=== block 1 ===
Block 1, clock wires, drivers and flops:
Drawn at 6 px/micron.
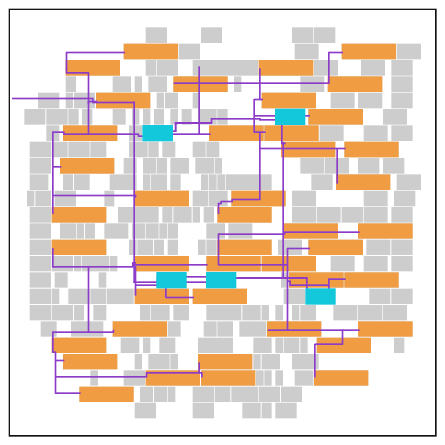

==> src/rtl/packet_buffer_pkg.sv <==
// ============================================================================
// Module      : packet_buffer_pkg
// Description : Shared types and constants for the packet byte reader.
// Revision    : 1.0 - initial release
// ============================================================================
`default_nettype none

package packet_buffer_pkg;

  localparam int BYTE_WIDTH        = 8;
  localparam int LEN_WIDTH_DEFAULT = 16;

  typedef enum logic [1:0] {
    ST_IDLE  = 2'd0,
    ST_ISSUE = 2'd1,
    ST_DRAIN = 2'd2
  } reader_state_e;

  typedef struct packed {
    logic [BYTE_WIDTH-1:0] data;
    logic                  last;
  } buf_entry_t;

endpackage

`default_nettype wire

==> src/rtl/packet_byte_reader_if.sv <==
// ============================================================================
// Module      : packet_byte_reader_if
// Description : Descriptor, FIFO-read and byte-stream signals of the reader.
// Revision    : 1.0 - initial release
// ============================================================================
`default_nettype none

interface packet_byte_reader_if #(
  parameter int DATA_WIDTH = 8,
  parameter int LEN_WIDTH  = 16
);
  logic [LEN_WIDTH-1:0]  len_i;
  logic                  len_valid_i;
  logic                  len_ready_o;
  logic                  fifo_empty_i;
  logic                  fifo_read_en_o;
  logic [DATA_WIDTH-1:0] fifo_data_i;
  logic [DATA_WIDTH-1:0] m_data_o;
  logic                  m_valid_o;
  logic                  m_last_o;
  logic                  m_ready_i;
  logic                  busy_o;

  modport master (
    input  len_i, len_valid_i, fifo_empty_i, fifo_data_i, m_ready_i,
    output len_ready_o, fifo_read_en_o, m_data_o, m_valid_o, m_last_o, busy_o
  );

  modport slave (
    output len_i, len_valid_i, fifo_empty_i, fifo_data_i, m_ready_i,
    input  len_ready_o, fifo_read_en_o, m_data_o, m_valid_o, m_last_o, busy_o
  );
endinterface

`default_nettype wire

==> src/rtl/byte_skid_buffer.sv <==
// ============================================================================
// Module      : byte_skid_buffer
// Description : 2-entry {data,last} FIFO whose head never changes until popped.
// Revision    : 1.0 - initial release
// ============================================================================
`default_nettype none

module byte_skid_buffer
  import packet_buffer_pkg::*;
(
  input  wire logic       clk_i,
  input  wire logic       rst_ni,
  input  wire logic       push,
  input  wire buf_entry_t push_entry,
  input  wire logic       pop,
  output buf_entry_t      head,
  output logic            valid,
  output logic [1:0]      occ
);

  buf_entry_t r_mem [2];
  logic       r_wr_ptr;
  logic       r_rd_ptr;
  logic [1:0] r_occ;

  // Writes land on the slot after the head, so a presented entry is untouched.
  always_ff @(posedge clk_i or negedge rst_ni) begin
    if (!rst_ni) begin
      r_mem[0] <= '0;
      r_mem[1] <= '0;
      r_wr_ptr <= 1'b0;
      r_rd_ptr <= 1'b0;
      r_occ    <= 2'd0;
    end else begin
      if (push) begin
        r_mem[r_wr_ptr] <= push_entry;
        r_wr_ptr        <= ~r_wr_ptr;
      end
      if (pop) begin
        r_rd_ptr <= ~r_rd_ptr;
      end
      case ({push, pop})
        2'b10:   r_occ <= r_occ + 2'd1;
        2'b01:   r_occ <= r_occ - 2'd1;
        default: r_occ <= r_occ;
      endcase
    end
  end

  assign head  = r_mem[r_rd_ptr];
  assign valid = (r_occ != 2'd0);
  assign occ   = r_occ;

endmodule

`default_nettype wire

==> src/rtl/packet_byte_reader.sv <==
// ============================================================================
// Module      : packet_byte_reader
// Description : Turns length descriptors into credit-limited FIFO reads and a
//               valid/ready byte stream with end-of-packet marker.
// Revision    : 1.0 - initial release
// ============================================================================
`default_nettype none

module packet_byte_reader
  import packet_buffer_pkg::*;
#(
  parameter int DATA_WIDTH = BYTE_WIDTH,
  parameter int LEN_WIDTH  = LEN_WIDTH_DEFAULT
) (
  input  wire logic            clk_i,
  input  wire logic            rst_ni,
  packet_byte_reader_if.master bus
);

  reader_state_e         r_state;
  reader_state_e         w_next_state;
  logic [LEN_WIDTH-1:0]  r_remaining;
  logic                  r_inflight;
  logic                  r_inflight_last;
  logic                  r_out_of_reset;

  logic [DATA_WIDTH-1:0] w_fifo_byte;
  buf_entry_t            w_push_entry;
  buf_entry_t            w_head;
  logic                  w_valid;
  logic [1:0]            w_occ;
  logic                  w_pop;
  logic                  w_credit;
  logic                  w_read;
  logic                  w_last_read;
  logic                  w_len_ready;
  logic                  w_len_fire;
  logic                  w_busy;

  assign w_pop      = w_valid & bus.m_ready_i;
  // Entries held plus the byte still in flight, net of the one leaving now.
  assign w_credit   = (({1'b0, w_occ} + {2'b00, r_inflight}) < (3'd2 + {2'b00, w_pop}));
  assign w_read     = (r_state == ST_ISSUE) & ~bus.fifo_empty_i & w_credit;
  assign w_last_read = w_read & (r_remaining == LEN_WIDTH'(1));
  assign w_len_fire = bus.len_valid_i & w_len_ready;

  always_ff @(posedge clk_i or negedge rst_ni) begin
    if (!rst_ni) begin
      r_state <= ST_IDLE;
    end else begin
      r_state <= w_next_state;
    end
  end

  always_comb begin
    w_next_state = r_state;
    case (r_state)
      ST_IDLE:  if (w_len_fire && (bus.len_i != '0)) w_next_state = ST_ISSUE;
      ST_ISSUE: if (w_last_read)                     w_next_state = ST_DRAIN;
      ST_DRAIN: if (w_pop && w_head.last)            w_next_state = ST_IDLE;
      default:                                       w_next_state = ST_IDLE;
    endcase
  end

  always_comb begin
    w_len_ready = (r_state == ST_IDLE) & r_out_of_reset;
    w_busy      = (r_state != ST_IDLE);
  end

  always_ff @(posedge clk_i or negedge rst_ni) begin
    if (!rst_ni) begin
      r_remaining     <= '0;
      r_inflight      <= 1'b0;
      r_inflight_last <= 1'b0;
      r_out_of_reset  <= 1'b0;
    end else begin
      r_out_of_reset  <= 1'b1;
      r_inflight      <= w_read;
      r_inflight_last <= w_last_read;
      if ((r_state == ST_IDLE) && w_len_fire) begin
        r_remaining <= bus.len_i;
      end else if (w_read) begin
        r_remaining <= r_remaining - LEN_WIDTH'(1);
      end
    end
  end

  // FIFO data is valid the cycle after the read; push it with its tag then.
  assign w_fifo_byte       = bus.fifo_data_i;
  assign w_push_entry.data = w_fifo_byte;
  assign w_push_entry.last = r_inflight_last;

  byte_skid_buffer u_skid (
    .clk_i      (clk_i),
    .rst_ni     (rst_ni),
    .push       (r_inflight),
    .push_entry (w_push_entry),
    .pop        (w_pop),
    .head       (w_head),
    .valid      (w_valid),
    .occ        (w_occ)
  );

  assign bus.len_ready_o    = w_len_ready;
  assign bus.fifo_read_en_o = w_read;
  assign bus.busy_o         = w_busy;
  assign bus.m_data_o       = w_head.data;
  assign bus.m_valid_o      = w_valid;
  assign bus.m_last_o       = w_head.last & w_valid;

endmodule

`default_nettype wire

==> src/flat_wrapper.sv <==
// flat-port wrapper written by rule: the top's interface ports become plain ports
module packet_byte_reader_flat import packet_buffer_pkg::*;
#(
  parameter int DATA_WIDTH = BYTE_WIDTH,
  parameter int LEN_WIDTH  = LEN_WIDTH_DEFAULT
)
  (clk_i, rst_ni, bus_len_i, bus_len_valid_i, bus_fifo_empty_i, bus_fifo_data_i, bus_m_ready_i, bus_len_ready_o, bus_fifo_read_en_o, bus_m_data_o, bus_m_valid_o, bus_m_last_o, bus_busy_o);
  packet_byte_reader_if #(.DATA_WIDTH(DATA_WIDTH), .LEN_WIDTH(LEN_WIDTH)) bus_i ();
  input  wire logic clk_i;
  input  wire logic rst_ni;
  input wire logic [$bits(bus_i.len_i)-1:0] bus_len_i;
  input wire logic [$bits(bus_i.len_valid_i)-1:0] bus_len_valid_i;
  input wire logic [$bits(bus_i.fifo_empty_i)-1:0] bus_fifo_empty_i;
  input wire logic [$bits(bus_i.fifo_data_i)-1:0] bus_fifo_data_i;
  input wire logic [$bits(bus_i.m_ready_i)-1:0] bus_m_ready_i;
  output wire logic [$bits(bus_i.len_ready_o)-1:0] bus_len_ready_o;
  output wire logic [$bits(bus_i.fifo_read_en_o)-1:0] bus_fifo_read_en_o;
  output wire logic [$bits(bus_i.m_data_o)-1:0] bus_m_data_o;
  output wire logic [$bits(bus_i.m_valid_o)-1:0] bus_m_valid_o;
  output wire logic [$bits(bus_i.m_last_o)-1:0] bus_m_last_o;
  output wire logic [$bits(bus_i.busy_o)-1:0] bus_busy_o;
  assign bus_i.len_i = bus_len_i;
  assign bus_i.len_valid_i = bus_len_valid_i;
  assign bus_i.fifo_empty_i = bus_fifo_empty_i;
  assign bus_i.fifo_data_i = bus_fifo_data_i;
  assign bus_i.m_ready_i = bus_m_ready_i;
  assign bus_len_ready_o = bus_i.len_ready_o;
  assign bus_fifo_read_en_o = bus_i.fifo_read_en_o;
  assign bus_m_data_o = bus_i.m_data_o;
  assign bus_m_valid_o = bus_i.m_valid_o;
  assign bus_m_last_o = bus_i.m_last_o;
  assign bus_busy_o = bus_i.busy_o;
  packet_byte_reader #(.DATA_WIDTH(DATA_WIDTH), .LEN_WIDTH(LEN_WIDTH)) u_core (.clk_i(clk_i), .rst_ni(rst_ni), .bus(bus_i));
endmodule
==> config.mk <==
export PLATFORM = sky130hd
export DESIGN_NAME = packet_byte_reader_flat
export DESIGN_NICKNAME = d
export VERILOG_FILES = /design/src/rtl/packet_buffer_pkg.sv /design/src/rtl/packet_byte_reader_if.sv /design/src/rtl/byte_skid_buffer.sv /design/src/rtl/packet_byte_reader.sv /design/src/flat_wrapper.sv
export SDC_FILE = /design/constraint.sdc
export NUM_CORES = 1
export LEC_CHECK = 0
export CAP_MARGIN = 10
export CORE_MARGIN = 2
export CORE_UTILIZATION = 49
export CTS_CLUSTER_SIZE = 10
export DETAILED_ROUTE_END_ITERATION = 6
export PLACE_DENSITY = 0.78
export SLEW_MARGIN = 15
export SYNTH_ARGS = -nofsm -noshare
export SYNTH_HDL_FRONTEND = slang
export SYNTH_SLANG_ARGS = --single-unit
export TNS_END_PERCENT = 20
==> constraint.sdc <==
create_clock -name clk_i -period 2.4 [get_ports clk_i]
set_input_delay 0.36 -clock clk_i [delete_from_list [all_inputs] [get_ports clk_i]]
set_output_delay 0.36 -clock clk_i [all_outputs]
set_load 0.02 [all_outputs]
=== block 2 ===
### src/rtl/spi_master_if.sv
// spi_master_if: bundles the host word handshake and the four-wire SPI link
// of one SPI mode-0 initiator.
//
// Signals:
//   data_in_valid / data_in     host request and word to transmit
//   busy                        transaction in flight (accept .. end of gap)
//   data_out_valid / data_out   one-cycle pulse with the received word
//   sck / cs / mosi / miso      SPI link (cs active-low)
//   dbg_state                   current FSM state of the initiator
//
// Handshake: a word is accepted in the cycle where data_in_valid=1 and the
// initiator is idle (busy=0); requests while busy=1 are dropped, never
// queued. data_out_valid is a single-cycle pulse with no back-pressure.
//
// Modports: master = the initiator itself, slave = the host driving it.
interface spi_master_if #(
  parameter int DATA_WIDTH = 8
);
  logic                  data_in_valid;
  logic [DATA_WIDTH-1:0] data_in;
  logic                  busy;
  logic                  data_out_valid;
  logic [DATA_WIDTH-1:0] data_out;
  logic                  sck;
  logic                  cs;
  logic                  mosi;
  logic                  miso;
  logic [2:0]            dbg_state;

  modport master (
    input  data_in_valid, data_in, miso,
    output busy, data_out_valid, data_out, sck, cs, mosi, dbg_state
  );

  modport slave (
    output data_in_valid, data_in, miso,
    input  busy, data_out_valid, data_out, sck, cs, mosi, dbg_state
  );
endinterface

### src/rtl/spi_master.sv
// spi_master: SPI mode-0 initiator (CPOL=0, CPHA=0), MSB first, one
// full-duplex word per transaction.
//
// Ports:
//   clk  system clock, rising edge
//   rst  asynchronous active-high reset
//   bus  spi_master_if.master (host handshake, SPI pins, debug state)
//
// Frame shape (T = accept cycle, D = CLK_DIV, N = DATA_WIDTH):
//   T+1           cs low, first bit on mosi, SETUP
//   T+1+D*(1+2k)  sck rises, miso sampled in that cycle
//   T+1+D*(2+2k)  sck falls, next bit on mosi
//   T+1+D*(2N+1)  cs high, data_out loaded, data_out_valid pulse, GAP
//   T+1+D*(2N+2)  busy low, back to IDLE
module spi_master #(
  parameter int DATA_WIDTH = 8,
  parameter int CLK_DIV    = 4
) (
  input logic        clk,
  input logic        rst,
  spi_master_if.master bus
);

  localparam int CNT_W = (CLK_DIV > 1) ? $clog2(CLK_DIV) : 1;
  localparam int BIT_W = (DATA_WIDTH > 1) ? $clog2(DATA_WIDTH) : 1;
  localparam logic [CNT_W-1:0] CNT_LAST = CNT_W'(CLK_DIV - 1);
  localparam logic [BIT_W-1:0] BIT_LAST = BIT_W'(DATA_WIDTH - 1);

  typedef enum logic [2:0] {
    S_IDLE  = 3'd0,
    S_SETUP = 3'd1,
    S_SHIFT = 3'd2,
    S_HOLD  = 3'd3,
    S_GAP   = 3'd4
  } state_e;

  state_e                state_q, state_d;
  logic [CNT_W-1:0]      cnt_q, cnt_d;
  logic [BIT_W-1:0]      bit_cnt_q, bit_cnt_d;
  logic [DATA_WIDTH-1:0] tx_q, tx_d;
  logic [DATA_WIDTH-1:0] rx_q, rx_d;
  logic [DATA_WIDTH-1:0] data_out_q, data_out_d;
  logic                  sck_q, sck_d;
  logic                  cs_q, cs_d;
  logic                  mosi_q, mosi_d;
  logic                  busy_q, busy_d;
  logic                  dov_q, dov_d;
  logic                  wrap;

  always_comb begin
    state_d    = state_q;
    bit_cnt_d  = bit_cnt_q;
    tx_d       = tx_q;
    rx_d       = rx_q;
    data_out_d = data_out_q;
    sck_d      = sck_q;
    cs_d       = cs_q;
    mosi_d     = mosi_q;
    busy_d     = busy_q;
    dov_d      = 1'b0;

    // Half-period counter: held at zero while idle so every frame starts
    // its first half-period aligned to the accept cycle.
    wrap = (cnt_q == CNT_LAST);
    if (state_q == S_IDLE || wrap) begin
      cnt_d = '0;
    end else begin
      cnt_d = cnt_q + 1'b1;
    end

    case (state_q)
      S_IDLE: begin
        if (bus.data_in_valid) begin
          tx_d      = bus.data_in;
          rx_d      = '0;
          bit_cnt_d = '0;
          mosi_d    = bus.data_in[DATA_WIDTH-1];
          cs_d      = 1'b0;
          busy_d    = 1'b1;
          state_d   = S_SETUP;
        end
      end

      S_SETUP: begin
        if (wrap) begin
          sck_d   = 1'b1;
          state_d = S_SHIFT;
        end
      end

      S_SHIFT: begin
        // First cycle of each sck-high phase: capture miso. It was launched
        // by the slave a half period earlier, so it is settled here.
        if (sck_q && cnt_q == '0) begin
          rx_d = {rx_q[DATA_WIDTH-2:0], bus.miso};
        end
        if (wrap) begin
          if (sck_q) begin
            sck_d = 1'b0;
            if (bit_cnt_q == BIT_LAST) begin
              // Last falling edge: bit 0 stays on mosi through HOLD.
              state_d = S_HOLD;
            end else begin
              tx_d      = tx_q << 1;
              mosi_d    = tx_q[DATA_WIDTH-2];
              bit_cnt_d = bit_cnt_q + 1'b1;
            end
          end else begin
            sck_d = 1'b1;
          end
        end
      end

      S_HOLD: begin
        if (wrap) begin
          cs_d       = 1'b1;
          mosi_d     = 1'b0;
          data_out_d = rx_q;
          dov_d      = 1'b1;
          state_d    = S_GAP;
        end
      end

      S_GAP: begin
        if (wrap) begin
          busy_d  = 1'b0;
          state_d = S_IDLE;
        end
      end

      default: begin
        state_d = S_IDLE;
      end
    endcase
  end

  always_ff @(posedge clk or posedge rst) begin
    if (rst) begin
      state_q    <= S_IDLE;
      cnt_q      <= '0;
      bit_cnt_q  <= '0;
      tx_q       <= '0;
      rx_q       <= '0;
      data_out_q <= '0;
      sck_q      <= 1'b0;
      cs_q       <= 1'b1;
      mosi_q     <= 1'b0;
      busy_q     <= 1'b0;
      dov_q      <= 1'b0;
    end else begin
      state_q    <= state_d;
      cnt_q      <= cnt_d;
      bit_cnt_q  <= bit_cnt_d;
      tx_q       <= tx_d;
      rx_q       <= rx_d;
      data_out_q <= data_out_d;
      sck_q      <= sck_d;
      cs_q       <= cs_d;
      mosi_q     <= mosi_d;
      busy_q     <= busy_d;
      dov_q      <= dov_d;
    end
  end

  assign bus.sck            = sck_q;
  assign bus.cs             = cs_q;
  assign bus.mosi           = mosi_q;
  assign bus.busy           = busy_q;
  assign bus.data_out_valid = dov_q;
  assign bus.data_out       = data_out_q;
  assign bus.dbg_state      = state_q;

endmodule

### src/flat_wrapper.sv
// flat-port wrapper written by rule: the top's interface ports become plain ports
module spi_master_flat 
#(
  parameter int DATA_WIDTH = 8,
  parameter int CLK_DIV    = 4
)
  (clk, rst, bus_data_in_valid, bus_data_in, bus_miso, bus_busy, bus_data_out_valid, bus_data_out, bus_sck, bus_cs, bus_mosi, bus_dbg_state);
  spi_master_if #(.DATA_WIDTH(DATA_WIDTH)) bus_i ();
  input logic clk;
  input logic rst;
  input wire logic [$bits(bus_i.data_in_valid)-1:0] bus_data_in_valid;
  input wire logic [$bits(bus_i.data_in)-1:0] bus_data_in;
  input wire logic [$bits(bus_i.miso)-1:0] bus_miso;
  output wire logic [$bits(bus_i.busy)-1:0] bus_busy;
  output wire logic [$bits(bus_i.data_out_valid)-1:0] bus_data_out_valid;
  output wire logic [$bits(bus_i.data_out)-1:0] bus_data_out;
  output wire logic [$bits(bus_i.sck)-1:0] bus_sck;
  output wire logic [$bits(bus_i.cs)-1:0] bus_cs;
  output wire logic [$bits(bus_i.mosi)-1:0] bus_mosi;
  output wire logic [$bits(bus_i.dbg_state)-1:0] bus_dbg_state;
  assign bus_i.data_in_valid = bus_data_in_valid;
  assign bus_i.data_in = bus_data_in;
  assign bus_i.miso = bus_miso;
  assign bus_busy = bus_i.busy;
  assign bus_data_out_valid = bus_i.data_out_valid;
  assign bus_data_out = bus_i.data_out;
  assign bus_sck = bus_i.sck;
  assign bus_cs = bus_i.cs;
  assign bus_mosi = bus_i.mosi;
  assign bus_dbg_state = bus_i.dbg_state;
  spi_master #(.DATA_WIDTH(DATA_WIDTH), .CLK_DIV(CLK_DIV)) u_core (.clk(clk), .rst(rst), .bus(bus_i));
endmodule
### config.mk
export PLATFORM = sky130hd
export DESIGN_NAME = spi_master_flat
export DESIGN_NICKNAME = d
export VERILOG_FILES = /design/src/rtl/spi_master_if.sv /design/src/rtl/spi_master.sv /design/src/flat_wrapper.sv
export SDC_FILE = /design/constraint.sdc
export NUM_CORES = 1
export LEC_CHECK = 0
export CAP_MARGIN = 10
export CORE_MARGIN = 2
export CORE_UTILIZATION = 47
export DETAILED_ROUTE_END_ITERATION = 12
export GPL_ROUTABILITY_DRIVEN = 0
export PLACE_DENSITY = 0.75
export SYNTH_ARGS = -nofsm -noshare
export SYNTH_HDL_FRONTEND = slang
export SYNTH_SLANG_ARGS = --single-unit
### constraint.sdc
create_clock -name clk -period 1.9 [get_ports clk]
set_input_delay 0.57 -clock clk [delete_from_list [all_inputs] [get_ports clk]]
set_output_delay 0.57 -clock clk [all_outputs]
set_load 0.1 [all_outputs]
Block 2, clock wires, drivers and flops:
Drawn at 6 px/micron.
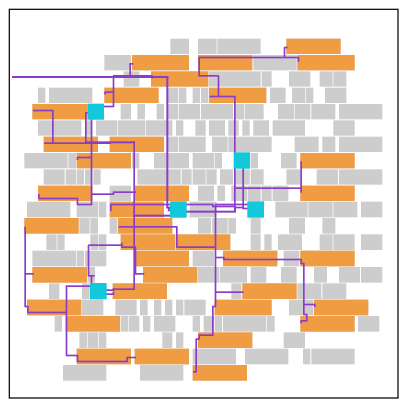
Key: cells driving clock nets = cyan [count 5]; clock wires = purple [length 460 microns]; flip-flops = orange [count 36]
Position of the flops: spread over the die. There are 6 routed clock nets.
clock power share: 9.2%
worst skew pair latency: 0.34 ns
Fin Clk Skew: 0.0105 ns

==> impl_metrics.tcl, block 2 <==
# place-and-route summary
set metrics [dict create \
    post_cts_buffers 0 \
    hold_path_depth 2 \
    grt_pass1_wl_mm 6.24 \
    power_switching_share_pct 48.6 \
    m1WireLength_mm 1.57 \
    ys_area_sq_mm 0.00172 \
    htreeDepth 2 \
    routed_wl_mm 3.54 \
    row_count 21 \
    vias_per_cell 5.32 \
    status "complete, no violations" \
    holdWs_ns 0.496 \
    finalInstanceArea_sq_mm 0.00236 \
    cts_hold_buf 0 \
    min_path_type "flop to flop" \
    vias 1309 \
    area_growth_pct 37.0 \
    grt_max_degree 37 \
    grtUsageMet3_pct 5.03 \
    maxSlewViolCount 0 \
    synth.cell_area_sq_mm 0.00172 \
    firstDrtPassIters 4 \
    critPathRequiredTime_ns 2.14 \
    min_from "u_core.bus.cs$_DFFE_PP1P_" \
    ys_cells 159 \
    path_class "flop to flop" \
    n_antenna_cell 0 \
    fin_cells 246 \
    overflow 0 \
    tightestPinTransition_ns 0.521 \
    rsz0062_at_grt "false" \
    grt_pass1_vias 1371 \
    common_cells "dfrtp_1 (35), nand2_1 (20), inv_1 (16)" \
    timing.rr.start "u_core.bit_cnt_q[1]$_DFFE_PP0P_" \
    routed-wl-met3_microns 181 \
    endpoint "u_core.bus.mosi$_DFFE_PP0P_" \
    yosysTopAreaCell "dfrtp_1" \
    edf_count 0 \
    die_area_sq_mm 0.00417 \
    yosys.area_share.adder_pct 3.63 \
    pwr-share-comb_pct 58.6 \
    maxUsedRoutingLayer "met4" \
    synth_top_cell_by_count "dfrtp_1" \
]
## block 2: cell type report
type	count	area (sq um)	area share (%)
Clock buffer	7	45.0	1.91
Clock inverter	1	5.00	0.212
Inverter	16	60.1	2.54
Multi-Input combinational cell	100	733	31.1
Sequential cell	36	907	38.4
Tap cell	46	57.6	2.44
Timing Repair Buffer	40	553	23.4
## block 2: power by group through the flow
| stage | sequential, W | clock [W] | combinational (W) |
|---|---|---|---|
| after floorplan | 0.00219 | 0 | 0.000798 |
| after global placement | 0.00139 | 0 | 0.00246 |
| final | 0.00140 | 0.000399 | 0.00255 |
| after detailed placement | 0.00141 | 0 | 0.00252 |
| after global routing | 0.00144 | 0.000450 | 0.00270 |
| after CTS | 0.00141 | 0.000407 | 0.00255 |
## block 2: critical path, cell delays in order, from the launching register on
cell and delay [ns]:
dfrtp_1 0.41, ha_1 0.20, ha_1 0.22, nand4b_4 0.22, a311oi_2 0.30, mux2_2 0.36
## block 2: per-stage QoR
step                utilization, %  setup slack [ns]
global route                  69.1           0.00975
finish                        69.1            0.0974
floorplan                        -            0.0646
detailed placement            67.0           -0.0508
CTS                           68.9            0.0567
global placement              67.0           0.00105
Block 1, metal layers overlaid:
Drawn at 4 px/micron.
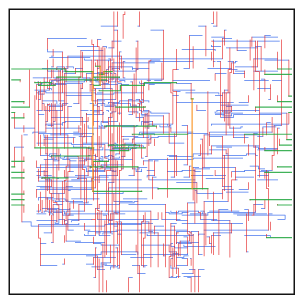
Key: met4 = orange [wire length 57.8 microns]; met3 = green [wire length 313 microns]; met1 = blue [wire length 2,000 microns]; met2 = red [wire length 2,160 microns]
GRT Total Usage: 19.9%
routed length per placed instance: 15.2 microns

About 'clock wires, drivers and flops' of block 1:
Key: clock wires = purple [length 549 microns]; flip-flops = orange [count 43]; cells driving clock nets = cyan [count 5]
There are 6 routed clock nets. Position of the flops: spread over the die.
Fin Clk Skew: 0.00627 ns
clock power share: 15.9%
P_clk: 0.000541 W
worst skew pair latency: 0.29 ns

==> impl_metrics.tcl, block 1 <==
# place-and-route summary
set metrics [dict create \
    status "complete, no violations" \
    critPathSlowestCell "dfrtp_1" \
    timing.rr.start "u_core.u_skid.occ[0]$_DFFE_PN0P_" \
    r2r_slack_ns 0.36 \
    vias_per_cell 5.73 \
    yosysTopAreaCell "dfrtp_1" \
    cts_buffers 5 \
    postSynth.asyncResetShare_pct 100 \
    largest_reg_flops 18 \
    r2r_end "u_core.r_remaining[8]$_DFFE_PN0P_" \
    synth_cell_type_count 43 \
    pwr-share-comb_pct 44.4 \
    tns_ns 0 \
    vias 1708 \
    row_count 24 \
    rsz0062_at_grt "false" \
    min_period_ns 2.23 \
    synth_area_per_cell_sq_um 11.3 \
    m1WireLength_mm 2.00 \
    crit_start "u_core.u_skid.occ[0]$_DFFE_PN0P_" \
]
block 1: layout by cell type (no fill, tap or decap), types with 2 or more instances in the layout:
cell	instances
a21o_1	4
a221o_1	7
and3_1	2
buf_4	8
clkbuf_8	5
clkdlybuf4s50_1	39
dfrtp_1	43
ha_1	5
inv_1	6
mux2_2	26
nand2_1	13
nand3_1	9
nand4_1	5
nor2_1	16
nor3_1	6
nor4_1	6
o211ai_1	2
o21ai_1	6
xnor2_1	3
xor2_1	7
block 1: per-stage QoR:
step	setup WS (ns)	power [W]	std cells
2_1_floorplan	0.472	0.00231	193
3_3_place_gp	0.201	0.00284	291
3_5_place_dp	0.202	0.00288	291
4_1_cts	0.151	0.00343	298
5_1_grt	0.0681	0.00364	298
6_report	0.171	0.00340	298
block 1: repair_timing:
action	in CTS	in global routing
resized	1	0
setup endpoints to repair	1	0
hold buffers	0	0
setup buffers	0	0
block 1: cell type report:
cell class | count | share of cell area (%)
clock buffers | 6 | 2.58
clock inverters | 1 | 1.07
inverters | 7 | 0.935
multi-input cells | 140 | 38.3
flip-flops and latches | 43 | 38.3
well taps | 52 | 2.32
repair buffers | 49 | 16.5

==> gallery <==
Track usage over the die.
picture 1
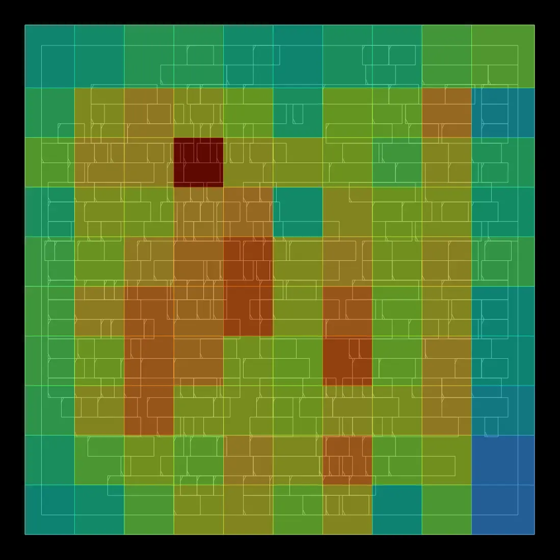
picture 2
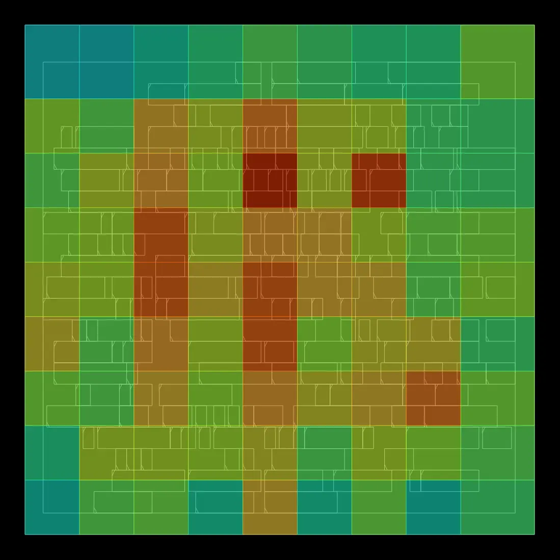
Picture 2 is block 2.
Picture 1 is block 1.


=== block 3 ===
Block 3, clock wires, drivers and flops:
Drawn at 6 px/micron.
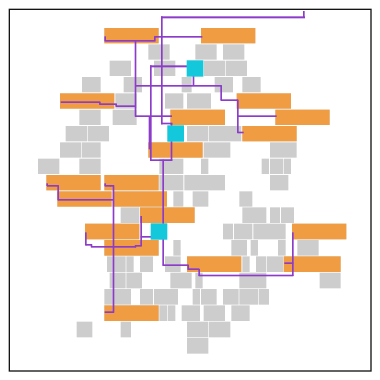

<file path="config.mk">
export PLATFORM = sky130hd
export DESIGN_NAME = uart_tx
export DESIGN_NICKNAME = d
export VERILOG_FILES = /design/src/rtl/uart_pkg.sv /design/src/rtl/uart_baud_gen.sv /design/src/rtl/uart_tx.sv
export SDC_FILE = /design/constraint.sdc
export NUM_CORES = 1
export LEC_CHECK = 0
export CORE_UTILIZATION = 30
export DETAILED_ROUTE_END_ITERATION = 8
export GPL_TIMING_DRIVEN = 0
export SKIP_LAST_GASP = 1
export SLEW_MARGIN = 15
export SYNTH_ARGS = -nofsm -noshare
export SYNTH_HDL_FRONTEND = slang
export SYNTH_HIERARCHICAL = 1
export SYNTH_SLANG_ARGS = --single-unit
</file>
<file path="constraint.sdc">
create_clock -name clk -period 4.4 [get_ports clk]
set_input_delay 1.1 -clock clk [delete_from_list [all_inputs] [get_ports clk]]
set_output_delay 1.1 -clock clk [all_outputs]
set_load 0.02 [all_outputs]
</file>
<file path="src/rtl/uart_pkg.sv">
// Shared UART definitions: state encoding, frame constants and parity helper.
// Optional parity support is enabled by defining UART_TX_PARITY_EN.
package uart_pkg;

  localparam int unsigned DATA_BITS  = 8;
  localparam logic        IDLE_LEVEL = 1'b1;

  typedef enum logic [2:0] {
    IDLE,
    FETCH,
    START,
    DATA,
`ifdef UART_TX_PARITY_EN
    PARITY,
`endif
    STOP
  } tx_state_t;

`ifdef UART_TX_PARITY_EN
  // Even parity: XOR of all data bits.
  function automatic logic even_parity(input logic [DATA_BITS-1:0] d);
    return ^d;
  endfunction
`endif

endpackage

</file>
<file path="src/rtl/uart_baud_gen.sv">
// Bit-period counter: counts 0..CLK_DIV-1 and ticks on the last cycle of each
// bit. Held at zero while clear is high so a new bit period starts cleanly.
module uart_baud_gen #(
  parameter int unsigned CLK_DIV = 16
) (
  input  logic clk,
  input  logic reset,
  input  logic clear,
  output logic tick
);

  localparam int unsigned CW = $clog2(CLK_DIV);
  localparam logic [CW-1:0] LAST = CW'(CLK_DIV - 1);

  logic [CW-1:0] cnt;

  assign tick = (cnt == LAST) && !clear;

  // Counter wraps to zero at each bit boundary, or is forced to zero by clear.
  always_ff @(posedge clk or posedge reset) begin
    if (reset) begin
      cnt <= '0;
    end else if (clear || tick) begin
      cnt <= '0;
    end else begin
      cnt <= cnt + 1'b1;
    end
  end

endmodule

</file>
<file path="src/rtl/uart_tx.sv">
// UART transmitter fed from an upstream FIFO: 8N1 frames, LSB first.
// Defining UART_TX_PARITY_EN adds an even parity bit (8E1, 11-bit frame).
module uart_tx
  import uart_pkg::*;
#(
  parameter int unsigned CLK_DIV = 16
) (
  input  logic       clk,
  input  logic       reset,
  input  logic       fifo_empty,
  input  logic [7:0] fifo_data,
  output logic       fifo_rd,
  output logic       txd,
  output logic       busy,
  output logic       tx_done
);

  tx_state_t              state, state_d;
  logic [DATA_BITS-1:0]   shreg, shreg_d;
  logic [2:0]             bit_cnt, bit_cnt_d;
  logic                   txd_d;
  logic                   rd_req;
  logic                   baud_clr;
  logic                   tick;
`ifdef UART_TX_PARITY_EN
  logic                   parity_q, parity_d;
`endif

  uart_baud_gen #(
    .CLK_DIV (CLK_DIV)
  ) u_baud (
    .clk   (clk),
    .reset (reset),
    .clear (baud_clr),
    .tick  (tick)
  );

  // Read strobe is suppressed during reset even though state already reads IDLE.
  assign fifo_rd = rd_req && !reset;
  assign busy    = (state != IDLE);

  // Next-state, datapath and strobe decode; txd is computed from the next
  // state so the registered line changes on the same edge as the state.
  always_comb begin
    state_d   = state;
    shreg_d   = shreg;
    bit_cnt_d = bit_cnt;
    rd_req    = 1'b0;
    tx_done   = 1'b0;
    baud_clr  = 1'b0;
`ifdef UART_TX_PARITY_EN
    parity_d  = parity_q;
`endif

    case (state)
      IDLE: begin
        baud_clr = 1'b1;
        if (!fifo_empty) begin
          rd_req  = 1'b1;
          state_d = FETCH;
        end
      end
      FETCH: begin
        baud_clr  = 1'b1;
        shreg_d   = fifo_data;
        bit_cnt_d = '0;
`ifdef UART_TX_PARITY_EN
        parity_d  = even_parity(fifo_data);
`endif
        state_d   = START;
      end
      START: begin
        if (tick) state_d = DATA;
      end
      DATA: begin
        if (tick) begin
          shreg_d   = {1'b0, shreg[DATA_BITS-1:1]};
          bit_cnt_d = bit_cnt + 3'd1;
          if (bit_cnt == 3'(DATA_BITS - 1)) begin
`ifdef UART_TX_PARITY_EN
            state_d = PARITY;
`else
            state_d = STOP;
`endif
          end
        end
      end
`ifdef UART_TX_PARITY_EN
      PARITY: begin
        if (tick) state_d = STOP;
      end
`endif
      STOP: begin
        if (tick) begin
          tx_done = 1'b1;
          state_d = IDLE;
        end
      end
      default: state_d = IDLE;
    endcase

    case (state_d)
      START:   txd_d = 1'b0;
      DATA:    txd_d = shreg_d[0];
`ifdef UART_TX_PARITY_EN
      PARITY:  txd_d = parity_q;
`endif
      default: txd_d = IDLE_LEVEL;
    endcase
  end

  // State, shift register, bit counter and registered serial line.
  always_ff @(posedge clk or posedge reset) begin
    if (reset) begin
      state    <= IDLE;
      shreg    <= '0;
      bit_cnt  <= '0;
      txd      <= IDLE_LEVEL;
`ifdef UART_TX_PARITY_EN
      parity_q <= 1'b0;
`endif
    end else begin
      state    <= state_d;
      shreg    <= shreg_d;
      bit_cnt  <= bit_cnt_d;
      txd      <= txd_d;
`ifdef UART_TX_PARITY_EN
      parity_q <= parity_d;
`endif
    end
  end

endmodule

</file>
=== block 4 ===
[config.mk]
export PLATFORM = sky130hd
export DESIGN_NAME = rtmc_spi_target
export DESIGN_NICKNAME = d
export VERILOG_FILES = /design/src/rtl/rtmc_pkg.sv /design/src/rtl/rtmc_sync.sv /design/src/rtl/rtmc_spi_target.sv
export SDC_FILE = /design/constraint.sdc
export NUM_CORES = 1
export LEC_CHECK = 0
export CAP_MARGIN = 20
export CORE_MARGIN = 2
export CORE_UTILIZATION = 50
export CTS_BUF_LIST = sky130_fd_sc_hd__clkbuf_8
export DETAILED_ROUTE_END_ITERATION = 6
export GPL_TIMING_DRIVEN = 0
export PLACE_DENSITY = 0.75
export SETUP_SLACK_MARGIN = 0.15
export SYNTH_ARGS = -nofsm -noshare
export SYNTH_HDL_FRONTEND = slang
export SYNTH_SLANG_ARGS = --single-unit
[constraint.sdc]
create_clock -name clk -period 1.85 [get_ports clk]
set_input_delay 0.37 -clock clk [delete_from_list [all_inputs] [get_ports clk]]
set_output_delay 0.37 -clock clk [all_outputs]
set_load 0.02 [all_outputs]
[src/rtl/rtmc_pkg.sv]
// Shared widths, command-byte layout and SPI target state encoding for the rtmc register interface.
package rtmc_pkg;

  localparam int unsigned RTMC_ADDR_W        = 7;
  localparam int unsigned RTMC_DATA_W        = 8;
  localparam int unsigned RTMC_CMD_WRITE_BIT = 7;
  localparam int unsigned RTMC_BIT_CNT_W     = 3;

  typedef enum logic [1:0] {
    IDLE = 2'd0,
    CMD  = 2'd1,
    DATA = 2'd2
  } spi_state_t;

endpackage

[src/rtl/rtmc_sync.sv]
// Multi-stage flip-flop synchronizer for one asynchronous input pin.
module rtmc_sync #(
  parameter int unsigned STAGES  = 2,
  parameter logic        RST_VAL = 1'b0
) (
  input  logic clk,
  input  logic rst_n,
  input  logic i_d,
  output logic o_q
);

  logic [STAGES-1:0] r_sync;

  always_ff @(posedge clk or negedge rst_n) begin
    if (!rst_n) begin
      r_sync <= {STAGES{RST_VAL}};
    end else begin
      r_sync <= {r_sync[STAGES-2:0], i_d};
    end
  end

  assign o_q = r_sync[STAGES-1];

endmodule

[src/rtl/rtmc_spi_target.sv]
// SPI mode-0 target: decodes {rw, addr} command frames into single-cycle register-bus strobes
// with auto-incrementing burst reads and writes.
module rtmc_spi_target
  import rtmc_pkg::*;
#(
  parameter int unsigned SYNC_STAGES = 2
) (
  input  logic                   clk,
  input  logic                   rst_n,
  input  logic                   sck,
  input  logic                   cs_n,
  input  logic                   sdi,
  output logic                   sdo,
  output logic [RTMC_ADDR_W-1:0] reg_addr,
  output logic [RTMC_DATA_W-1:0] reg_wdata,
  output logic                   reg_we,
  output logic                   reg_re,
  input  logic [RTMC_DATA_W-1:0] reg_rdata
);

  logic w_sck_s, w_cs_s, w_sdi_s;

  rtmc_sync #(.STAGES(SYNC_STAGES), .RST_VAL(1'b0)) u_sync_sck (
    .clk(clk), .rst_n(rst_n), .i_d(sck),  .o_q(w_sck_s));
  rtmc_sync #(.STAGES(SYNC_STAGES), .RST_VAL(1'b1)) u_sync_cs (
    .clk(clk), .rst_n(rst_n), .i_d(cs_n), .o_q(w_cs_s));
  rtmc_sync #(.STAGES(SYNC_STAGES), .RST_VAL(1'b0)) u_sync_sdi (
    .clk(clk), .rst_n(rst_n), .i_d(sdi),  .o_q(w_sdi_s));

  logic                      r_sck_d, r_rise, r_fall, r_sdi_d, r_re_d, r_armed;
  logic [SYNC_STAGES-1:0]    r_flush;
  spi_state_t                r_state, w_state_nxt;
  logic [RTMC_BIT_CNT_W-1:0] r_cnt, w_cnt_nxt;
  logic [RTMC_DATA_W-1:0]    r_rx, w_rx_nxt, r_tx, w_tx_nxt, w_byte;
  logic [RTMC_ADDR_W-1:0]    r_addr, w_addr_nxt, r_reg_addr, w_reg_addr_nxt;
  logic [RTMC_DATA_W-1:0]    r_wdata, w_wdata_nxt;
  logic                      r_rw, w_rw_nxt, r_sdo, w_sdo_nxt;
  logic                      r_we, w_we_nxt, r_re, w_re_nxt;

  // Edge pulses are registered so sdi is sampled with the same alignment as sck.
  // r_armed stays low until the synchronizers have flushed and cs_n is seen high,
  // so a frame already in progress at reset release is ignored.
  always_ff @(posedge clk or negedge rst_n) begin
    if (!rst_n) begin
      r_sck_d <= 1'b0;
      r_rise  <= 1'b0;
      r_fall  <= 1'b0;
      r_sdi_d <= 1'b0;
      r_re_d  <= 1'b0;
      r_flush <= '0;
      r_armed <= 1'b0;
    end else begin
      r_sck_d <= w_sck_s;
      r_rise  <= w_sck_s & ~r_sck_d;
      r_fall  <= ~w_sck_s & r_sck_d;
      r_sdi_d <= w_sdi_s;
      r_re_d  <= r_re;
      r_flush <= {r_flush[SYNC_STAGES-2:0], 1'b1};
      r_armed <= r_armed | (r_flush[SYNC_STAGES-1] & w_cs_s);
    end
  end

  always_ff @(posedge clk or negedge rst_n) begin
    if (!rst_n) begin
      r_state    <= IDLE;
      r_cnt      <= '0;
      r_rx       <= '0;
      r_tx       <= '0;
      r_addr     <= '0;
      r_rw       <= 1'b0;
      r_sdo      <= 1'b0;
      r_reg_addr <= '0;
      r_wdata    <= '0;
      r_we       <= 1'b0;
      r_re       <= 1'b0;
    end else begin
      r_state    <= w_state_nxt;
      r_cnt      <= w_cnt_nxt;
      r_rx       <= w_rx_nxt;
      r_tx       <= w_tx_nxt;
      r_addr     <= w_addr_nxt;
      r_rw       <= w_rw_nxt;
      r_sdo      <= w_sdo_nxt;
      r_reg_addr <= w_reg_addr_nxt;
      r_wdata    <= w_wdata_nxt;
      r_we       <= w_we_nxt;
      r_re       <= w_re_nxt;
    end
  end

  assign w_byte = {r_rx[RTMC_DATA_W-2:0], r_sdi_d};

  // r_addr always holds the address of the next strobe in the burst.
  always_comb begin
    w_state_nxt    = r_state;
    w_cnt_nxt      = r_cnt;
    w_rx_nxt       = r_rx;
    w_tx_nxt       = r_tx;
    w_addr_nxt     = r_addr;
    w_rw_nxt       = r_rw;
    w_sdo_nxt      = r_sdo;
    w_reg_addr_nxt = r_reg_addr;
    w_wdata_nxt    = r_wdata;
    w_we_nxt       = 1'b0;
    w_re_nxt       = 1'b0;

    case (r_state)
      IDLE: begin
        w_sdo_nxt = 1'b0;
        w_tx_nxt  = '0;
        w_cnt_nxt = '0;
        if (r_armed && !w_cs_s) begin
          w_state_nxt = CMD;
        end
      end
      CMD: begin
        w_sdo_nxt = 1'b0;
        if (w_cs_s) begin
          w_state_nxt = IDLE;
          w_cnt_nxt   = '0;
        end else if (r_rise) begin
          w_rx_nxt  = w_byte;
          w_cnt_nxt = r_cnt + RTMC_BIT_CNT_W'(1);
          if (r_cnt == RTMC_BIT_CNT_W'(7)) begin
            w_state_nxt = DATA;
            w_rw_nxt    = w_byte[RTMC_CMD_WRITE_BIT];
            if (w_byte[RTMC_CMD_WRITE_BIT]) begin
              w_addr_nxt = w_byte[RTMC_ADDR_W-1:0];
            end else begin
              w_re_nxt       = 1'b1;
              w_reg_addr_nxt = w_byte[RTMC_ADDR_W-1:0];
              w_addr_nxt     = w_byte[RTMC_ADDR_W-1:0] + RTMC_ADDR_W'(1);
            end
          end
        end
      end
      DATA: begin
        if (w_cs_s) begin
          w_state_nxt = IDLE;
          w_cnt_nxt   = '0;
          w_sdo_nxt   = 1'b0;
        end else begin
          if (r_re_d) begin
            w_tx_nxt = reg_rdata;
          end else if (r_fall) begin
            w_sdo_nxt = r_tx[RTMC_DATA_W-1];
            w_tx_nxt  = {r_tx[RTMC_DATA_W-2:0], 1'b0};
          end
          if (r_rise) begin
            w_rx_nxt  = w_byte;
            w_cnt_nxt = r_cnt + RTMC_BIT_CNT_W'(1);
            if (r_cnt == RTMC_BIT_CNT_W'(7)) begin
              w_reg_addr_nxt = r_addr;
              w_addr_nxt     = r_addr + RTMC_ADDR_W'(1);
              if (r_rw) begin
                w_we_nxt    = 1'b1;
                w_wdata_nxt = w_byte;
              end else begin
                w_re_nxt = 1'b1;
              end
            end
          end
        end
      end
      default: begin
        w_state_nxt = IDLE;
        w_cnt_nxt   = '0;
      end
    endcase
  end

  assign sdo       = r_sdo;
  assign reg_addr  = r_reg_addr;
  assign reg_wdata = r_wdata;
  assign reg_we    = r_we;
  assign reg_re    = r_re;

endmodule

=== block 5 ===
<file path="src/rtl/dec_arb_pkg.sv">
// dec_arb_pkg: shared constants, state encoding and helpers for the 3-to-8
// select-decoder arbiter (dec_sel_arbiter) and its round-robin picker (rr_pick8).
//
// Contents:
//   N_REQ, SEL_W        requester count and select width
//   HOLD_MAX_DEF        default maximum grant length in clocks (timeout build only)
//   GAP_CYC_DEF         default break-before-make gap in clocks
//   arb_state_e         FSM encoding IDLE/BUSY/GAP
//   sel_onehot()        select index -> one-hot grant vector
package dec_arb_pkg;

  localparam int unsigned N_REQ = 8;
  localparam int unsigned SEL_W = 3;

  localparam logic [15:0] HOLD_MAX_DEF = 16'd1000;
  localparam logic [3:0]  GAP_CYC_DEF  = 4'd1;

  typedef enum logic [1:0] {
    IDLE = 2'd0,
    BUSY = 2'd1,
    GAP  = 2'd2
  } arb_state_e;

  function automatic logic [N_REQ-1:0] sel_onehot(input logic [SEL_W-1:0] s);
    logic [N_REQ-1:0] one;
    one = {{(N_REQ-1){1'b0}}, 1'b1};
    return one << s;
  endfunction

endpackage

</file>
<file path="src/rtl/dec_sel_arbiter_rr_pick8.sv">
// rr_pick8: combinational round-robin search over eight request lines.
// The search starts at ptr and walks upward modulo 8; the first set request wins.
//
// Ports:
//   req    in   8  request vector
//   ptr    in   3  index with highest priority this round
//   found  out  1  at least one request is set
//   idx    out  3  winning index (0 when found is low)
module rr_pick8
  import dec_arb_pkg::*;
(
  input  logic [N_REQ-1:0] req,
  input  logic [SEL_W-1:0] ptr,
  output logic             found,
  output logic [SEL_W-1:0] idx
);

  logic [SEL_W-1:0] cand;

  always_comb begin
    found = 1'b0;
    idx   = '0;
    cand  = '0;
    for (int i = 0; i < int'(N_REQ); i++) begin
      // 3-bit add wraps 7 -> 0, giving the modulo-8 walk for free
      cand = ptr + SEL_W'(i);
      if (!found && req[cand]) begin
        found = 1'b1;
        idx   = cand;
      end
    end
  end

endmodule

</file>
<file path="src/rtl/dec_sel_arbiter.sv">
// dec_sel_arbiter: round-robin arbiter/sequencer in front of the 3-to-8 select
// decoder. Grants one requester at a time, holds the grant while the owner keeps
// requesting, and inserts GAP_CYC idle clocks between owners (break-before-make).
// sel[0]/sel[1]/sel[2] feed decoder inputs in1/in2/in3.
//
// Optional feature: define DEC_ARB_TIMEOUT_EN to build the hold counter, which
// forcibly revokes a grant after HOLD_MAX clocks and pulses timeout for one cycle.
// Without it the grant lasts until release and timeout is tied low.
//
// Parameters:
//   HOLD_MAX  maximum grant length in clocks (1..65535, timeout build only)
//   GAP_CYC   clocks with no grant between two owners (1..15)
// Ports:
//   sys_clk  in   1  clock, rising edge
//   sys_rst  in   1  asynchronous active-high reset
//   req      in   8  level requests
//   sel      out  3  registered owner index, holds last value when idle
//   gnt      out  8  registered one-hot grant, 0 when not busy
//   busy     out  1  registered, high while a grant is active
//   timeout  out  1  one-cycle pulse after a HOLD_MAX revocation
module dec_sel_arbiter
  import dec_arb_pkg::*;
#(
  parameter logic [15:0] HOLD_MAX = HOLD_MAX_DEF,
  parameter logic [3:0]  GAP_CYC  = GAP_CYC_DEF
) (
  input  logic             sys_clk,
  input  logic             sys_rst,
  input  logic [N_REQ-1:0] req,
  output logic [SEL_W-1:0] sel,
  output logic [N_REQ-1:0] gnt,
  output logic             busy,
  output logic             timeout
);

  arb_state_e       state_q, state_d;
  logic [SEL_W-1:0] ptr_q, ptr_d;
  logic [3:0]       gap_q, gap_d;
  logic [SEL_W-1:0] sel_q, sel_d;
  logic [N_REQ-1:0] gnt_q, gnt_d;
  logic             busy_q, busy_d;

  logic             pick_found;
  logic [SEL_W-1:0] pick_idx;
  logic             grant;
  logic             leave;
  logic             hold_expire;

  rr_pick8 u_pick (
    .req   (req),
    .ptr   (ptr_q),
    .found (pick_found),
    .idx   (pick_idx)
  );

`ifdef DEC_ARB_TIMEOUT_EN
  logic [15:0] hold_q, hold_d, hold_inc;
  logic        timeout_q, timeout_d;

  // hold_inc is the number of BUSY clocks including the current one; it
  // saturates so a huge HOLD_MAX can never be skipped by wrap-around.
  assign hold_inc    = (hold_q == 16'hFFFF) ? hold_q : hold_q + 16'd1;
  assign hold_expire = (hold_inc == HOLD_MAX);

  always_ff @(posedge sys_clk or posedge sys_rst) begin
    if (sys_rst) begin
      hold_q    <= 16'd0;
      timeout_q <= 1'b0;
    end else begin
      hold_q    <= hold_d;
      timeout_q <= timeout_d;
    end
  end

  assign timeout = timeout_q;
`else
  assign hold_expire = 1'b0;
  assign timeout     = 1'b0;
`endif

  always_comb begin
    state_d = state_q;
    ptr_d   = ptr_q;
    gap_d   = gap_q;
    sel_d   = sel_q;
    gnt_d   = gnt_q;
    busy_d  = busy_q;
    grant   = 1'b0;
    leave   = 1'b0;
`ifdef DEC_ARB_TIMEOUT_EN
    hold_d    = hold_q;
    timeout_d = 1'b0;
`endif

    case (state_q)
      IDLE: begin
        if (pick_found) grant = 1'b1;
      end
      BUSY: begin
        // Release wins over a coincident timeout: no pulse in that case.
        if (!req[sel_q]) begin
          leave = 1'b1;
        end else if (hold_expire) begin
          leave = 1'b1;
`ifdef DEC_ARB_TIMEOUT_EN
          timeout_d = 1'b1;
`endif
        end else begin
`ifdef DEC_ARB_TIMEOUT_EN
          hold_d = hold_inc;
`endif
        end
      end
      GAP: begin
        if (gap_q >= GAP_CYC) begin
          if (pick_found) grant = 1'b1;
          else            state_d = IDLE;
        end else begin
          gap_d = gap_q + 4'd1;
        end
      end
      default: begin
        state_d = IDLE;
        gnt_d   = '0;
        busy_d  = 1'b0;
      end
    endcase

    if (leave) begin
      state_d = GAP;
      gnt_d   = '0;
      busy_d  = 1'b0;
      // The clock following this edge is the first gap clock.
      gap_d   = 4'd1;
    end

    if (grant) begin
      state_d = BUSY;
      sel_d   = pick_idx;
      gnt_d   = sel_onehot(pick_idx);
      busy_d  = 1'b1;
      ptr_d   = pick_idx + 3'd1;
`ifdef DEC_ARB_TIMEOUT_EN
      hold_d  = 16'd0;
`endif
    end
  end

  always_ff @(posedge sys_clk or posedge sys_rst) begin
    if (sys_rst) begin
      state_q <= IDLE;
      ptr_q   <= '0;
      gap_q   <= 4'd0;
      sel_q   <= '0;
      gnt_q   <= '0;
      busy_q  <= 1'b0;
    end else begin
      state_q <= state_d;
      ptr_q   <= ptr_d;
      gap_q   <= gap_d;
      sel_q   <= sel_d;
      gnt_q   <= gnt_d;
      busy_q  <= busy_d;
    end
  end

  assign sel  = sel_q;
  assign gnt  = gnt_q;
  assign busy = busy_q;

endmodule

</file>
<file path="config.mk">
export PLATFORM = sky130hd
export DESIGN_NAME = dec_sel_arbiter
export DESIGN_NICKNAME = d
export VERILOG_FILES = /design/src/rtl/dec_arb_pkg.sv /design/src/rtl/dec_sel_arbiter_rr_pick8.sv /design/src/rtl/dec_sel_arbiter.sv
export SDC_FILE = /design/constraint.sdc
export NUM_CORES = 1
export LEC_CHECK = 0
export ABC_AREA = 1
export CAP_MARGIN = 20
export CORE_MARGIN = 10
export CORE_UTILIZATION = 57
export DETAILED_ROUTE_END_ITERATION = 7
export PLACE_DENSITY_LB_ADDON = 0.08
export SYNTH_ARGS = -nofsm -noshare
export SYNTH_HDL_FRONTEND = slang
export SYNTH_HIERARCHICAL = 1
export SYNTH_SLANG_ARGS = --single-unit
export TNS_END_PERCENT = 30
</file>
<file path="constraint.sdc">
create_clock -name sys_clk -period 4 [get_ports sys_clk]
set_clock_uncertainty 0.2 [all_clocks]
set_input_delay 0.6 -clock sys_clk [delete_from_list [all_inputs] [get_ports sys_clk]]
set_output_delay 0.6 -clock sys_clk [all_outputs]
set_load 0.05 [all_outputs]
</file>
=== block 6 ===
$ cat src/rtl/mouse_master_sm_if.sv
`default_nettype none
// +----------------------------------------------------------------------------+
// | Module   : mouse_master_sm_if                                              |
// | Brief    : Byte-level transmit/receive and packet-publish bundle.           |
// | Revision : 1.0                                                             |
// +----------------------------------------------------------------------------+
interface mouse_master_sm_if;
    logic       SEND_BYTE;
    logic [7:0] BYTE_TO_SEND;
    logic       BYTE_SENT;
    logic       READ_ENABLE;
    logic [7:0] BYTE_READ;
    logic [1:0] BYTE_ERROR_CODE;
    logic       BYTE_READY;
    logic [7:0] MOUSE_STATUS;
    logic [7:0] MOUSE_DX;
    logic [7:0] MOUSE_DY;
    logic       SEND_INTERRUPT;

    modport master (
        output SEND_BYTE, BYTE_TO_SEND, READ_ENABLE,
        output MOUSE_STATUS, MOUSE_DX, MOUSE_DY, SEND_INTERRUPT,
        input  BYTE_SENT, BYTE_READ, BYTE_ERROR_CODE, BYTE_READY
    );

    modport slave (
        input  SEND_BYTE, BYTE_TO_SEND, READ_ENABLE,
        input  MOUSE_STATUS, MOUSE_DX, MOUSE_DY, SEND_INTERRUPT,
        output BYTE_SENT, BYTE_READ, BYTE_ERROR_CODE, BYTE_READY
    );
endinterface
`default_nettype wire

$ cat src/rtl/mouse_master_sm.sv
`default_nettype none
// +----------------------------------------------------------------------------+
// | Module   : mouse_master_sm                                                 |
// | Brief    : PS/2 mouse host FSM: reset/enable handshake, 3-byte stream.      |
// |            Option MOUSE_SM_SYNC_CHECK_EN: drop status bytes with bit3=0.    |
// | Revision : 1.0                                                             |
// +----------------------------------------------------------------------------+
module mouse_master_sm #(
    parameter int unsigned POWERUP_CYCLES = 5000,
    parameter int unsigned RESP_TIMEOUT   = 5000000
) (
    input  logic              CLK,
    input  logic              RESET,
    mouse_master_sm_if.master bus
);

    localparam logic [31:0] C_POWERUP = 32'(POWERUP_CYCLES);
    localparam logic [31:0] C_TIMEOUT = 32'(RESP_TIMEOUT);
    localparam logic [7:0]  C_CMD_RST = 8'hFF;
    localparam logic [7:0]  C_CMD_EN  = 8'hF4;

    typedef enum logic [3:0] {
        INIT_WAIT     = 4'd0,
        SEND_RST      = 4'd1,
        WAIT_RST_SENT = 4'd2,
        WAIT_ACK1     = 4'd3,
        WAIT_SELFTEST = 4'd4,
        WAIT_ID       = 4'd5,
        SEND_EN       = 4'd6,
        WAIT_EN_SENT  = 4'd7,
        WAIT_ACK2     = 4'd8,
        RD_B1         = 4'd9,
        RD_B2         = 4'd10,
        RD_B3         = 4'd11,
        PUBLISH       = 4'd12
    } state_t;

    state_t      state_q, state_d;
    logic [31:0] cnt_q, cnt_d, cnt_inc;
    logic [7:0]  cmd_q, cmd_d;
    logic [7:0]  sh1_q, sh1_d, sh2_q, sh2_d, sh3_q, sh3_d;
    logic [7:0]  status_q, status_d, dx_q, dx_d, dy_q, dy_d;
    logic        irq_q, irq_d;
    logic        rx_good, rx_bad, timed_out, b1_sync_ok;

    assign cnt_inc   = (cnt_q == 32'hFFFF_FFFF) ? cnt_q : cnt_q + 32'd1;
    assign timed_out = (cnt_inc >= C_TIMEOUT);
    assign rx_good   = bus.BYTE_READY && (bus.BYTE_ERROR_CODE == 2'b00);
    assign rx_bad    = bus.BYTE_READY && (bus.BYTE_ERROR_CODE != 2'b00);

`ifdef MOUSE_SM_SYNC_CHECK_EN
    assign b1_sync_ok = bus.BYTE_READ[3];
`else
    assign b1_sync_ok = 1'b1;
`endif

    always_comb begin
        state_d  = state_q;
        sh1_d    = sh1_q;
        sh2_d    = sh2_q;
        sh3_d    = sh3_q;
        status_d = status_q;
        dx_d     = dx_q;
        dy_d     = dy_q;
        irq_d    = 1'b0;

        case (state_q)
            INIT_WAIT: if (cnt_q >= C_POWERUP) state_d = SEND_RST;
            SEND_RST:  state_d = WAIT_RST_SENT;
            SEND_EN:   state_d = WAIT_EN_SENT;
            WAIT_RST_SENT: begin
                if (bus.BYTE_SENT)  state_d = WAIT_ACK1;
                else if (timed_out) state_d = INIT_WAIT;
            end
            WAIT_EN_SENT: begin
                if (bus.BYTE_SENT)  state_d = WAIT_ACK2;
                else if (timed_out) state_d = INIT_WAIT;
            end
            // Any unexpected or corrupted handshake byte restarts from power-up.
            WAIT_ACK1: begin
                if (bus.BYTE_READY)
                    state_d = (rx_good && bus.BYTE_READ == 8'hFA) ? WAIT_SELFTEST : INIT_WAIT;
                else if (timed_out) state_d = INIT_WAIT;
            end
            WAIT_SELFTEST: begin
                if (bus.BYTE_READY)
                    state_d = (rx_good && bus.BYTE_READ == 8'hAA) ? WAIT_ID : INIT_WAIT;
                else if (timed_out) state_d = INIT_WAIT;
            end
            WAIT_ID: begin
                if (bus.BYTE_READY)
                    state_d = (rx_good && bus.BYTE_READ == 8'h00) ? SEND_EN : INIT_WAIT;
                else if (timed_out) state_d = INIT_WAIT;
            end
            WAIT_ACK2: begin
                if (bus.BYTE_READY)
                    state_d = (rx_good && bus.BYTE_READ == 8'hFA) ? RD_B1 : INIT_WAIT;
                else if (timed_out) state_d = INIT_WAIT;
            end
            RD_B1: begin
                if (rx_good && b1_sync_ok) begin
                    sh1_d   = bus.BYTE_READ;
                    state_d = RD_B2;
                end
            end
            RD_B2: begin
                if (rx_good) begin
                    sh2_d   = bus.BYTE_READ;
                    state_d = RD_B3;
                end else if (rx_bad || timed_out) begin
                    state_d = RD_B1;
                end
            end
            RD_B3: begin
                if (rx_good) begin
                    sh3_d   = bus.BYTE_READ;
                    state_d = PUBLISH;
                end else if (rx_bad || timed_out) begin
                    state_d = RD_B1;
                end
            end
            PUBLISH: begin
                status_d = sh1_q;
                dx_d     = sh2_q;
                dy_d     = sh3_q;
                irq_d    = 1'b1;
                state_d  = RD_B1;
            end
            default: state_d = INIT_WAIT;
        endcase

        // A corrupted stream byte throws away the partial packet.
        if ((state_q inside {RD_B1, RD_B2, RD_B3}) && rx_bad) begin
            sh1_d = 8'h00;
            sh2_d = 8'h00;
            sh3_d = 8'h00;
        end
    end

    assign cnt_d = (state_d != state_q) ? 32'd0 : cnt_inc;
    assign cmd_d = (state_d == SEND_RST) ? C_CMD_RST :
                   (state_d == SEND_EN)  ? C_CMD_EN  : cmd_q;

    always_ff @(posedge CLK or negedge RESET) begin
        if (!RESET) begin
            state_q  <= INIT_WAIT;
            cnt_q    <= 32'd0;
            cmd_q    <= 8'h00;
            sh1_q    <= 8'h00;
            sh2_q    <= 8'h00;
            sh3_q    <= 8'h00;
            status_q <= 8'h00;
            dx_q     <= 8'h00;
            dy_q     <= 8'h00;
            irq_q    <= 1'b0;
        end else begin
            state_q  <= state_d;
            cnt_q    <= cnt_d;
            cmd_q    <= cmd_d;
            sh1_q    <= sh1_d;
            sh2_q    <= sh2_d;
            sh3_q    <= sh3_d;
            status_q <= status_d;
            dx_q     <= dx_d;
            dy_q     <= dy_d;
            irq_q    <= irq_d;
        end
    end

    assign bus.SEND_BYTE      = (state_q == SEND_RST) || (state_q == SEND_EN);
    assign bus.BYTE_TO_SEND   = cmd_q;
    assign bus.READ_ENABLE    = state_q inside {WAIT_ACK1, WAIT_SELFTEST, WAIT_ID, WAIT_ACK2,
                                                RD_B1, RD_B2, RD_B3, PUBLISH};
    assign bus.MOUSE_STATUS   = status_q;
    assign bus.MOUSE_DX       = dx_q;
    assign bus.MOUSE_DY       = dy_q;
    assign bus.SEND_INTERRUPT = irq_q;

endmodule
`default_nettype wire

$ cat src/flat_wrapper.sv
// flat-port wrapper written by rule: the top's interface ports become plain ports
module mouse_master_sm_flat 
#(
    parameter int unsigned POWERUP_CYCLES = 5000,
    parameter int unsigned RESP_TIMEOUT   = 5000000
)
  (CLK, RESET, bus_SEND_BYTE, bus_BYTE_TO_SEND, bus_READ_ENABLE, bus_MOUSE_STATUS, bus_MOUSE_DX, bus_MOUSE_DY, bus_SEND_INTERRUPT, bus_BYTE_SENT, bus_BYTE_READ, bus_BYTE_ERROR_CODE, bus_BYTE_READY);
  mouse_master_sm_if bus_i ();
  input  logic CLK;
  input  logic RESET;
  output wire logic [$bits(bus_i.SEND_BYTE)-1:0] bus_SEND_BYTE;
  output wire logic [$bits(bus_i.BYTE_TO_SEND)-1:0] bus_BYTE_TO_SEND;
  output wire logic [$bits(bus_i.READ_ENABLE)-1:0] bus_READ_ENABLE;
  output wire logic [$bits(bus_i.MOUSE_STATUS)-1:0] bus_MOUSE_STATUS;
  output wire logic [$bits(bus_i.MOUSE_DX)-1:0] bus_MOUSE_DX;
  output wire logic [$bits(bus_i.MOUSE_DY)-1:0] bus_MOUSE_DY;
  output wire logic [$bits(bus_i.SEND_INTERRUPT)-1:0] bus_SEND_INTERRUPT;
  input wire logic [$bits(bus_i.BYTE_SENT)-1:0] bus_BYTE_SENT;
  input wire logic [$bits(bus_i.BYTE_READ)-1:0] bus_BYTE_READ;
  input wire logic [$bits(bus_i.BYTE_ERROR_CODE)-1:0] bus_BYTE_ERROR_CODE;
  input wire logic [$bits(bus_i.BYTE_READY)-1:0] bus_BYTE_READY;
  assign bus_SEND_BYTE = bus_i.SEND_BYTE;
  assign bus_BYTE_TO_SEND = bus_i.BYTE_TO_SEND;
  assign bus_READ_ENABLE = bus_i.READ_ENABLE;
  assign bus_MOUSE_STATUS = bus_i.MOUSE_STATUS;
  assign bus_MOUSE_DX = bus_i.MOUSE_DX;
  assign bus_MOUSE_DY = bus_i.MOUSE_DY;
  assign bus_SEND_INTERRUPT = bus_i.SEND_INTERRUPT;
  assign bus_i.BYTE_SENT = bus_BYTE_SENT;
  assign bus_i.BYTE_READ = bus_BYTE_READ;
  assign bus_i.BYTE_ERROR_CODE = bus_BYTE_ERROR_CODE;
  assign bus_i.BYTE_READY = bus_BYTE_READY;
  mouse_master_sm #(.POWERUP_CYCLES(POWERUP_CYCLES), .RESP_TIMEOUT(RESP_TIMEOUT)) u_core (.CLK(CLK), .RESET(RESET), .bus(bus_i));
endmodule
$ cat config.mk
export PLATFORM = sky130hd
export DESIGN_NAME = mouse_master_sm_flat
export DESIGN_NICKNAME = d
export VERILOG_FILES = /design/src/rtl/mouse_master_sm_if.sv /design/src/rtl/mouse_master_sm.sv /design/src/flat_wrapper.sv
export SDC_FILE = /design/constraint.sdc
export NUM_CORES = 1
export LEC_CHECK = 0
export ABC_AREA = 1
export CORE_ASPECT_RATIO = 0.8
export CORE_UTILIZATION = 41
export CTS_BUF_LIST = sky130_fd_sc_hd__clkbuf_8
export CTS_CLUSTER_DIAMETER = 200
export CTS_CLUSTER_SIZE = 25
export DETAILED_ROUTE_END_ITERATION = 6
export PLACE_DENSITY_LB_ADDON = 0.15
export SETUP_SLACK_MARGIN = 0.02
export SLEW_MARGIN = 5
export SYNTH_ARGS = -nofsm -noshare
export SYNTH_HDL_FRONTEND = slang
export SYNTH_SLANG_ARGS = --single-unit
$ cat constraint.sdc
create_clock -name CLK -period 3 [get_ports CLK]
set_input_delay 0.3 -clock CLK [delete_from_list [all_inputs] [get_ports CLK]]
set_output_delay 0.3 -clock CLK [all_outputs]
set_load 0.02 [all_outputs]
Block 6, track usage over the die:
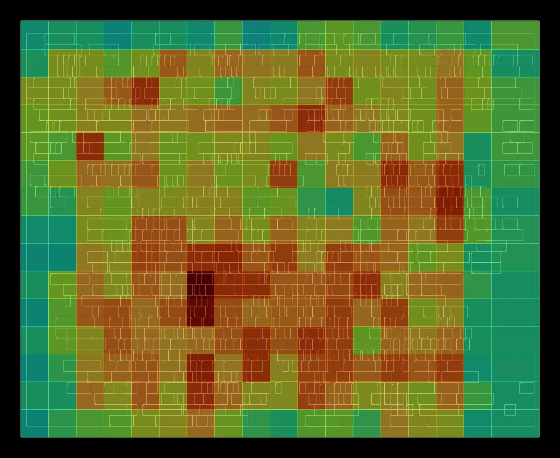
Core Util, Final: 58.2%
routed length per placed instance: 16.6 microns

==> impl_metrics.tcl, block 6 <==
# place-and-route summary
set metrics [dict create \
    status "finished, violations left" \
    failed_checks "setup timing" \
    clk_path_buf_depth 2 \
    critPathBufInv 3 \
    r2r_slack_ns -0.05 \
    fp_util_pct 42.8 \
    path_class "flop to flop" \
    synth_compound_gate_area_share_pct 4.86 \
    layout.nonclk_buf_share_pct 16.0 \
    maxUsedRoutingLayer "met4" \
    synth_top_cell_by_count "nand2_1" \
    fp.dieH_microns 104 \
    maxSlewViolCount 0 \
    edf_count 0 \
    min_period_ns 3.05 \
    setup_viol 30 \
    groute.usage.overall_pct 24.6 \
    grt_pass1_vias 4751 \
    dp_hpwl_mm 11.3 \
    vias_per_cell 5.26 \
    yosys.area_share.adder_pct 0.472 \
    die_area_sq_mm 0.0134 \
    dp.cells 970 \
    setup_slack_ns -0.0452 \
    post_cts_buffers 6 \
    drt_iter0_drc 690 \
    finalHoldViolCount 0 \
    n_antenna_cell 0 \
    rsz0062_at_grt "true" \
]
-- block 6: per-stage QoR --
step | setup WS [ns] | utilization (%) | instance area [sq um] | TNS, ns
2_1_floorplan | 0.315 | - | 5310 | 0
3_3_place_gp | -0.00205 | 49.4 | 6120 | -0.0148
3_5_place_dp | -0.0919 | 49.4 | 6120 | -1.14
4_1_cts | 0.0232 | 52.7 | 6530 | 0
5_1_grt | -0.219 | 58.2 | 7200 | -6.06
6_report | -0.0452 | 58.2 | 7200 | -0.447
-- block 6: tightest hold or removal path, delay by kind of cell, from the launching register on --
kind | cells | cell delay (ns)
flops | 1 | 0.35
simple gates | 2 | 0.09
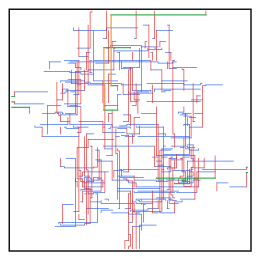
Block 3: metal layers overlaid
Drawn at 4 px/micron.
Key: met2 = red [wire length 930 microns]; met3 = green [wire length 61.0 microns]; met1 = blue [wire length 919 microns]; met4 = orange [wire length 33.3 microns]
routed length per placed instance: 13.2 microns
Vias: 730
GRT Total Usage: 12.4%

Block 3, signal wires on met3:
Drawn at 4 px/micron.
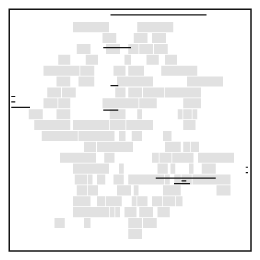
The layer holds 3.1% of the routed length. The wires run mostly horizontal.
final WL: 1.94 mm
routing usage on met3: 3.25%

## Picture notes: 'clock wires, drivers and flops' of block 3
Key: cells driving clock nets = cyan [count 3]; clock wires = purple [length 272 microns]; flip-flops = orange [count 19]
There are 4 routed clock nets.
Fin Clk Skew: 0.00449 ns
worst skew pair latency: 0.30 ns

==> impl_metrics.tcl, block 3 <==
# place-and-route summary
set metrics [dict create \
    status "complete, no violations" \
    routed-wl-met3_microns 60 \
    r2r_slack_ns 2.36 \
    min_from "shreg[5]$_DFFE_PP0P_" \
    cp-end-kind "primary output" \
    comb_area_sq_um 473 \
    cp-start-kind "primary input" \
    rsz0062_at_grt "false" \
    met1_usage_pct 15.4 \
    finalClockPeriodUsage_pct 81.8 \
    antenna_found_initial 0 \
    r2r_end "shreg[5]$_DFFE_PP0P_" \
    timing.rr.start "u_baud/cnt[0]$_DFF_PP0_" \
    wl_met2_microns 929 \
    tns_ns 0 \
    register_area_sq_um 477 \
    largestClassByArea "flip-flops and latches" \
    cts_buffers 3 \
    clkbuf_count 3 \
    clk_path_buf_depth 2 \
    clk_share_pct 2.23 \
    ys_area_sq_mm 0.00101 \
    synthMuxAreaShare_pct 1.49 \
    post_cts_buffers 0 \
    clk_pin_slew_worst_paths_ns 0.11 \
    grt.busiest_layer "met2" \
    crit_start "fifo_empty" \
    row_count 20 \
]
[block 3: stage by stage]
step	std cells	hold slack (ns)	utilization [%]
5_1_grt	147	0.498	39.4
6_report	147	0.494	39.4
2_1_floorplan	85	0.449	-
3_3_place_gp	143	0.466	38.6
3_5_place_dp	143	0.471	38.6
4_1_cts	147	0.495	39.4
[block 3: Yosys cell counts, types with 2 or more instances]
master	instances	area [sq um]
dfrtp_1	18	450
a22o_2	8	80.1
a21o_2	6	52.6
inv_1	4	15.0
nand2_1	4	15.0
nor2_1	4	15.0
buf_6	3	33.8
ha_1	3	37.5
and3_2	2	15.0
and4b_2	2	22.5
nor2b_1	2	12.5
o21ai_0	2	10.0
o21bai_1	2	15.0
[block 3: critical path: stages]
cell and delay [ns]:
clkdlybuf4s50_1 0.42, nor4b_1 0.31, clkdlybuf4s50_1 0.67
[block 3: flip-flops by register name, summed over array words and instances (netlist names)]
name        count
bit_cnt         3
u_baud/cnt      4
state           3
shreg           8
txd             1
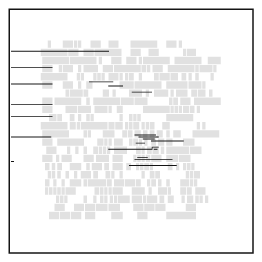
Block 5: signal wires on met3
Drawn at 3 px/micron.
The wires run mostly horizontal. The layer holds 4.6% of the routed length.
routing usage on met3: 3.75%
final WL: 4.31 mm

==> impl_metrics.tcl, block 5 <==
# place-and-route summary
set metrics [dict create \
    status "complete, no violations" \
    layout.nets 312 \
    dp.cells 334 \
    postSynth.asyncResetShare_pct 100 \
    warnings 33 \
    synth_flops 21 \
    largest_reg_flops 8 \
    simple_gate_share_pct 50.7 \
    seq_cells 21 \
    crit_start "ptr_q[1]$_DFFE_PP0P_" \
    wl_met2_mm 2.01 \
    m1WireLength_mm 2.09 \
    clk_pin_slew_worst_paths_ns 0.08 \
    layout.nonclk_buf_share_pct 9.28 \
    wl_per_cell_microns 12.7 \
    drive_gt1_share_pct 25.2 \
    finalClockPeriodUsage_pct 81.7 \
    yosysWarnings 6 \
    finalHoldViolCount 0 \
    placed_cell_area_sq_mm 0.00230 \
    min_from "gap_q[2]$_DFFE_PP0P_" \
    gp_congestion 0.913 \
    overflow 0 \
    seq_area_share_pct 22.4 \
    met2_usage_pct 23.2 \
    fp_util_pct 58.3 \
    ant_nets 0 \
    post_cts_buffers 0 \
]
-- block 5: worst max-delay path, cell delays in order (launching register included) --
cell and delay, ns:
dfrtp_1 0.59, inv_2 0.15, ha_1 0.46, inv_2 0.14, nand3_1 0.13, nand2_1 0.07, nor2_1 0.19, nor2_4 0.06
inv_2 0.07, nor2_2 0.05, nand3_1 0.08, nor2_1 0.05, nor2_1 0.10, nand3_1 0.17, ha_1 0.25, ha_1 0.27
o21ai_0 0.15
-- block 5: cells in the final DEF (no fill, tap or decap) --
cell type / instances
a21oi_1: 1
a31oi_2: 1
and2_2: 1
buf_4: 1
clkbuf_8: 3
clkdlybuf4s50_1: 21
clkinv_2: 1
conb_1: 1
dfrtp_1: 21
ha_1: 11
inv_1: 31
inv_2: 6
inv_4: 2
nand2_1: 73
nand2_2: 6
nand2_4: 10
nand3_1: 28
nand3_2: 29
nand3_4: 1
nand3b_1: 1
nand4_1: 5
nand4_4: 1
nor2_1: 11
nor2_2: 5
nor2_4: 3
nor2_8: 1
o21a_1: 3
o21ai_0: 7
o21ai_2: 1
xnor2_1: 2
xor2_1: 1
xor2_4: 1
Block 4, signal wires on met3:
Drawn at 4 px/micron.
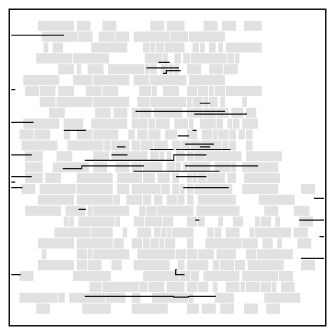
29 nets have wire on it. The longest straight run is 22.1 microns.
final WL: 5.63 mm
Vias: 2,059
routing usage on met3: 4.89%

==> impl_metrics.tcl, block 4 <==
# place-and-route summary
set metrics [dict create \
    worstRegToRegCells 7 \
    synth_area_per_cell_sq_um 11.6 \
    finalClockPeriodUsage_pct 90.0 \
    common_cells "dfrtp_1 (58), nor2_1 (21), mux2_2 (17)" \
    top_cell_area_share_pct 52.0 \
    critPathBufInv 1 \
    fp_util_pct 51.3 \
    fin_cells 380 \
    final_util_pct 67.0 \
    antenna_found_initial 0 \
    core_sq_mm 0.00544 \
    r2r_slack_ns 0.19 \
    status "complete, no violations" \
    simple_gate_share_pct 12.3 \
    overflow 0 \
    rsz0062_at_grt "true" \
    comb_area_sq_mm 0.00125 \
    fmax_mhz 601 \
    yosysTopAreaCell "dfrtp_1" \
    fill_cells 394 \
    holdWs_ns 0.0282 \
    placed_cell_area_sq_mm 0.00320 \
    slew_headroom_pct 59.8 \
    fp.dieH_microns 78.7 \
    ant_nets 0 \
    n_all_buffers 61 \
    crit_path_max_incr_delay_ns 0.60 \
    synthMuxAreaShare_pct 12.6 \
    setup_slack_ns 0.185 \
    crit_start "reg_addr[3]$_DFFE_PN0P_" \
    endpoint "reg_addr[3]" \
    cts_tree "yes" \
    clk_path_buf_depth 2 \
    drive_gt1_share_pct 27.3 \
    synth_compound_gate_area_share_pct 11.3 \
]
## block 4: flip-flops by register name (all words and copies together) (netlist names), 2 cells and up
name	flops
r_tx	8
reg_wdata	8
r_addr	7
reg_addr	7
u_sync_cs.r_sync	2
r_cnt	3
r_state	2
u_sync_sck.r_sync	2
r_rx	7
r_flush	2
u_sync_sdi.r_sync	2
## block 4: placed cells by master, fill, tap and decap left out, drive strengths merged, types with 3 or more instances in the layout
cell	Yosys	final
nand3	8	9
o21ai	7	7
nor2	21	21
dlymetal6s2s	0	7
nand2	15	15
a31oi	4	4
clkdlybuf4s50	0	21
clkbuf	2	11
ha	8	8
and3	3	3
inv	9	10
nor2b	3	3
dfrtp	58	58
mux2	17	17
mux2i	16	16
buf	9	30
o22ai	3	3
clkinv	0	3
o31ai	8	8
xnor2	4	4
nand4b	3	3
a21oi	15	15
a211oi	3	3
xor2	3	3
## block 4: routing by layer
metal	wire length (microns)	global-route usage, %
met1	2570	27.8
met2	2650	27.4
met3	290	4.89
met4	129	9.82
met5	0	0

=== block 7 ===
Block 7, metal layers overlaid:
Drawn at 4 px/micron.
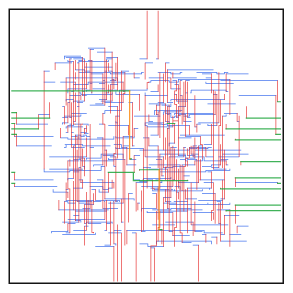

**src/rtl/shift_seq_pkg.sv**
```systemverilog
// Shared encodings for the shift register sequencer: command opcodes and FSM states.
package shift_seq_pkg;

  typedef enum logic [1:0] {
    OP_LOAD = 2'b00,
    OP_ROTL = 2'b01,
    OP_ROTR = 2'b10,
    OP_LSR  = 2'b11
  } op_e;

  typedef enum logic [1:0] {
    ST_IDLE  = 2'b00,
    ST_LOAD  = 2'b01,
    ST_SHIFT = 2'b10,
    ST_DONE  = 2'b11
  } state_e;

endpackage

```
**src/rtl/shift_datapath.sv**
```systemverilog
// Universal shift register: holds q and applies one load/rotate/shift per enabled edge.
module shift_datapath
  import shift_seq_pkg::*;
#(
  parameter int WIDTH = 8
) (
  input  logic             clock,
  input  logic             reset_n,
  input  logic             en,
  input  logic [1:0]       mode,
  input  logic [WIDTH-1:0] data,
  output logic [WIDTH-1:0] q
);

  logic [WIDTH-1:0] q_nxt;

  // Per-step mux: the value q would take if this edge is enabled.
  always_comb begin
    q_nxt = q;
    case (mode)
      OP_LOAD: q_nxt = data;
      OP_ROTL: q_nxt = {q[WIDTH-2:0], q[WIDTH-1]};
      OP_ROTR: q_nxt = {q[0], q[WIDTH-1:1]};
      OP_LSR:  q_nxt = {1'b0, q[WIDTH-1:1]};
      default: q_nxt = q;
    endcase
  end

  // Register update, gated by the sequencer's enable.
  always_ff @(posedge clock or negedge reset_n) begin
    if (!reset_n) begin
      q <= '0;
    end else if (en) begin
      q <= q_nxt;
    end
  end

endmodule

```
**src/rtl/shift_reg_sequencer.sv**
```systemverilog
// Command-driven sequencer for the universal shift register datapath.
//
// state    | meaning
// ---------+-----------------------------------------------------------
// ST_IDLE  | waiting for a command; cmd_ready high unless abort
// ST_LOAD  | one edge to copy the latched data into q
// ST_SHIFT | one rotate/shift per edge until remaining reaches 1
// ST_DONE  | one-cycle done pulse, no command accepted
module shift_reg_sequencer
  import shift_seq_pkg::*;
#(
  parameter int WIDTH = 8,
  parameter int CNT_W = 3
) (
  input  logic             clock,
  input  logic             reset_n,
  input  logic             cmd_valid,
  output logic             cmd_ready,
  input  logic [1:0]       cmd_op,
  input  logic [CNT_W-1:0] cmd_count,
  input  logic [WIDTH-1:0] cmd_data,
  input  logic             abort,
  output logic             busy,
  output logic             done,
  output logic [WIDTH-1:0] q
);

  state_e           state;
  state_e           state_nxt;
  logic [1:0]       op_q;
  logic [WIDTH-1:0] data_q;
  logic [CNT_W-1:0] remaining;
  logic             accept;
  logic             dp_en;
  logic [1:0]       dp_mode;

  assign cmd_ready = (state == ST_IDLE) && !abort;
  assign accept    = cmd_valid && cmd_ready;
  assign busy      = (state != ST_IDLE);
  assign done      = (state == ST_DONE);

  // State register.
  always_ff @(posedge clock or negedge reset_n) begin
    if (!reset_n) begin
      state <= ST_IDLE;
    end else begin
      state <= state_nxt;
    end
  end

  // Next-state and datapath control; abort wins over any pending work.
  always_comb begin
    state_nxt = state;
    dp_en     = 1'b0;
    dp_mode   = op_q;
    case (state)
      ST_IDLE: begin
        if (accept) begin
          if (cmd_op == OP_LOAD) begin
            state_nxt = ST_LOAD;
          end else if (cmd_count == '0) begin
            state_nxt = ST_DONE;
          end else begin
            state_nxt = ST_SHIFT;
          end
        end
      end
      ST_LOAD: begin
        if (abort) begin
          state_nxt = ST_IDLE;
        end else begin
          dp_en     = 1'b1;
          dp_mode   = OP_LOAD;
          state_nxt = ST_DONE;
        end
      end
      ST_SHIFT: begin
        if (abort) begin
          state_nxt = ST_IDLE;
        end else begin
          dp_en = 1'b1;
          if (remaining == CNT_W'(1)) begin
            state_nxt = ST_DONE;
          end
        end
      end
      ST_DONE: begin
        state_nxt = ST_IDLE;
      end
      default: begin
        state_nxt = ST_IDLE;
      end
    endcase
  end

  // Command latches, captured only on accept so later cmd_* changes are ignored.
  always_ff @(posedge clock or negedge reset_n) begin
    if (!reset_n) begin
      op_q   <= OP_LOAD;
      data_q <= '0;
    end else if (accept) begin
      op_q   <= cmd_op;
      data_q <= cmd_data;
    end
  end

  // Step down-counter; saturates at zero so it can never wrap.
  always_ff @(posedge clock or negedge reset_n) begin
    if (!reset_n) begin
      remaining <= '0;
    end else if (accept) begin
      remaining <= (cmd_op == OP_LOAD) ? '0 : cmd_count;
    end else if (state == ST_SHIFT && !abort && remaining != '0) begin
      remaining <= remaining - CNT_W'(1);
    end
  end

  shift_datapath #(
    .WIDTH (WIDTH)
  ) u_datapath (
    .clock   (clock),
    .reset_n (reset_n),
    .en      (dp_en),
    .mode    (dp_mode),
    .data    (data_q),
    .q       (q)
  );

endmodule

```
**config.mk**
```make
export PLATFORM = sky130hd
export DESIGN_NAME = shift_reg_sequencer
export DESIGN_NICKNAME = d
export VERILOG_FILES = /design/src/rtl/shift_seq_pkg.sv /design/src/rtl/shift_datapath.sv /design/src/rtl/shift_reg_sequencer.sv
export SDC_FILE = /design/constraint.sdc
export NUM_CORES = 1
export LEC_CHECK = 0
export CORE_MARGIN = 8
export CORE_UTILIZATION = 50
export DETAILED_ROUTE_END_ITERATION = 16
export PLACE_DENSITY = 0.89
export SYNTH_ARGS = -nofsm -noshare
export SYNTH_HDL_FRONTEND = slang
export SYNTH_HIERARCHICAL = 1
export SYNTH_SLANG_ARGS = --single-unit
export TNS_END_PERCENT = 1
```
**constraint.sdc**
```tcl
create_clock -name clock -period 1.5 [get_ports clock]
set_input_delay 0.3 -clock clock [delete_from_list [all_inputs] [get_ports clock]]
set_output_delay 0.3 -clock clock [all_outputs]
set_load 0.02 [all_outputs]
```
=== block 8 ===
--- src/rtl/l4_weight_reader_if.sv ---
// Weight reader bus bundle: burst request, ROM port and beat output stream.
// master = the reader, slave = requester/ROM/consumer side.
interface l4_weight_reader_if #(
    parameter int DW    = 9,
    parameter int LANES = 16,
    parameter int AW    = 6
);
    logic                       start;
    logic [AW-1:0]              base;
    logic [2:0]                 beats;
    logic [AW-1:0]              rom_addr;
    logic [LANES-1:0][DW-1:0]   rom_dout;
    logic [LANES-1:0][DW-1:0]   out_data;
    logic                       out_valid;
    logic                       out_ready;
    logic                       out_last;
    logic                       busy;
    logic                       done;

    modport master (
        input  start, base, beats, rom_dout, out_ready,
        output rom_addr, out_data, out_valid, out_last, busy, done
    );

    modport slave (
        output start, base, beats, rom_dout, out_ready,
        input  rom_addr, out_data, out_valid, out_last, busy, done
    );
endinterface

--- src/rtl/l4_weight_reader.sv ---
// Burst reader for the layer-4 weight ROM: issues up to four LANES-wide reads
// and presents each line as a held valid/ready beat.

module l4_weight_reader_lane #(
    parameter int DW = 9
) (
    input  logic          clk,
    input  logic          rst_n,
    input  logic          en,
    input  logic [DW-1:0] d,
    output logic [DW-1:0] q
);
    always_ff @(posedge clk or negedge rst_n) begin
        if (!rst_n)  q <= '0;
        else if (en) q <= d;
    end
endmodule

module l4_weight_reader #(
    parameter int DW    = 9,
    parameter int LANES = 16,
    parameter int AW    = 6
) (
    input logic               clk,
    input logic               rst_n,
    l4_weight_reader_if.master bus
);
    typedef enum logic [1:0] {IDLE, ADDR, LATCH, PRESENT} state_t;

    state_t                   state_q, state_d;
    logic [AW-1:0]            addr_q, addr_d;
    logic [2:0]               rem_q, rem_d;
    logic                     valid_q, valid_d;
    logic                     last_q, last_d;
    logic                     done_q, done_d;
    logic                     latch_en;
    logic [2:0]               beats_sat;
    logic [LANES-1:0][DW-1:0] data_q;

    assign beats_sat = (bus.beats > 3'd4) ? 3'd4 : bus.beats;

    always_ff @(posedge clk or negedge rst_n) begin
        if (!rst_n) begin
            state_q <= IDLE;
            addr_q  <= '0;
            rem_q   <= '0;
            valid_q <= 1'b0;
            last_q  <= 1'b0;
            done_q  <= 1'b0;
        end else begin
            state_q <= state_d;
            addr_q  <= addr_d;
            rem_q   <= rem_d;
            valid_q <= valid_d;
            last_q  <= last_d;
            done_q  <= done_d;
        end
    end

    always_comb begin
        state_d  = state_q;
        addr_d   = addr_q;
        rem_d    = rem_q;
        valid_d  = valid_q;
        last_d   = last_q;
        done_d   = 1'b0;
        latch_en = 1'b0;
        case (state_q)
            IDLE: begin
                if (bus.start) begin
                    // An empty burst still acknowledges with done, but never touches the ROM.
                    if (beats_sat == 3'd0) begin
                        done_d = 1'b1;
                    end else begin
                        addr_d  = bus.base;
                        rem_d   = beats_sat;
                        state_d = ADDR;
                    end
                end
            end
            ADDR: state_d = LATCH;
            LATCH: begin
                latch_en = 1'b1;
                valid_d  = 1'b1;
                last_d   = (rem_q == 3'd1);
                state_d  = PRESENT;
            end
            PRESENT: begin
                if (bus.out_ready) begin
                    valid_d = 1'b0;
                    if (rem_q > 3'd1) begin
                        addr_d  = addr_q + AW'(LANES);
                        rem_d   = rem_q - 3'd1;
                        state_d = ADDR;
                    end else begin
                        last_d  = 1'b0;
                        rem_d   = 3'd0;
                        done_d  = 1'b1;
                        state_d = IDLE;
                    end
                end
            end
            default: state_d = IDLE;
        endcase
    end

    // Beat data lives only in the lane registers and survives past the burst.
    for (genvar i = 0; i < LANES; i++) begin : g_lane
        l4_weight_reader_lane #(.DW(DW)) u_lane (
            .clk   (clk),
            .rst_n (rst_n),
            .en    (latch_en),
            .d     (bus.rom_dout[i]),
            .q     (data_q[i])
        );
    end

    assign bus.rom_addr  = addr_q;
    assign bus.out_data  = data_q;
    assign bus.out_valid = valid_q;
    assign bus.out_last  = last_q;
    assign bus.done      = done_q;
    assign bus.busy      = (state_q != IDLE);
endmodule

--- src/flat_wrapper.sv ---
// flat-port wrapper written by rule: the top's interface ports become plain ports
module l4_weight_reader_flat 
#(
    parameter int DW    = 9,
    parameter int LANES = 16,
    parameter int AW    = 6
)
  (clk, rst_n, bus_start, bus_base, bus_beats, bus_rom_dout, bus_out_ready, bus_rom_addr, bus_out_data, bus_out_valid, bus_out_last, bus_busy, bus_done);
  l4_weight_reader_if #(.DW(DW), .LANES(LANES), .AW(AW)) bus_i ();
  input logic clk;
  input logic rst_n;
  input wire logic [$bits(bus_i.start)-1:0] bus_start;
  input wire logic [$bits(bus_i.base)-1:0] bus_base;
  input wire logic [$bits(bus_i.beats)-1:0] bus_beats;
  input wire logic [$bits(bus_i.rom_dout)-1:0] bus_rom_dout;
  input wire logic [$bits(bus_i.out_ready)-1:0] bus_out_ready;
  output wire logic [$bits(bus_i.rom_addr)-1:0] bus_rom_addr;
  output wire logic [$bits(bus_i.out_data)-1:0] bus_out_data;
  output wire logic [$bits(bus_i.out_valid)-1:0] bus_out_valid;
  output wire logic [$bits(bus_i.out_last)-1:0] bus_out_last;
  output wire logic [$bits(bus_i.busy)-1:0] bus_busy;
  output wire logic [$bits(bus_i.done)-1:0] bus_done;
  assign bus_i.start = bus_start;
  assign bus_i.base = bus_base;
  assign bus_i.beats = bus_beats;
  assign bus_i.rom_dout = bus_rom_dout;
  assign bus_i.out_ready = bus_out_ready;
  assign bus_rom_addr = bus_i.rom_addr;
  assign bus_out_data = bus_i.out_data;
  assign bus_out_valid = bus_i.out_valid;
  assign bus_out_last = bus_i.out_last;
  assign bus_busy = bus_i.busy;
  assign bus_done = bus_i.done;
  l4_weight_reader #(.DW(DW), .LANES(LANES), .AW(AW)) u_core (.clk(clk), .rst_n(rst_n), .bus(bus_i));
endmodule
--- config.mk ---
export PLATFORM = sky130hd
export DESIGN_NAME = l4_weight_reader_flat
export DESIGN_NICKNAME = d
export VERILOG_FILES = /design/src/rtl/l4_weight_reader_if.sv /design/src/rtl/l4_weight_reader.sv /design/src/flat_wrapper.sv
export SDC_FILE = /design/constraint.sdc
export NUM_CORES = 1
export LEC_CHECK = 0
export ABC_AREA = 1
export CORE_ASPECT_RATIO = 0.5
export CORE_MARGIN = 10
export CORE_UTILIZATION = 42
export DETAILED_ROUTE_END_ITERATION = 8
export PLACE_DENSITY_LB_ADDON = 0.25
export SLEW_MARGIN = 20
export SYNTH_ARGS = -nofsm -noshare
export SYNTH_HDL_FRONTEND = slang
export SYNTH_SLANG_ARGS = --single-unit
--- constraint.sdc ---
create_clock -name clk -period 4.1 [get_ports clk]
set_input_delay 0.82 -clock clk [delete_from_list [all_inputs] [get_ports clk]]
set_output_delay 0.82 -clock clk [all_outputs]
set_load 0.02 [all_outputs]
=== block 9 ===
==> src/rtl/multicycle_ctrl_if.sv <==
// Instruction- and data-memory req/ack bundle seen by the multi-cycle controller.
// master = controller side, slave = memory side.
interface multicycle_ctrl_if #(
   parameter int ADDR_W = 16
);
   logic              imem_req;
   logic [ADDR_W-1:0] imem_addr;
   logic              imem_ack;
   logic [31:0]       imem_data;
   logic              dmem_req;
   logic              dmem_we;
   logic              dmem_ack;

   modport master (
      output imem_req, imem_addr, dmem_req, dmem_we,
      input  imem_ack, imem_data, dmem_ack
   );

   modport slave (
      input  imem_req, imem_addr, dmem_req, dmem_we,
      output imem_ack, imem_data, dmem_ack
   );
endinterface

==> src/rtl/multicycle_ctrl.sv <==
// Multi-cycle control path: FETCH/DECODE/EXEC/MEM/WB sequencing over req/ack memories.
// Optional macro OVERFLOW_TRAP_EN: add/sub/addi with ALU overflow halt the core in TRAP.
module multicycle_ctrl #(
   parameter int DATA_W = 16,
   parameter int ADDR_W = 16,
   parameter int REG_AW = 5
) (
   input  logic                 clk,
   input  logic                 rst_n,
   multicycle_ctrl_if.master    mem,
   output logic [REG_AW-1:0]    rs_addr,
   output logic [REG_AW-1:0]    rt_addr,
   output logic [REG_AW-1:0]    rd_addr,
   output logic                 reg_we,
   output logic                 wb_sel,
   output logic [3:0]           alu_op,
   output logic                 alu_src,
   output logic [DATA_W-1:0]    imm_ext,
   input  logic                 alu_zero,
   input  logic                 alu_ovf,
   output logic [ADDR_W-1:0]    pc,
   output logic                 halted
);

   typedef enum logic [2:0] {
      S_FETCH  = 3'd0,
      S_DECODE = 3'd1,
      S_EXEC   = 3'd2,
      S_MEM    = 3'd3,
      S_WB     = 3'd4,
      S_TRAP   = 3'd5
   } state_t;

   localparam logic [5:0] OP_RTYPE = 6'h00;
   localparam logic [5:0] OP_ADDI  = 6'h08;
   localparam logic [5:0] OP_LW    = 6'h23;
   localparam logic [5:0] OP_SW    = 6'h2B;
   localparam logic [5:0] OP_BEQ   = 6'h04;
   localparam logic [5:0] OP_J     = 6'h02;

   state_t            state_reg;
   logic [31:0]       ir_reg;
   logic [ADDR_W-1:0] pc_reg;
   logic              imem_req_reg;
   logic              dmem_req_reg;
   logic              dmem_we_reg;
   logic              reg_we_reg;
   logic              wb_sel_reg;
   logic              alu_src_reg;
   logic [3:0]        alu_op_reg;
   logic              halted_reg;

   logic [5:0]        opcode;
   logic [5:0]        funct;
   logic              is_rtype;
   logic              is_addi;
   logic              is_lw;
   logic              is_sw;
   logic              is_beq;
   logic              is_j;
   logic              funct_ok;
   logic              illegal;
   logic              is_arith;
   logic [3:0]        dec_alu_op;
   logic              ovf_trap;
   logic [REG_AW-1:0] field_addr [3];

   // rs, rt, rd sit at bits 25:21, 20:16, 15:11 of the instruction word.
   generate
      for (genvar gi = 0; gi < 3; gi++) begin : g_field
         assign field_addr[gi] = REG_AW'(ir_reg[21 - 5*gi +: 5]);
      end
   endgenerate

   always_comb begin
      opcode     = ir_reg[31:26];
      funct      = ir_reg[5:0];
      is_rtype   = (opcode == OP_RTYPE);
      is_addi    = (opcode == OP_ADDI);
      is_lw      = (opcode == OP_LW);
      is_sw      = (opcode == OP_SW);
      is_beq     = (opcode == OP_BEQ);
      is_j       = (opcode == OP_J);
      funct_ok   = 1'b1;
      dec_alu_op = 4'b0001;
      if (is_rtype) begin
         case (funct)
            6'h20:   dec_alu_op = 4'b0001;
            6'h22:   dec_alu_op = 4'b0101;
            6'h24:   dec_alu_op = 4'b0000;
            6'h25:   dec_alu_op = 4'b0010;
            6'h27:   dec_alu_op = 4'b1000;
            6'h2A:   dec_alu_op = 4'b0111;
            default: funct_ok   = 1'b0;
         endcase
      end else if (is_beq) begin
         dec_alu_op = 4'b0101;
      end
      illegal  = !((is_rtype && funct_ok) || is_addi || is_lw || is_sw || is_beq || is_j);
      is_arith = is_addi || (is_rtype && (funct == 6'h20 || funct == 6'h22));
   end

`ifdef OVERFLOW_TRAP_EN
   assign ovf_trap = is_arith && alu_ovf;
`else
   logic unused_ovf;
   assign unused_ovf = is_arith & alu_ovf;
   assign ovf_trap   = 1'b0;
`endif

   always_ff @(posedge clk or negedge rst_n) begin
      if (!rst_n) begin
         state_reg    <= S_FETCH;
         ir_reg       <= '0;
         pc_reg       <= '0;
         imem_req_reg <= 1'b0;
         dmem_req_reg <= 1'b0;
         dmem_we_reg  <= 1'b0;
         reg_we_reg   <= 1'b0;
         wb_sel_reg   <= 1'b0;
         alu_src_reg  <= 1'b0;
         alu_op_reg   <= 4'b0000;
         halted_reg   <= 1'b0;
      end else begin
         case (state_reg)
            S_FETCH: begin
               // req is raised one cycle before ack can be honoured, so ack never feeds req.
               if (imem_req_reg && mem.imem_ack) begin
                  imem_req_reg <= 1'b0;
                  ir_reg       <= mem.imem_data;
                  pc_reg       <= pc_reg + ADDR_W'(1);
                  state_reg    <= S_DECODE;
               end else begin
                  imem_req_reg <= 1'b1;
               end
            end
            S_DECODE: begin
               if (illegal) begin
                  halted_reg <= 1'b1;
                  state_reg  <= S_TRAP;
               end else if (is_j) begin
                  pc_reg       <= ADDR_W'(ir_reg[15:0]);
                  imem_req_reg <= 1'b1;
                  state_reg    <= S_FETCH;
               end else begin
                  alu_op_reg  <= dec_alu_op;
                  alu_src_reg <= is_addi || is_lw || is_sw;
                  state_reg   <= S_EXEC;
               end
            end
            S_EXEC: begin
               if (ovf_trap) begin
                  halted_reg <= 1'b1;
                  state_reg  <= S_TRAP;
               end else if (is_beq) begin
                  if (alu_zero) begin
                     pc_reg <= pc_reg + imm_ext[ADDR_W-1:0];
                  end
                  imem_req_reg <= 1'b1;
                  state_reg    <= S_FETCH;
               end else if (is_lw || is_sw) begin
                  dmem_req_reg <= 1'b1;
                  dmem_we_reg  <= is_sw;
                  state_reg    <= S_MEM;
               end else begin
                  reg_we_reg <= 1'b1;
                  wb_sel_reg <= 1'b0;
                  state_reg  <= S_WB;
               end
            end
            S_MEM: begin
               if (mem.dmem_ack) begin
                  dmem_req_reg <= 1'b0;
                  dmem_we_reg  <= 1'b0;
                  if (is_lw) begin
                     reg_we_reg <= 1'b1;
                     wb_sel_reg <= 1'b1;
                     state_reg  <= S_WB;
                  end else begin
                     imem_req_reg <= 1'b1;
                     state_reg    <= S_FETCH;
                  end
               end
            end
            S_WB: begin
               reg_we_reg   <= 1'b0;
               wb_sel_reg   <= 1'b0;
               imem_req_reg <= 1'b1;
               state_reg    <= S_FETCH;
            end
            S_TRAP: begin
               imem_req_reg <= 1'b0;
               dmem_req_reg <= 1'b0;
               dmem_we_reg  <= 1'b0;
               reg_we_reg   <= 1'b0;
               halted_reg   <= 1'b1;
            end
            default: begin
               halted_reg <= 1'b1;
               state_reg  <= S_TRAP;
            end
         endcase
      end
   end

   // rd_addr carries the write destination: rd for R-type, rt for addi/lw.
   assign rs_addr       = field_addr[0];
   assign rt_addr       = field_addr[1];
   assign rd_addr       = is_rtype ? field_addr[2] : field_addr[1];
   assign imm_ext       = DATA_W'($signed(ir_reg[15:0]));
   assign pc            = pc_reg;
   assign mem.imem_addr = pc_reg;
   assign mem.imem_req  = imem_req_reg;
   assign mem.dmem_req  = dmem_req_reg;
   assign mem.dmem_we   = dmem_we_reg;
   assign reg_we        = reg_we_reg;
   assign wb_sel        = wb_sel_reg;
   assign alu_op        = alu_op_reg;
   assign alu_src       = alu_src_reg;
   assign halted        = halted_reg;

endmodule

==> src/flat_wrapper.sv <==
// flat-port wrapper written by rule: the top's interface ports become plain ports
module multicycle_ctrl_flat 
#(
   parameter int DATA_W = 16,
   parameter int ADDR_W = 16,
   parameter int REG_AW = 5
)
  (clk, rst_n, rs_addr, rt_addr, rd_addr, reg_we, wb_sel, alu_op, alu_src, imm_ext, alu_zero, alu_ovf, pc, halted, mem_imem_req, mem_imem_addr, mem_dmem_req, mem_dmem_we, mem_imem_ack, mem_imem_data, mem_dmem_ack);
  multicycle_ctrl_if #(.ADDR_W(ADDR_W)) mem_i ();
  input  logic clk;
  input  logic rst_n;
  output logic [REG_AW-1:0] rs_addr;
  output logic [REG_AW-1:0] rt_addr;
  output logic [REG_AW-1:0] rd_addr;
  output logic reg_we;
  output logic wb_sel;
  output logic [3:0] alu_op;
  output logic alu_src;
  output logic [DATA_W-1:0] imm_ext;
  input  logic alu_zero;
  input  logic alu_ovf;
  output logic [ADDR_W-1:0] pc;
  output logic halted;
  output wire logic [$bits(mem_i.imem_req)-1:0] mem_imem_req;
  output wire logic [$bits(mem_i.imem_addr)-1:0] mem_imem_addr;
  output wire logic [$bits(mem_i.dmem_req)-1:0] mem_dmem_req;
  output wire logic [$bits(mem_i.dmem_we)-1:0] mem_dmem_we;
  input wire logic [$bits(mem_i.imem_ack)-1:0] mem_imem_ack;
  input wire logic [$bits(mem_i.imem_data)-1:0] mem_imem_data;
  input wire logic [$bits(mem_i.dmem_ack)-1:0] mem_dmem_ack;
  assign mem_imem_req = mem_i.imem_req;
  assign mem_imem_addr = mem_i.imem_addr;
  assign mem_dmem_req = mem_i.dmem_req;
  assign mem_dmem_we = mem_i.dmem_we;
  assign mem_i.imem_ack = mem_imem_ack;
  assign mem_i.imem_data = mem_imem_data;
  assign mem_i.dmem_ack = mem_dmem_ack;
  multicycle_ctrl #(.DATA_W(DATA_W), .ADDR_W(ADDR_W), .REG_AW(REG_AW)) u_core (.clk(clk), .rst_n(rst_n), .mem(mem_i), .rs_addr(rs_addr), .rt_addr(rt_addr), .rd_addr(rd_addr), .reg_we(reg_we), .wb_sel(wb_sel), .alu_op(alu_op), .alu_src(alu_src), .imm_ext(imm_ext), .alu_zero(alu_zero), .alu_ovf(alu_ovf), .pc(pc), .halted(halted));
endmodule
==> config.mk <==
export PLATFORM = sky130hd
export DESIGN_NAME = multicycle_ctrl_flat
export DESIGN_NICKNAME = d
export VERILOG_FILES = /design/src/rtl/multicycle_ctrl_if.sv /design/src/rtl/multicycle_ctrl.sv /design/src/flat_wrapper.sv
export SDC_FILE = /design/constraint.sdc
export NUM_CORES = 1
export LEC_CHECK = 0
export CORE_MARGIN = 2
export CORE_UTILIZATION = 50
export CTS_CLUSTER_SIZE = 12
export DETAILED_ROUTE_END_ITERATION = 10
export HOLD_SLACK_MARGIN = 0.1
export PLACE_DENSITY = 0.94
export SKIP_CTS_REPAIR_TIMING = 1
export SYNTH_ARGS = -nofsm -noshare
export SYNTH_HDL_FRONTEND = slang
export SYNTH_SLANG_ARGS = --single-unit
==> constraint.sdc <==
create_clock -name clk -period 3 [get_ports clk]
set_input_delay 0.45 -clock clk [delete_from_list [all_inputs] [get_ports clk]]
set_output_delay 0.45 -clock clk [all_outputs]
set_load 0.1 [all_outputs]

## Gallery

Track usage over the die.
Plate I
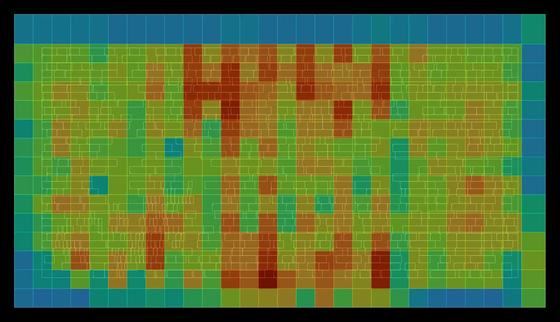
Plate II
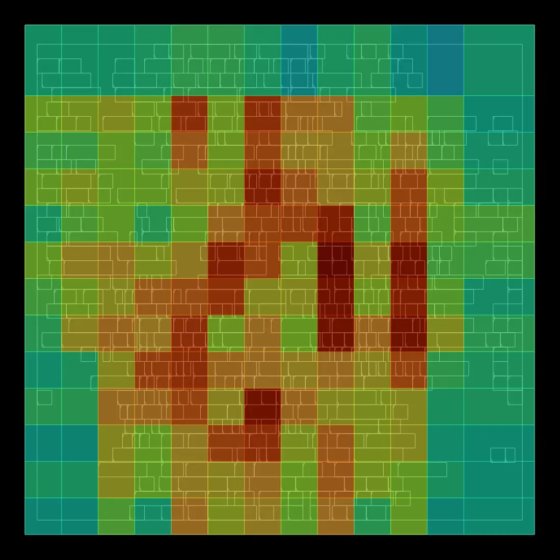
Plate III
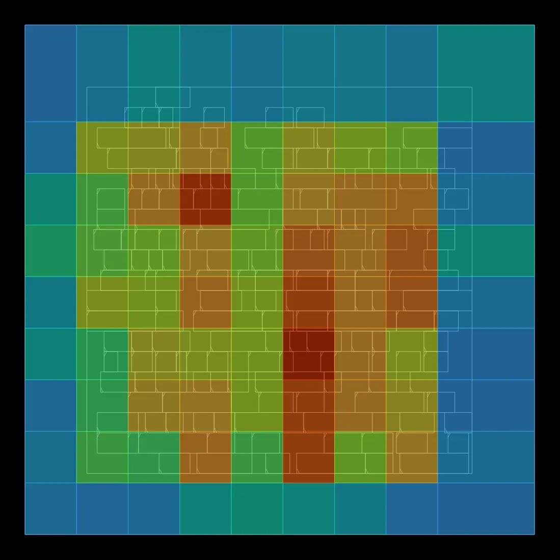
- lowest track usage: Plate III
Plate III is block 7.
Plate II is block 9.
Plate I is block 8.

Block 9, sequential cells coloured by netlist name:
Drawn at 3 px/micron. Other sequential cells in the stronger grey, the rest of the logic in the fainter grey.
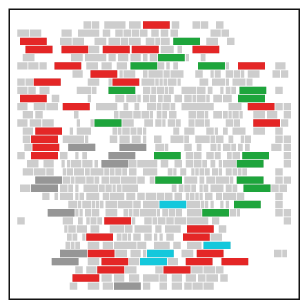
Key: `u_core.mem.imem_addr` = green [placed flops 16]; `u_core.alu_op` = cyan [placed flops 4, where bottom middle]; `u_core.ir_reg` = red [placed flops 32, where spread over the die]
Another 10 sequential cells are not coloured.
Reg area: 0.00155 sq mm
Core Util, Final: 63.7%
sequential share of cell area: 29.6%
Power Sequential: 0.000836 W

==> impl_metrics.tcl, block 9 <==
# place-and-route summary
set metrics [dict create \
    status "complete, no violations" \
    synth_compound_gate_area_share_pct 16.6 \
    crit_family "AND-OR/OR-AND gates" \
    yosysWarnings 0 \
    seqPwrFrac_pct 50.2 \
    min_period_ns 2.79 \
    synth_nets 497 \
    fmax_mhz 358 \
    critPathBufInv 1 \
    cp.arrival_ns 3.01 \
    flop_cell "dfrtp_1" \
    fin_cells 624 \
    core_sq_mm 0.00822 \
    p_switching_w 0.000358 \
    fp.dieH_microns 96.1 \
    area_growth_pct 23.3 \
    htreeDepth 3 \
    clk_path_buf_depth 2 \
    clk_pin_slew_worst_paths_ns 0.07 \
    port_buffers 110 \
    finalInstanceArea_sq_mm 0.00523 \
    cp-start-kind "flop" \
    yosys.area_share.adder_pct 5.78 \
    timing.rr.start "u_core.state_reg[2]$_DFFE_PN0P_" \
    final_layout_top_logic_cell "buf_4" \
    fin_skew_ns 0.00943 \
    critPathSlowestCell "dfrtp_1" \
    rsz0062_at_grt "false" \
    row_count 33 \
    yosysTopAreaCell "dfrtp_1" \
    ant_nets 0 \
    clk-insertion-delay-late_ns 0.35 \
    topCellsByArea "dfrtp_1 (37%), mux2_2 (9.8%), buf_4 (8.1%)" \
    synth-xor-area-share_pct 0.825 \
    fp.dieW_microns 96.1 \
    grt_max_degree 63 \
    maxSlewViolCount 0 \
    power_density_mw_per_mm2 318 \
    ys_cells 440 \
    met2_usage_pct 38.0 \
    pwr-share-comb_pct 4.0 \
    path_class "flop to flop" \
]
[block 9: worst min path at each step]
stage	start	end
3_5_place_dp	u_core.halted$_DFFE_PN0P_	u_core.halted$_DFFE_PN0P_
6_report	rst_n	u_core.ir_reg[1]$_DFFE_PN0P_
3_3_place_gp	u_core.halted$_DFFE_PN0P_	u_core.halted$_DFFE_PN0P_
5_1_grt	rst_n	u_core.mem.imem_addr[0]$_DFFE_PN0P_
2_1_floorplan	rst_n	u_core.alu_op[0]$_DFFE_PN0P_
4_1_cts	rst_n	u_core.mem.imem_addr[0]$_DFFE_PN0P_
[block 9: layout make-up]
class	count	area (sq um)	area share (%)
Clock buffer	13	159	3.04
Clock inverter	3	42.5	0.813
Inverter	16	60.1	1.15
Multi-Input combinational cell	301	2210	42.2
Sequential cell	62	1550	29.6
Tap cell	105	131	2.51
Timing Repair Buffer	124	1080	20.6
[block 9: power by group through the flow]
stage                      logic (W)  clock network (W)  registers [W]
after global placement     0.0000661                  0       0.000852
after CTS                  0.0000681           0.000771       0.000836
final                      0.0000663           0.000762       0.000836
after global routing       0.0000732           0.000816       0.000835
after detailed placement   0.0000678                  0       0.000852
after floorplan           0.00000191                  0       0.000852
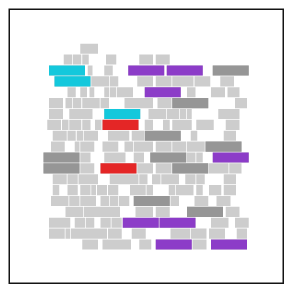
Block 7: sequential cells coloured by netlist name
Drawn at 4 px/micron. Other sequential cells in the stronger grey, the rest of the logic in the fainter grey.
Key: `op_q` = red [placed flops 2]; `remaining` = cyan [placed flops 3]; `data_q` = purple [placed flops 8]
Another 10 sequential cells are not coloured.
Reg area: 576 sq um
Power Sequential: 0.00115 W

About 'metal layers overlaid' of block 7:
Key: met1 = blue [wire length 1,270 microns]; met2 = red [wire length 1,580 microns]; met3 = green [wire length 176 microns]; met4 = orange [wire length 32.0 microns]
final WL: 3.06 mm
GRT Total Usage: 13.7%
routed length per placed instance: 16.3 microns
Vias: 1,026

==> impl_metrics.tcl, block 7 <==
# place-and-route summary
set metrics [dict create \
    status "finished, violations left" \
    failed_checks "setup timing" \
    crit_chain "inv_2 > buf_6 > ha_4 > inv_2 > nor2_2 > buf_6" \
    antenna_found_initial 0 \
    setup_viol 12 \
    rsz0062_at_grt "true" \
    wl_met2_mm 1.58 \
    worstRegToRegCells 7 \
    overflow 0 \
    setup_slack_ns -0.0803 \
    yosysTopAreaCell "dfrtp_1" \
    edf_count 0 \
    holdWs_ns 0.320 \
    vdd_drop_max_v 0.00145 \
    top_cell_area_share_pct 42.3 \
    power_density_mw_per_mm2 2000 \
    maxSlewViolCount 0 \
    fin_skew_ns 0.00892 \
    finalHoldViolCount 0 \
    row_count 19 \
    cp-start-kind "flop" \
    tightestPinTransition_ns 0.301 \
    clock-sinks 23 \
    firstDrtPassIters 4 \
    final_layout_top_logic_cell "dfrtp_1" \
]
block 7: final cells by class:
type | count | area share [%]
Multi-Input combinational cell | 80 | 41.9
Sequential cell | 23 | 30.8
Timing Repair Buffer | 43 | 22.4
Tap cell | 31 | 2.08
Inverter | 7 | 1.41
Clock buffer | 3 | 1.21
Clock inverter | 1 | 0.268
block 7: registers in the layout (all words and copies together), names as in the netlist:
signal        flops
op_q              2
data_q            8
state             2
u_datapath/q      8
remaining         3
block 7: logic make-up after synthesis:
family | Yosys count | share of synthesized area, %
simple gates | 31 | 15.8
flops | 23 | 42.3
mux | 21 | 16.4
compound gates | 20 | 12.6
buf+inv | 12 | 5.52
fa+ha+maj | 8 | 7.36
block 7: metrics by stage:
step / instance area, sq um / utilization (%) / TNS [ns]
2_1_floorplan: 1360 / - / 0
3_3_place_gp: 1750 / 65.7 / -4.12
3_5_place_dp: 1750 / 65.7 / -4.87
4_1_cts: 1770 / 66.6 / -0.760
5_1_grt: 1870 / 70.2 / -1.81
6_report: 1870 / 70.2 / -0.378
block 7: where the power goes:
part | switching [W] | internal, W
logic | 0.00108 | 0.00121
registers | 0.000231 | 0.000919
clock network | 0.000193 | 0.0000997
total | 0.00151 | 0.00223
Block 8, metal layers overlaid:
Drawn at 2 px/micron.
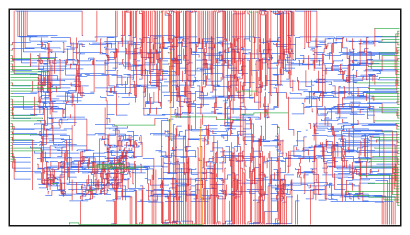
Key: met2 = red [wire length 10,500 microns]; met1 = blue [wire length 7,480 microns]; met3 = green [wire length 1,040 microns]; met4 = orange [wire length 252 microns]
GRT Total Usage: 17.9%
routed length per placed instance: 20.1 microns

Block 8, sequential cells coloured by netlist name:
Drawn at 2 px/micron. Other sequential cells in the stronger grey, the rest of the logic in the fainter grey.
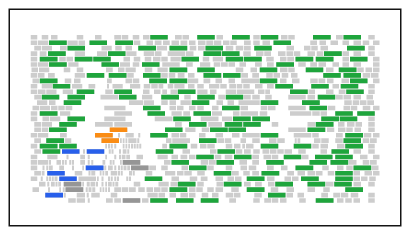
Key: `u_core.rem_q` = orange [placed flops 3]; `u_core.g_lane.u_lane.q` = green [placed flops 144, where spread over the die]; `u_core.bus.rom_addr` = blue [placed flops 6, where bottom left]
Another 5 sequential cells are not coloured.
sequential share of cell area: 38.2%
Power Sequential: 0.00281 W
Reg area: 0.00395 sq mm
Core Util, Final: 70.1%

==> impl_metrics.tcl, block 8 <==
# place-and-route summary
set metrics [dict create \
    row_count 31 \
    timing.rr.start "u_core.state_q[0]$_DFFE_PN0P_" \
    synth_top_cell_by_count "dfrtp_1" \
    ys_seq_share_pct 61.5 \
    nMultiInputCombCells 237 \
    status "complete, no violations" \
    comb_area_sq_mm 0.00228 \
    finalInstanceArea_sq_mm 0.0103 \
    cp-start-kind "flop" \
    cts-root-buf "clkbuf_16" \
    layout.nets 911 \
    gp_congestion 0.792 \
    htreeDepth 4 \
    die_area_sq_mm 0.0210 \
    critPathBufInv 3 \
    fp.dieH_microns 107 \
    antenna_found_initial 0 \
    r2r_end "u_core.g_lane[13].u_lane.q[2]$_DFFE_PN0P_" \
    topCellsByArea "dfrtp_1 (61%), mux2_2 (17%), mux2_4 (11%)" \
    drive_gt1_share_pct 24.0 \
    warnings 32 \
    power_density_mw_per_mm2 910 \
    yosysTopAreaCell "dfrtp_1" \
    synth_cell_type_count 20 \
    setup_slack_ns 1.36 \
    hold_path_depth 2 \
    rsz0062_at_grt "false" \
    synth_flops 158 \
    min_path_type "flop to flop" \
    crit_start "u_core.state_q[0]$_DFFE_PN0P_" \
    final_cell_mix "clkdlybuf4s50_1 (309), dfrtp_1 (158), mux2_2 (95)" \
    port_buffers 310 \
    min_from "u_core.bus.rom_addr[2]$_DFFE_PN0P_" \
    nonClockInverterCount 20 \
    min_period_ns 2.74 \
    drc 0 \
    clk-insertion-delay-late_ns 0.40 \
    edf_count 0 \
    cp.arrival_ns 1.92 \
    top_cell_area_share_pct 61.5 \
]
[block 8: sequential cells by signal (all words and copies together), names as in the netlist]
register	flops
u_core.bus.done	1
u_core.bus.out_last	1
u_core.bus.out_valid	1
u_core.bus.rom_addr	6
u_core.g_lane.u_lane.q	144
u_core.rem_q	3
u_core.state_q	2
[block 8: metal layers]
layer	share of wire, %	wire length (microns)	GRT usage, %	vias up
met1	39	7480	19.9	2291
met4	1.3	251	4.71	0
li1	-	-	-	2101
met3	5.4	1040	4.76	15
met2	55	10500	33.5	151
met5	0	0	0	-
[block 8: power breakdown]
part | leakage [nW] | internal (W) | switching [W] | total [W]
clock network | 0.294 | 0.00103 | 0.000645 | 0.00167
registers | 1.87 | 0.00237 | 0.000436 | 0.00281
logic | 2.33 | 0.00262 | 0.00230 | 0.00492
total | 4.49 | 0.00602 | 0.00338 | 0.00940
[block 8: cells by family (layout without fill, tap and decap cells)]
group / after synthesis / count (layout) / synth area share (%)
AOI/OAI and AO/OA: 8 / 8 / 0.662
adders and majority gates: 6 / 6 / 1.17
buffers and inverters: 37 / 366 / 3.21
DFF: 158 / 158 / 61.5
muxes: 144 / 144 / 28.1
and+or+nand+nor: 79 / 79 / 5.39


==> gallery <==
Metal layers overlaid.
image #1
Drawn at 3 px/micron.
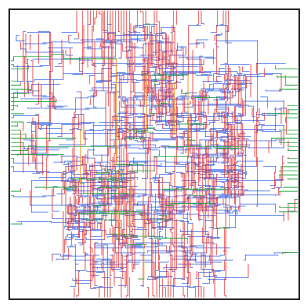
image #2
Drawn at 3 px/micron.
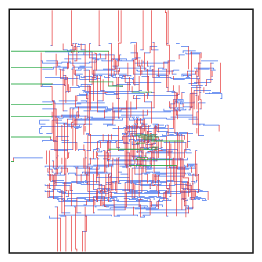
image #3
Drawn at 4 px/micron.
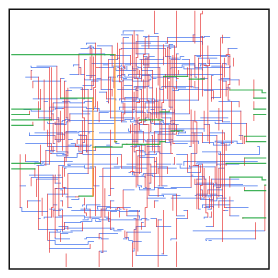
image #4
Drawn at 2 px/micron.
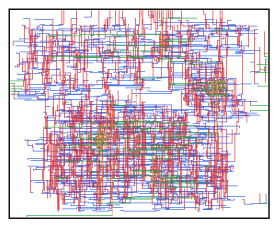
image #5
Drawn at 4 px/micron.
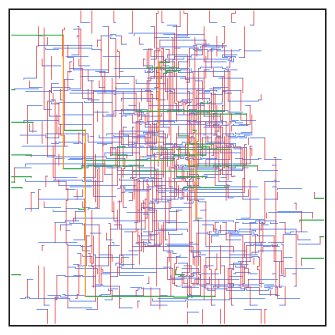
| picture | from |
|---|---|
| image #1 | block 9 |
| image #2 | block 5 |
| image #5 | block 4 |
| image #4 | block 6 |
| image #3 | block 2 |

Key to image #2:
Key: met1 = blue [wire length 2,090 microns]; met2 = red [wire length 2,010 microns]; met3 = green [wire length 199 microns]


==> notes/layouts.md <==
Pictures saved along the way, in no particular order.

Clock wires, drivers and flops.
shot_01.png
Drawn at 4 px/micron.
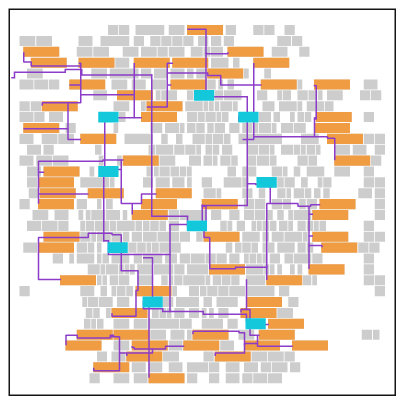
shot_02.png
Drawn at 4 px/micron.
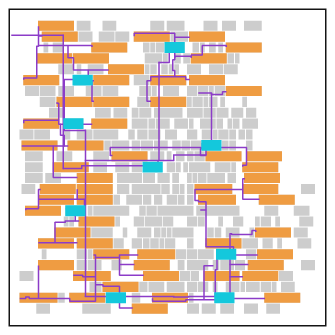
shot_03.png
Drawn at 6 px/micron.
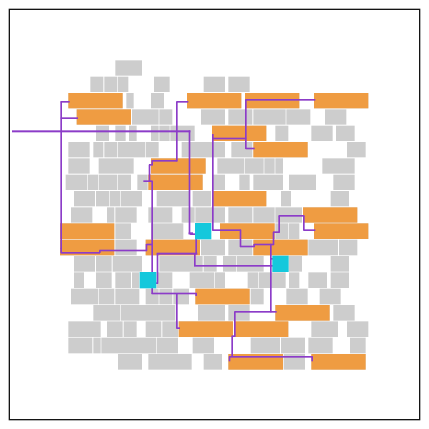
shot_04.png
Drawn at 3 px/micron.
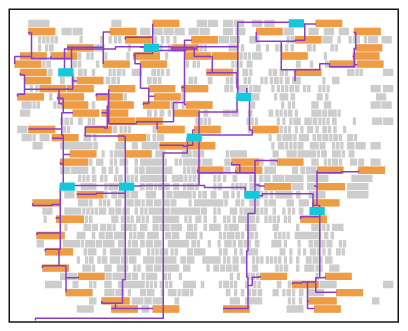
shot_05.png
Drawn at 2 px/micron.
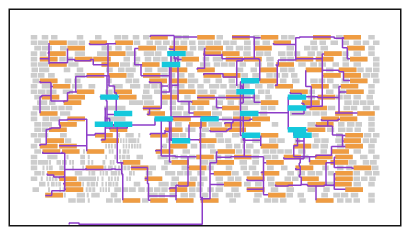
shot_06.png
Drawn at 4 px/micron.
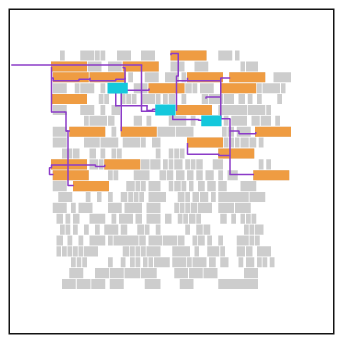
The one with the largest die is shot_05.png.
| picture | from |
|---|---|
| shot_02.png | block 4 |
| shot_01.png | block 9 |
| shot_06.png | block 5 |
| shot_03.png | block 7 |
| shot_05.png | block 8 |
| shot_04.png | block 6 |

Key to shot_05.png:
Key: clock wires = purple [length 1,980 microns]; flip-flops = orange [count 158]; cells driving clock nets = cyan [count 17]
There are 18 routed clock nets.

Power is estimated from default activity; no workload was simulated.
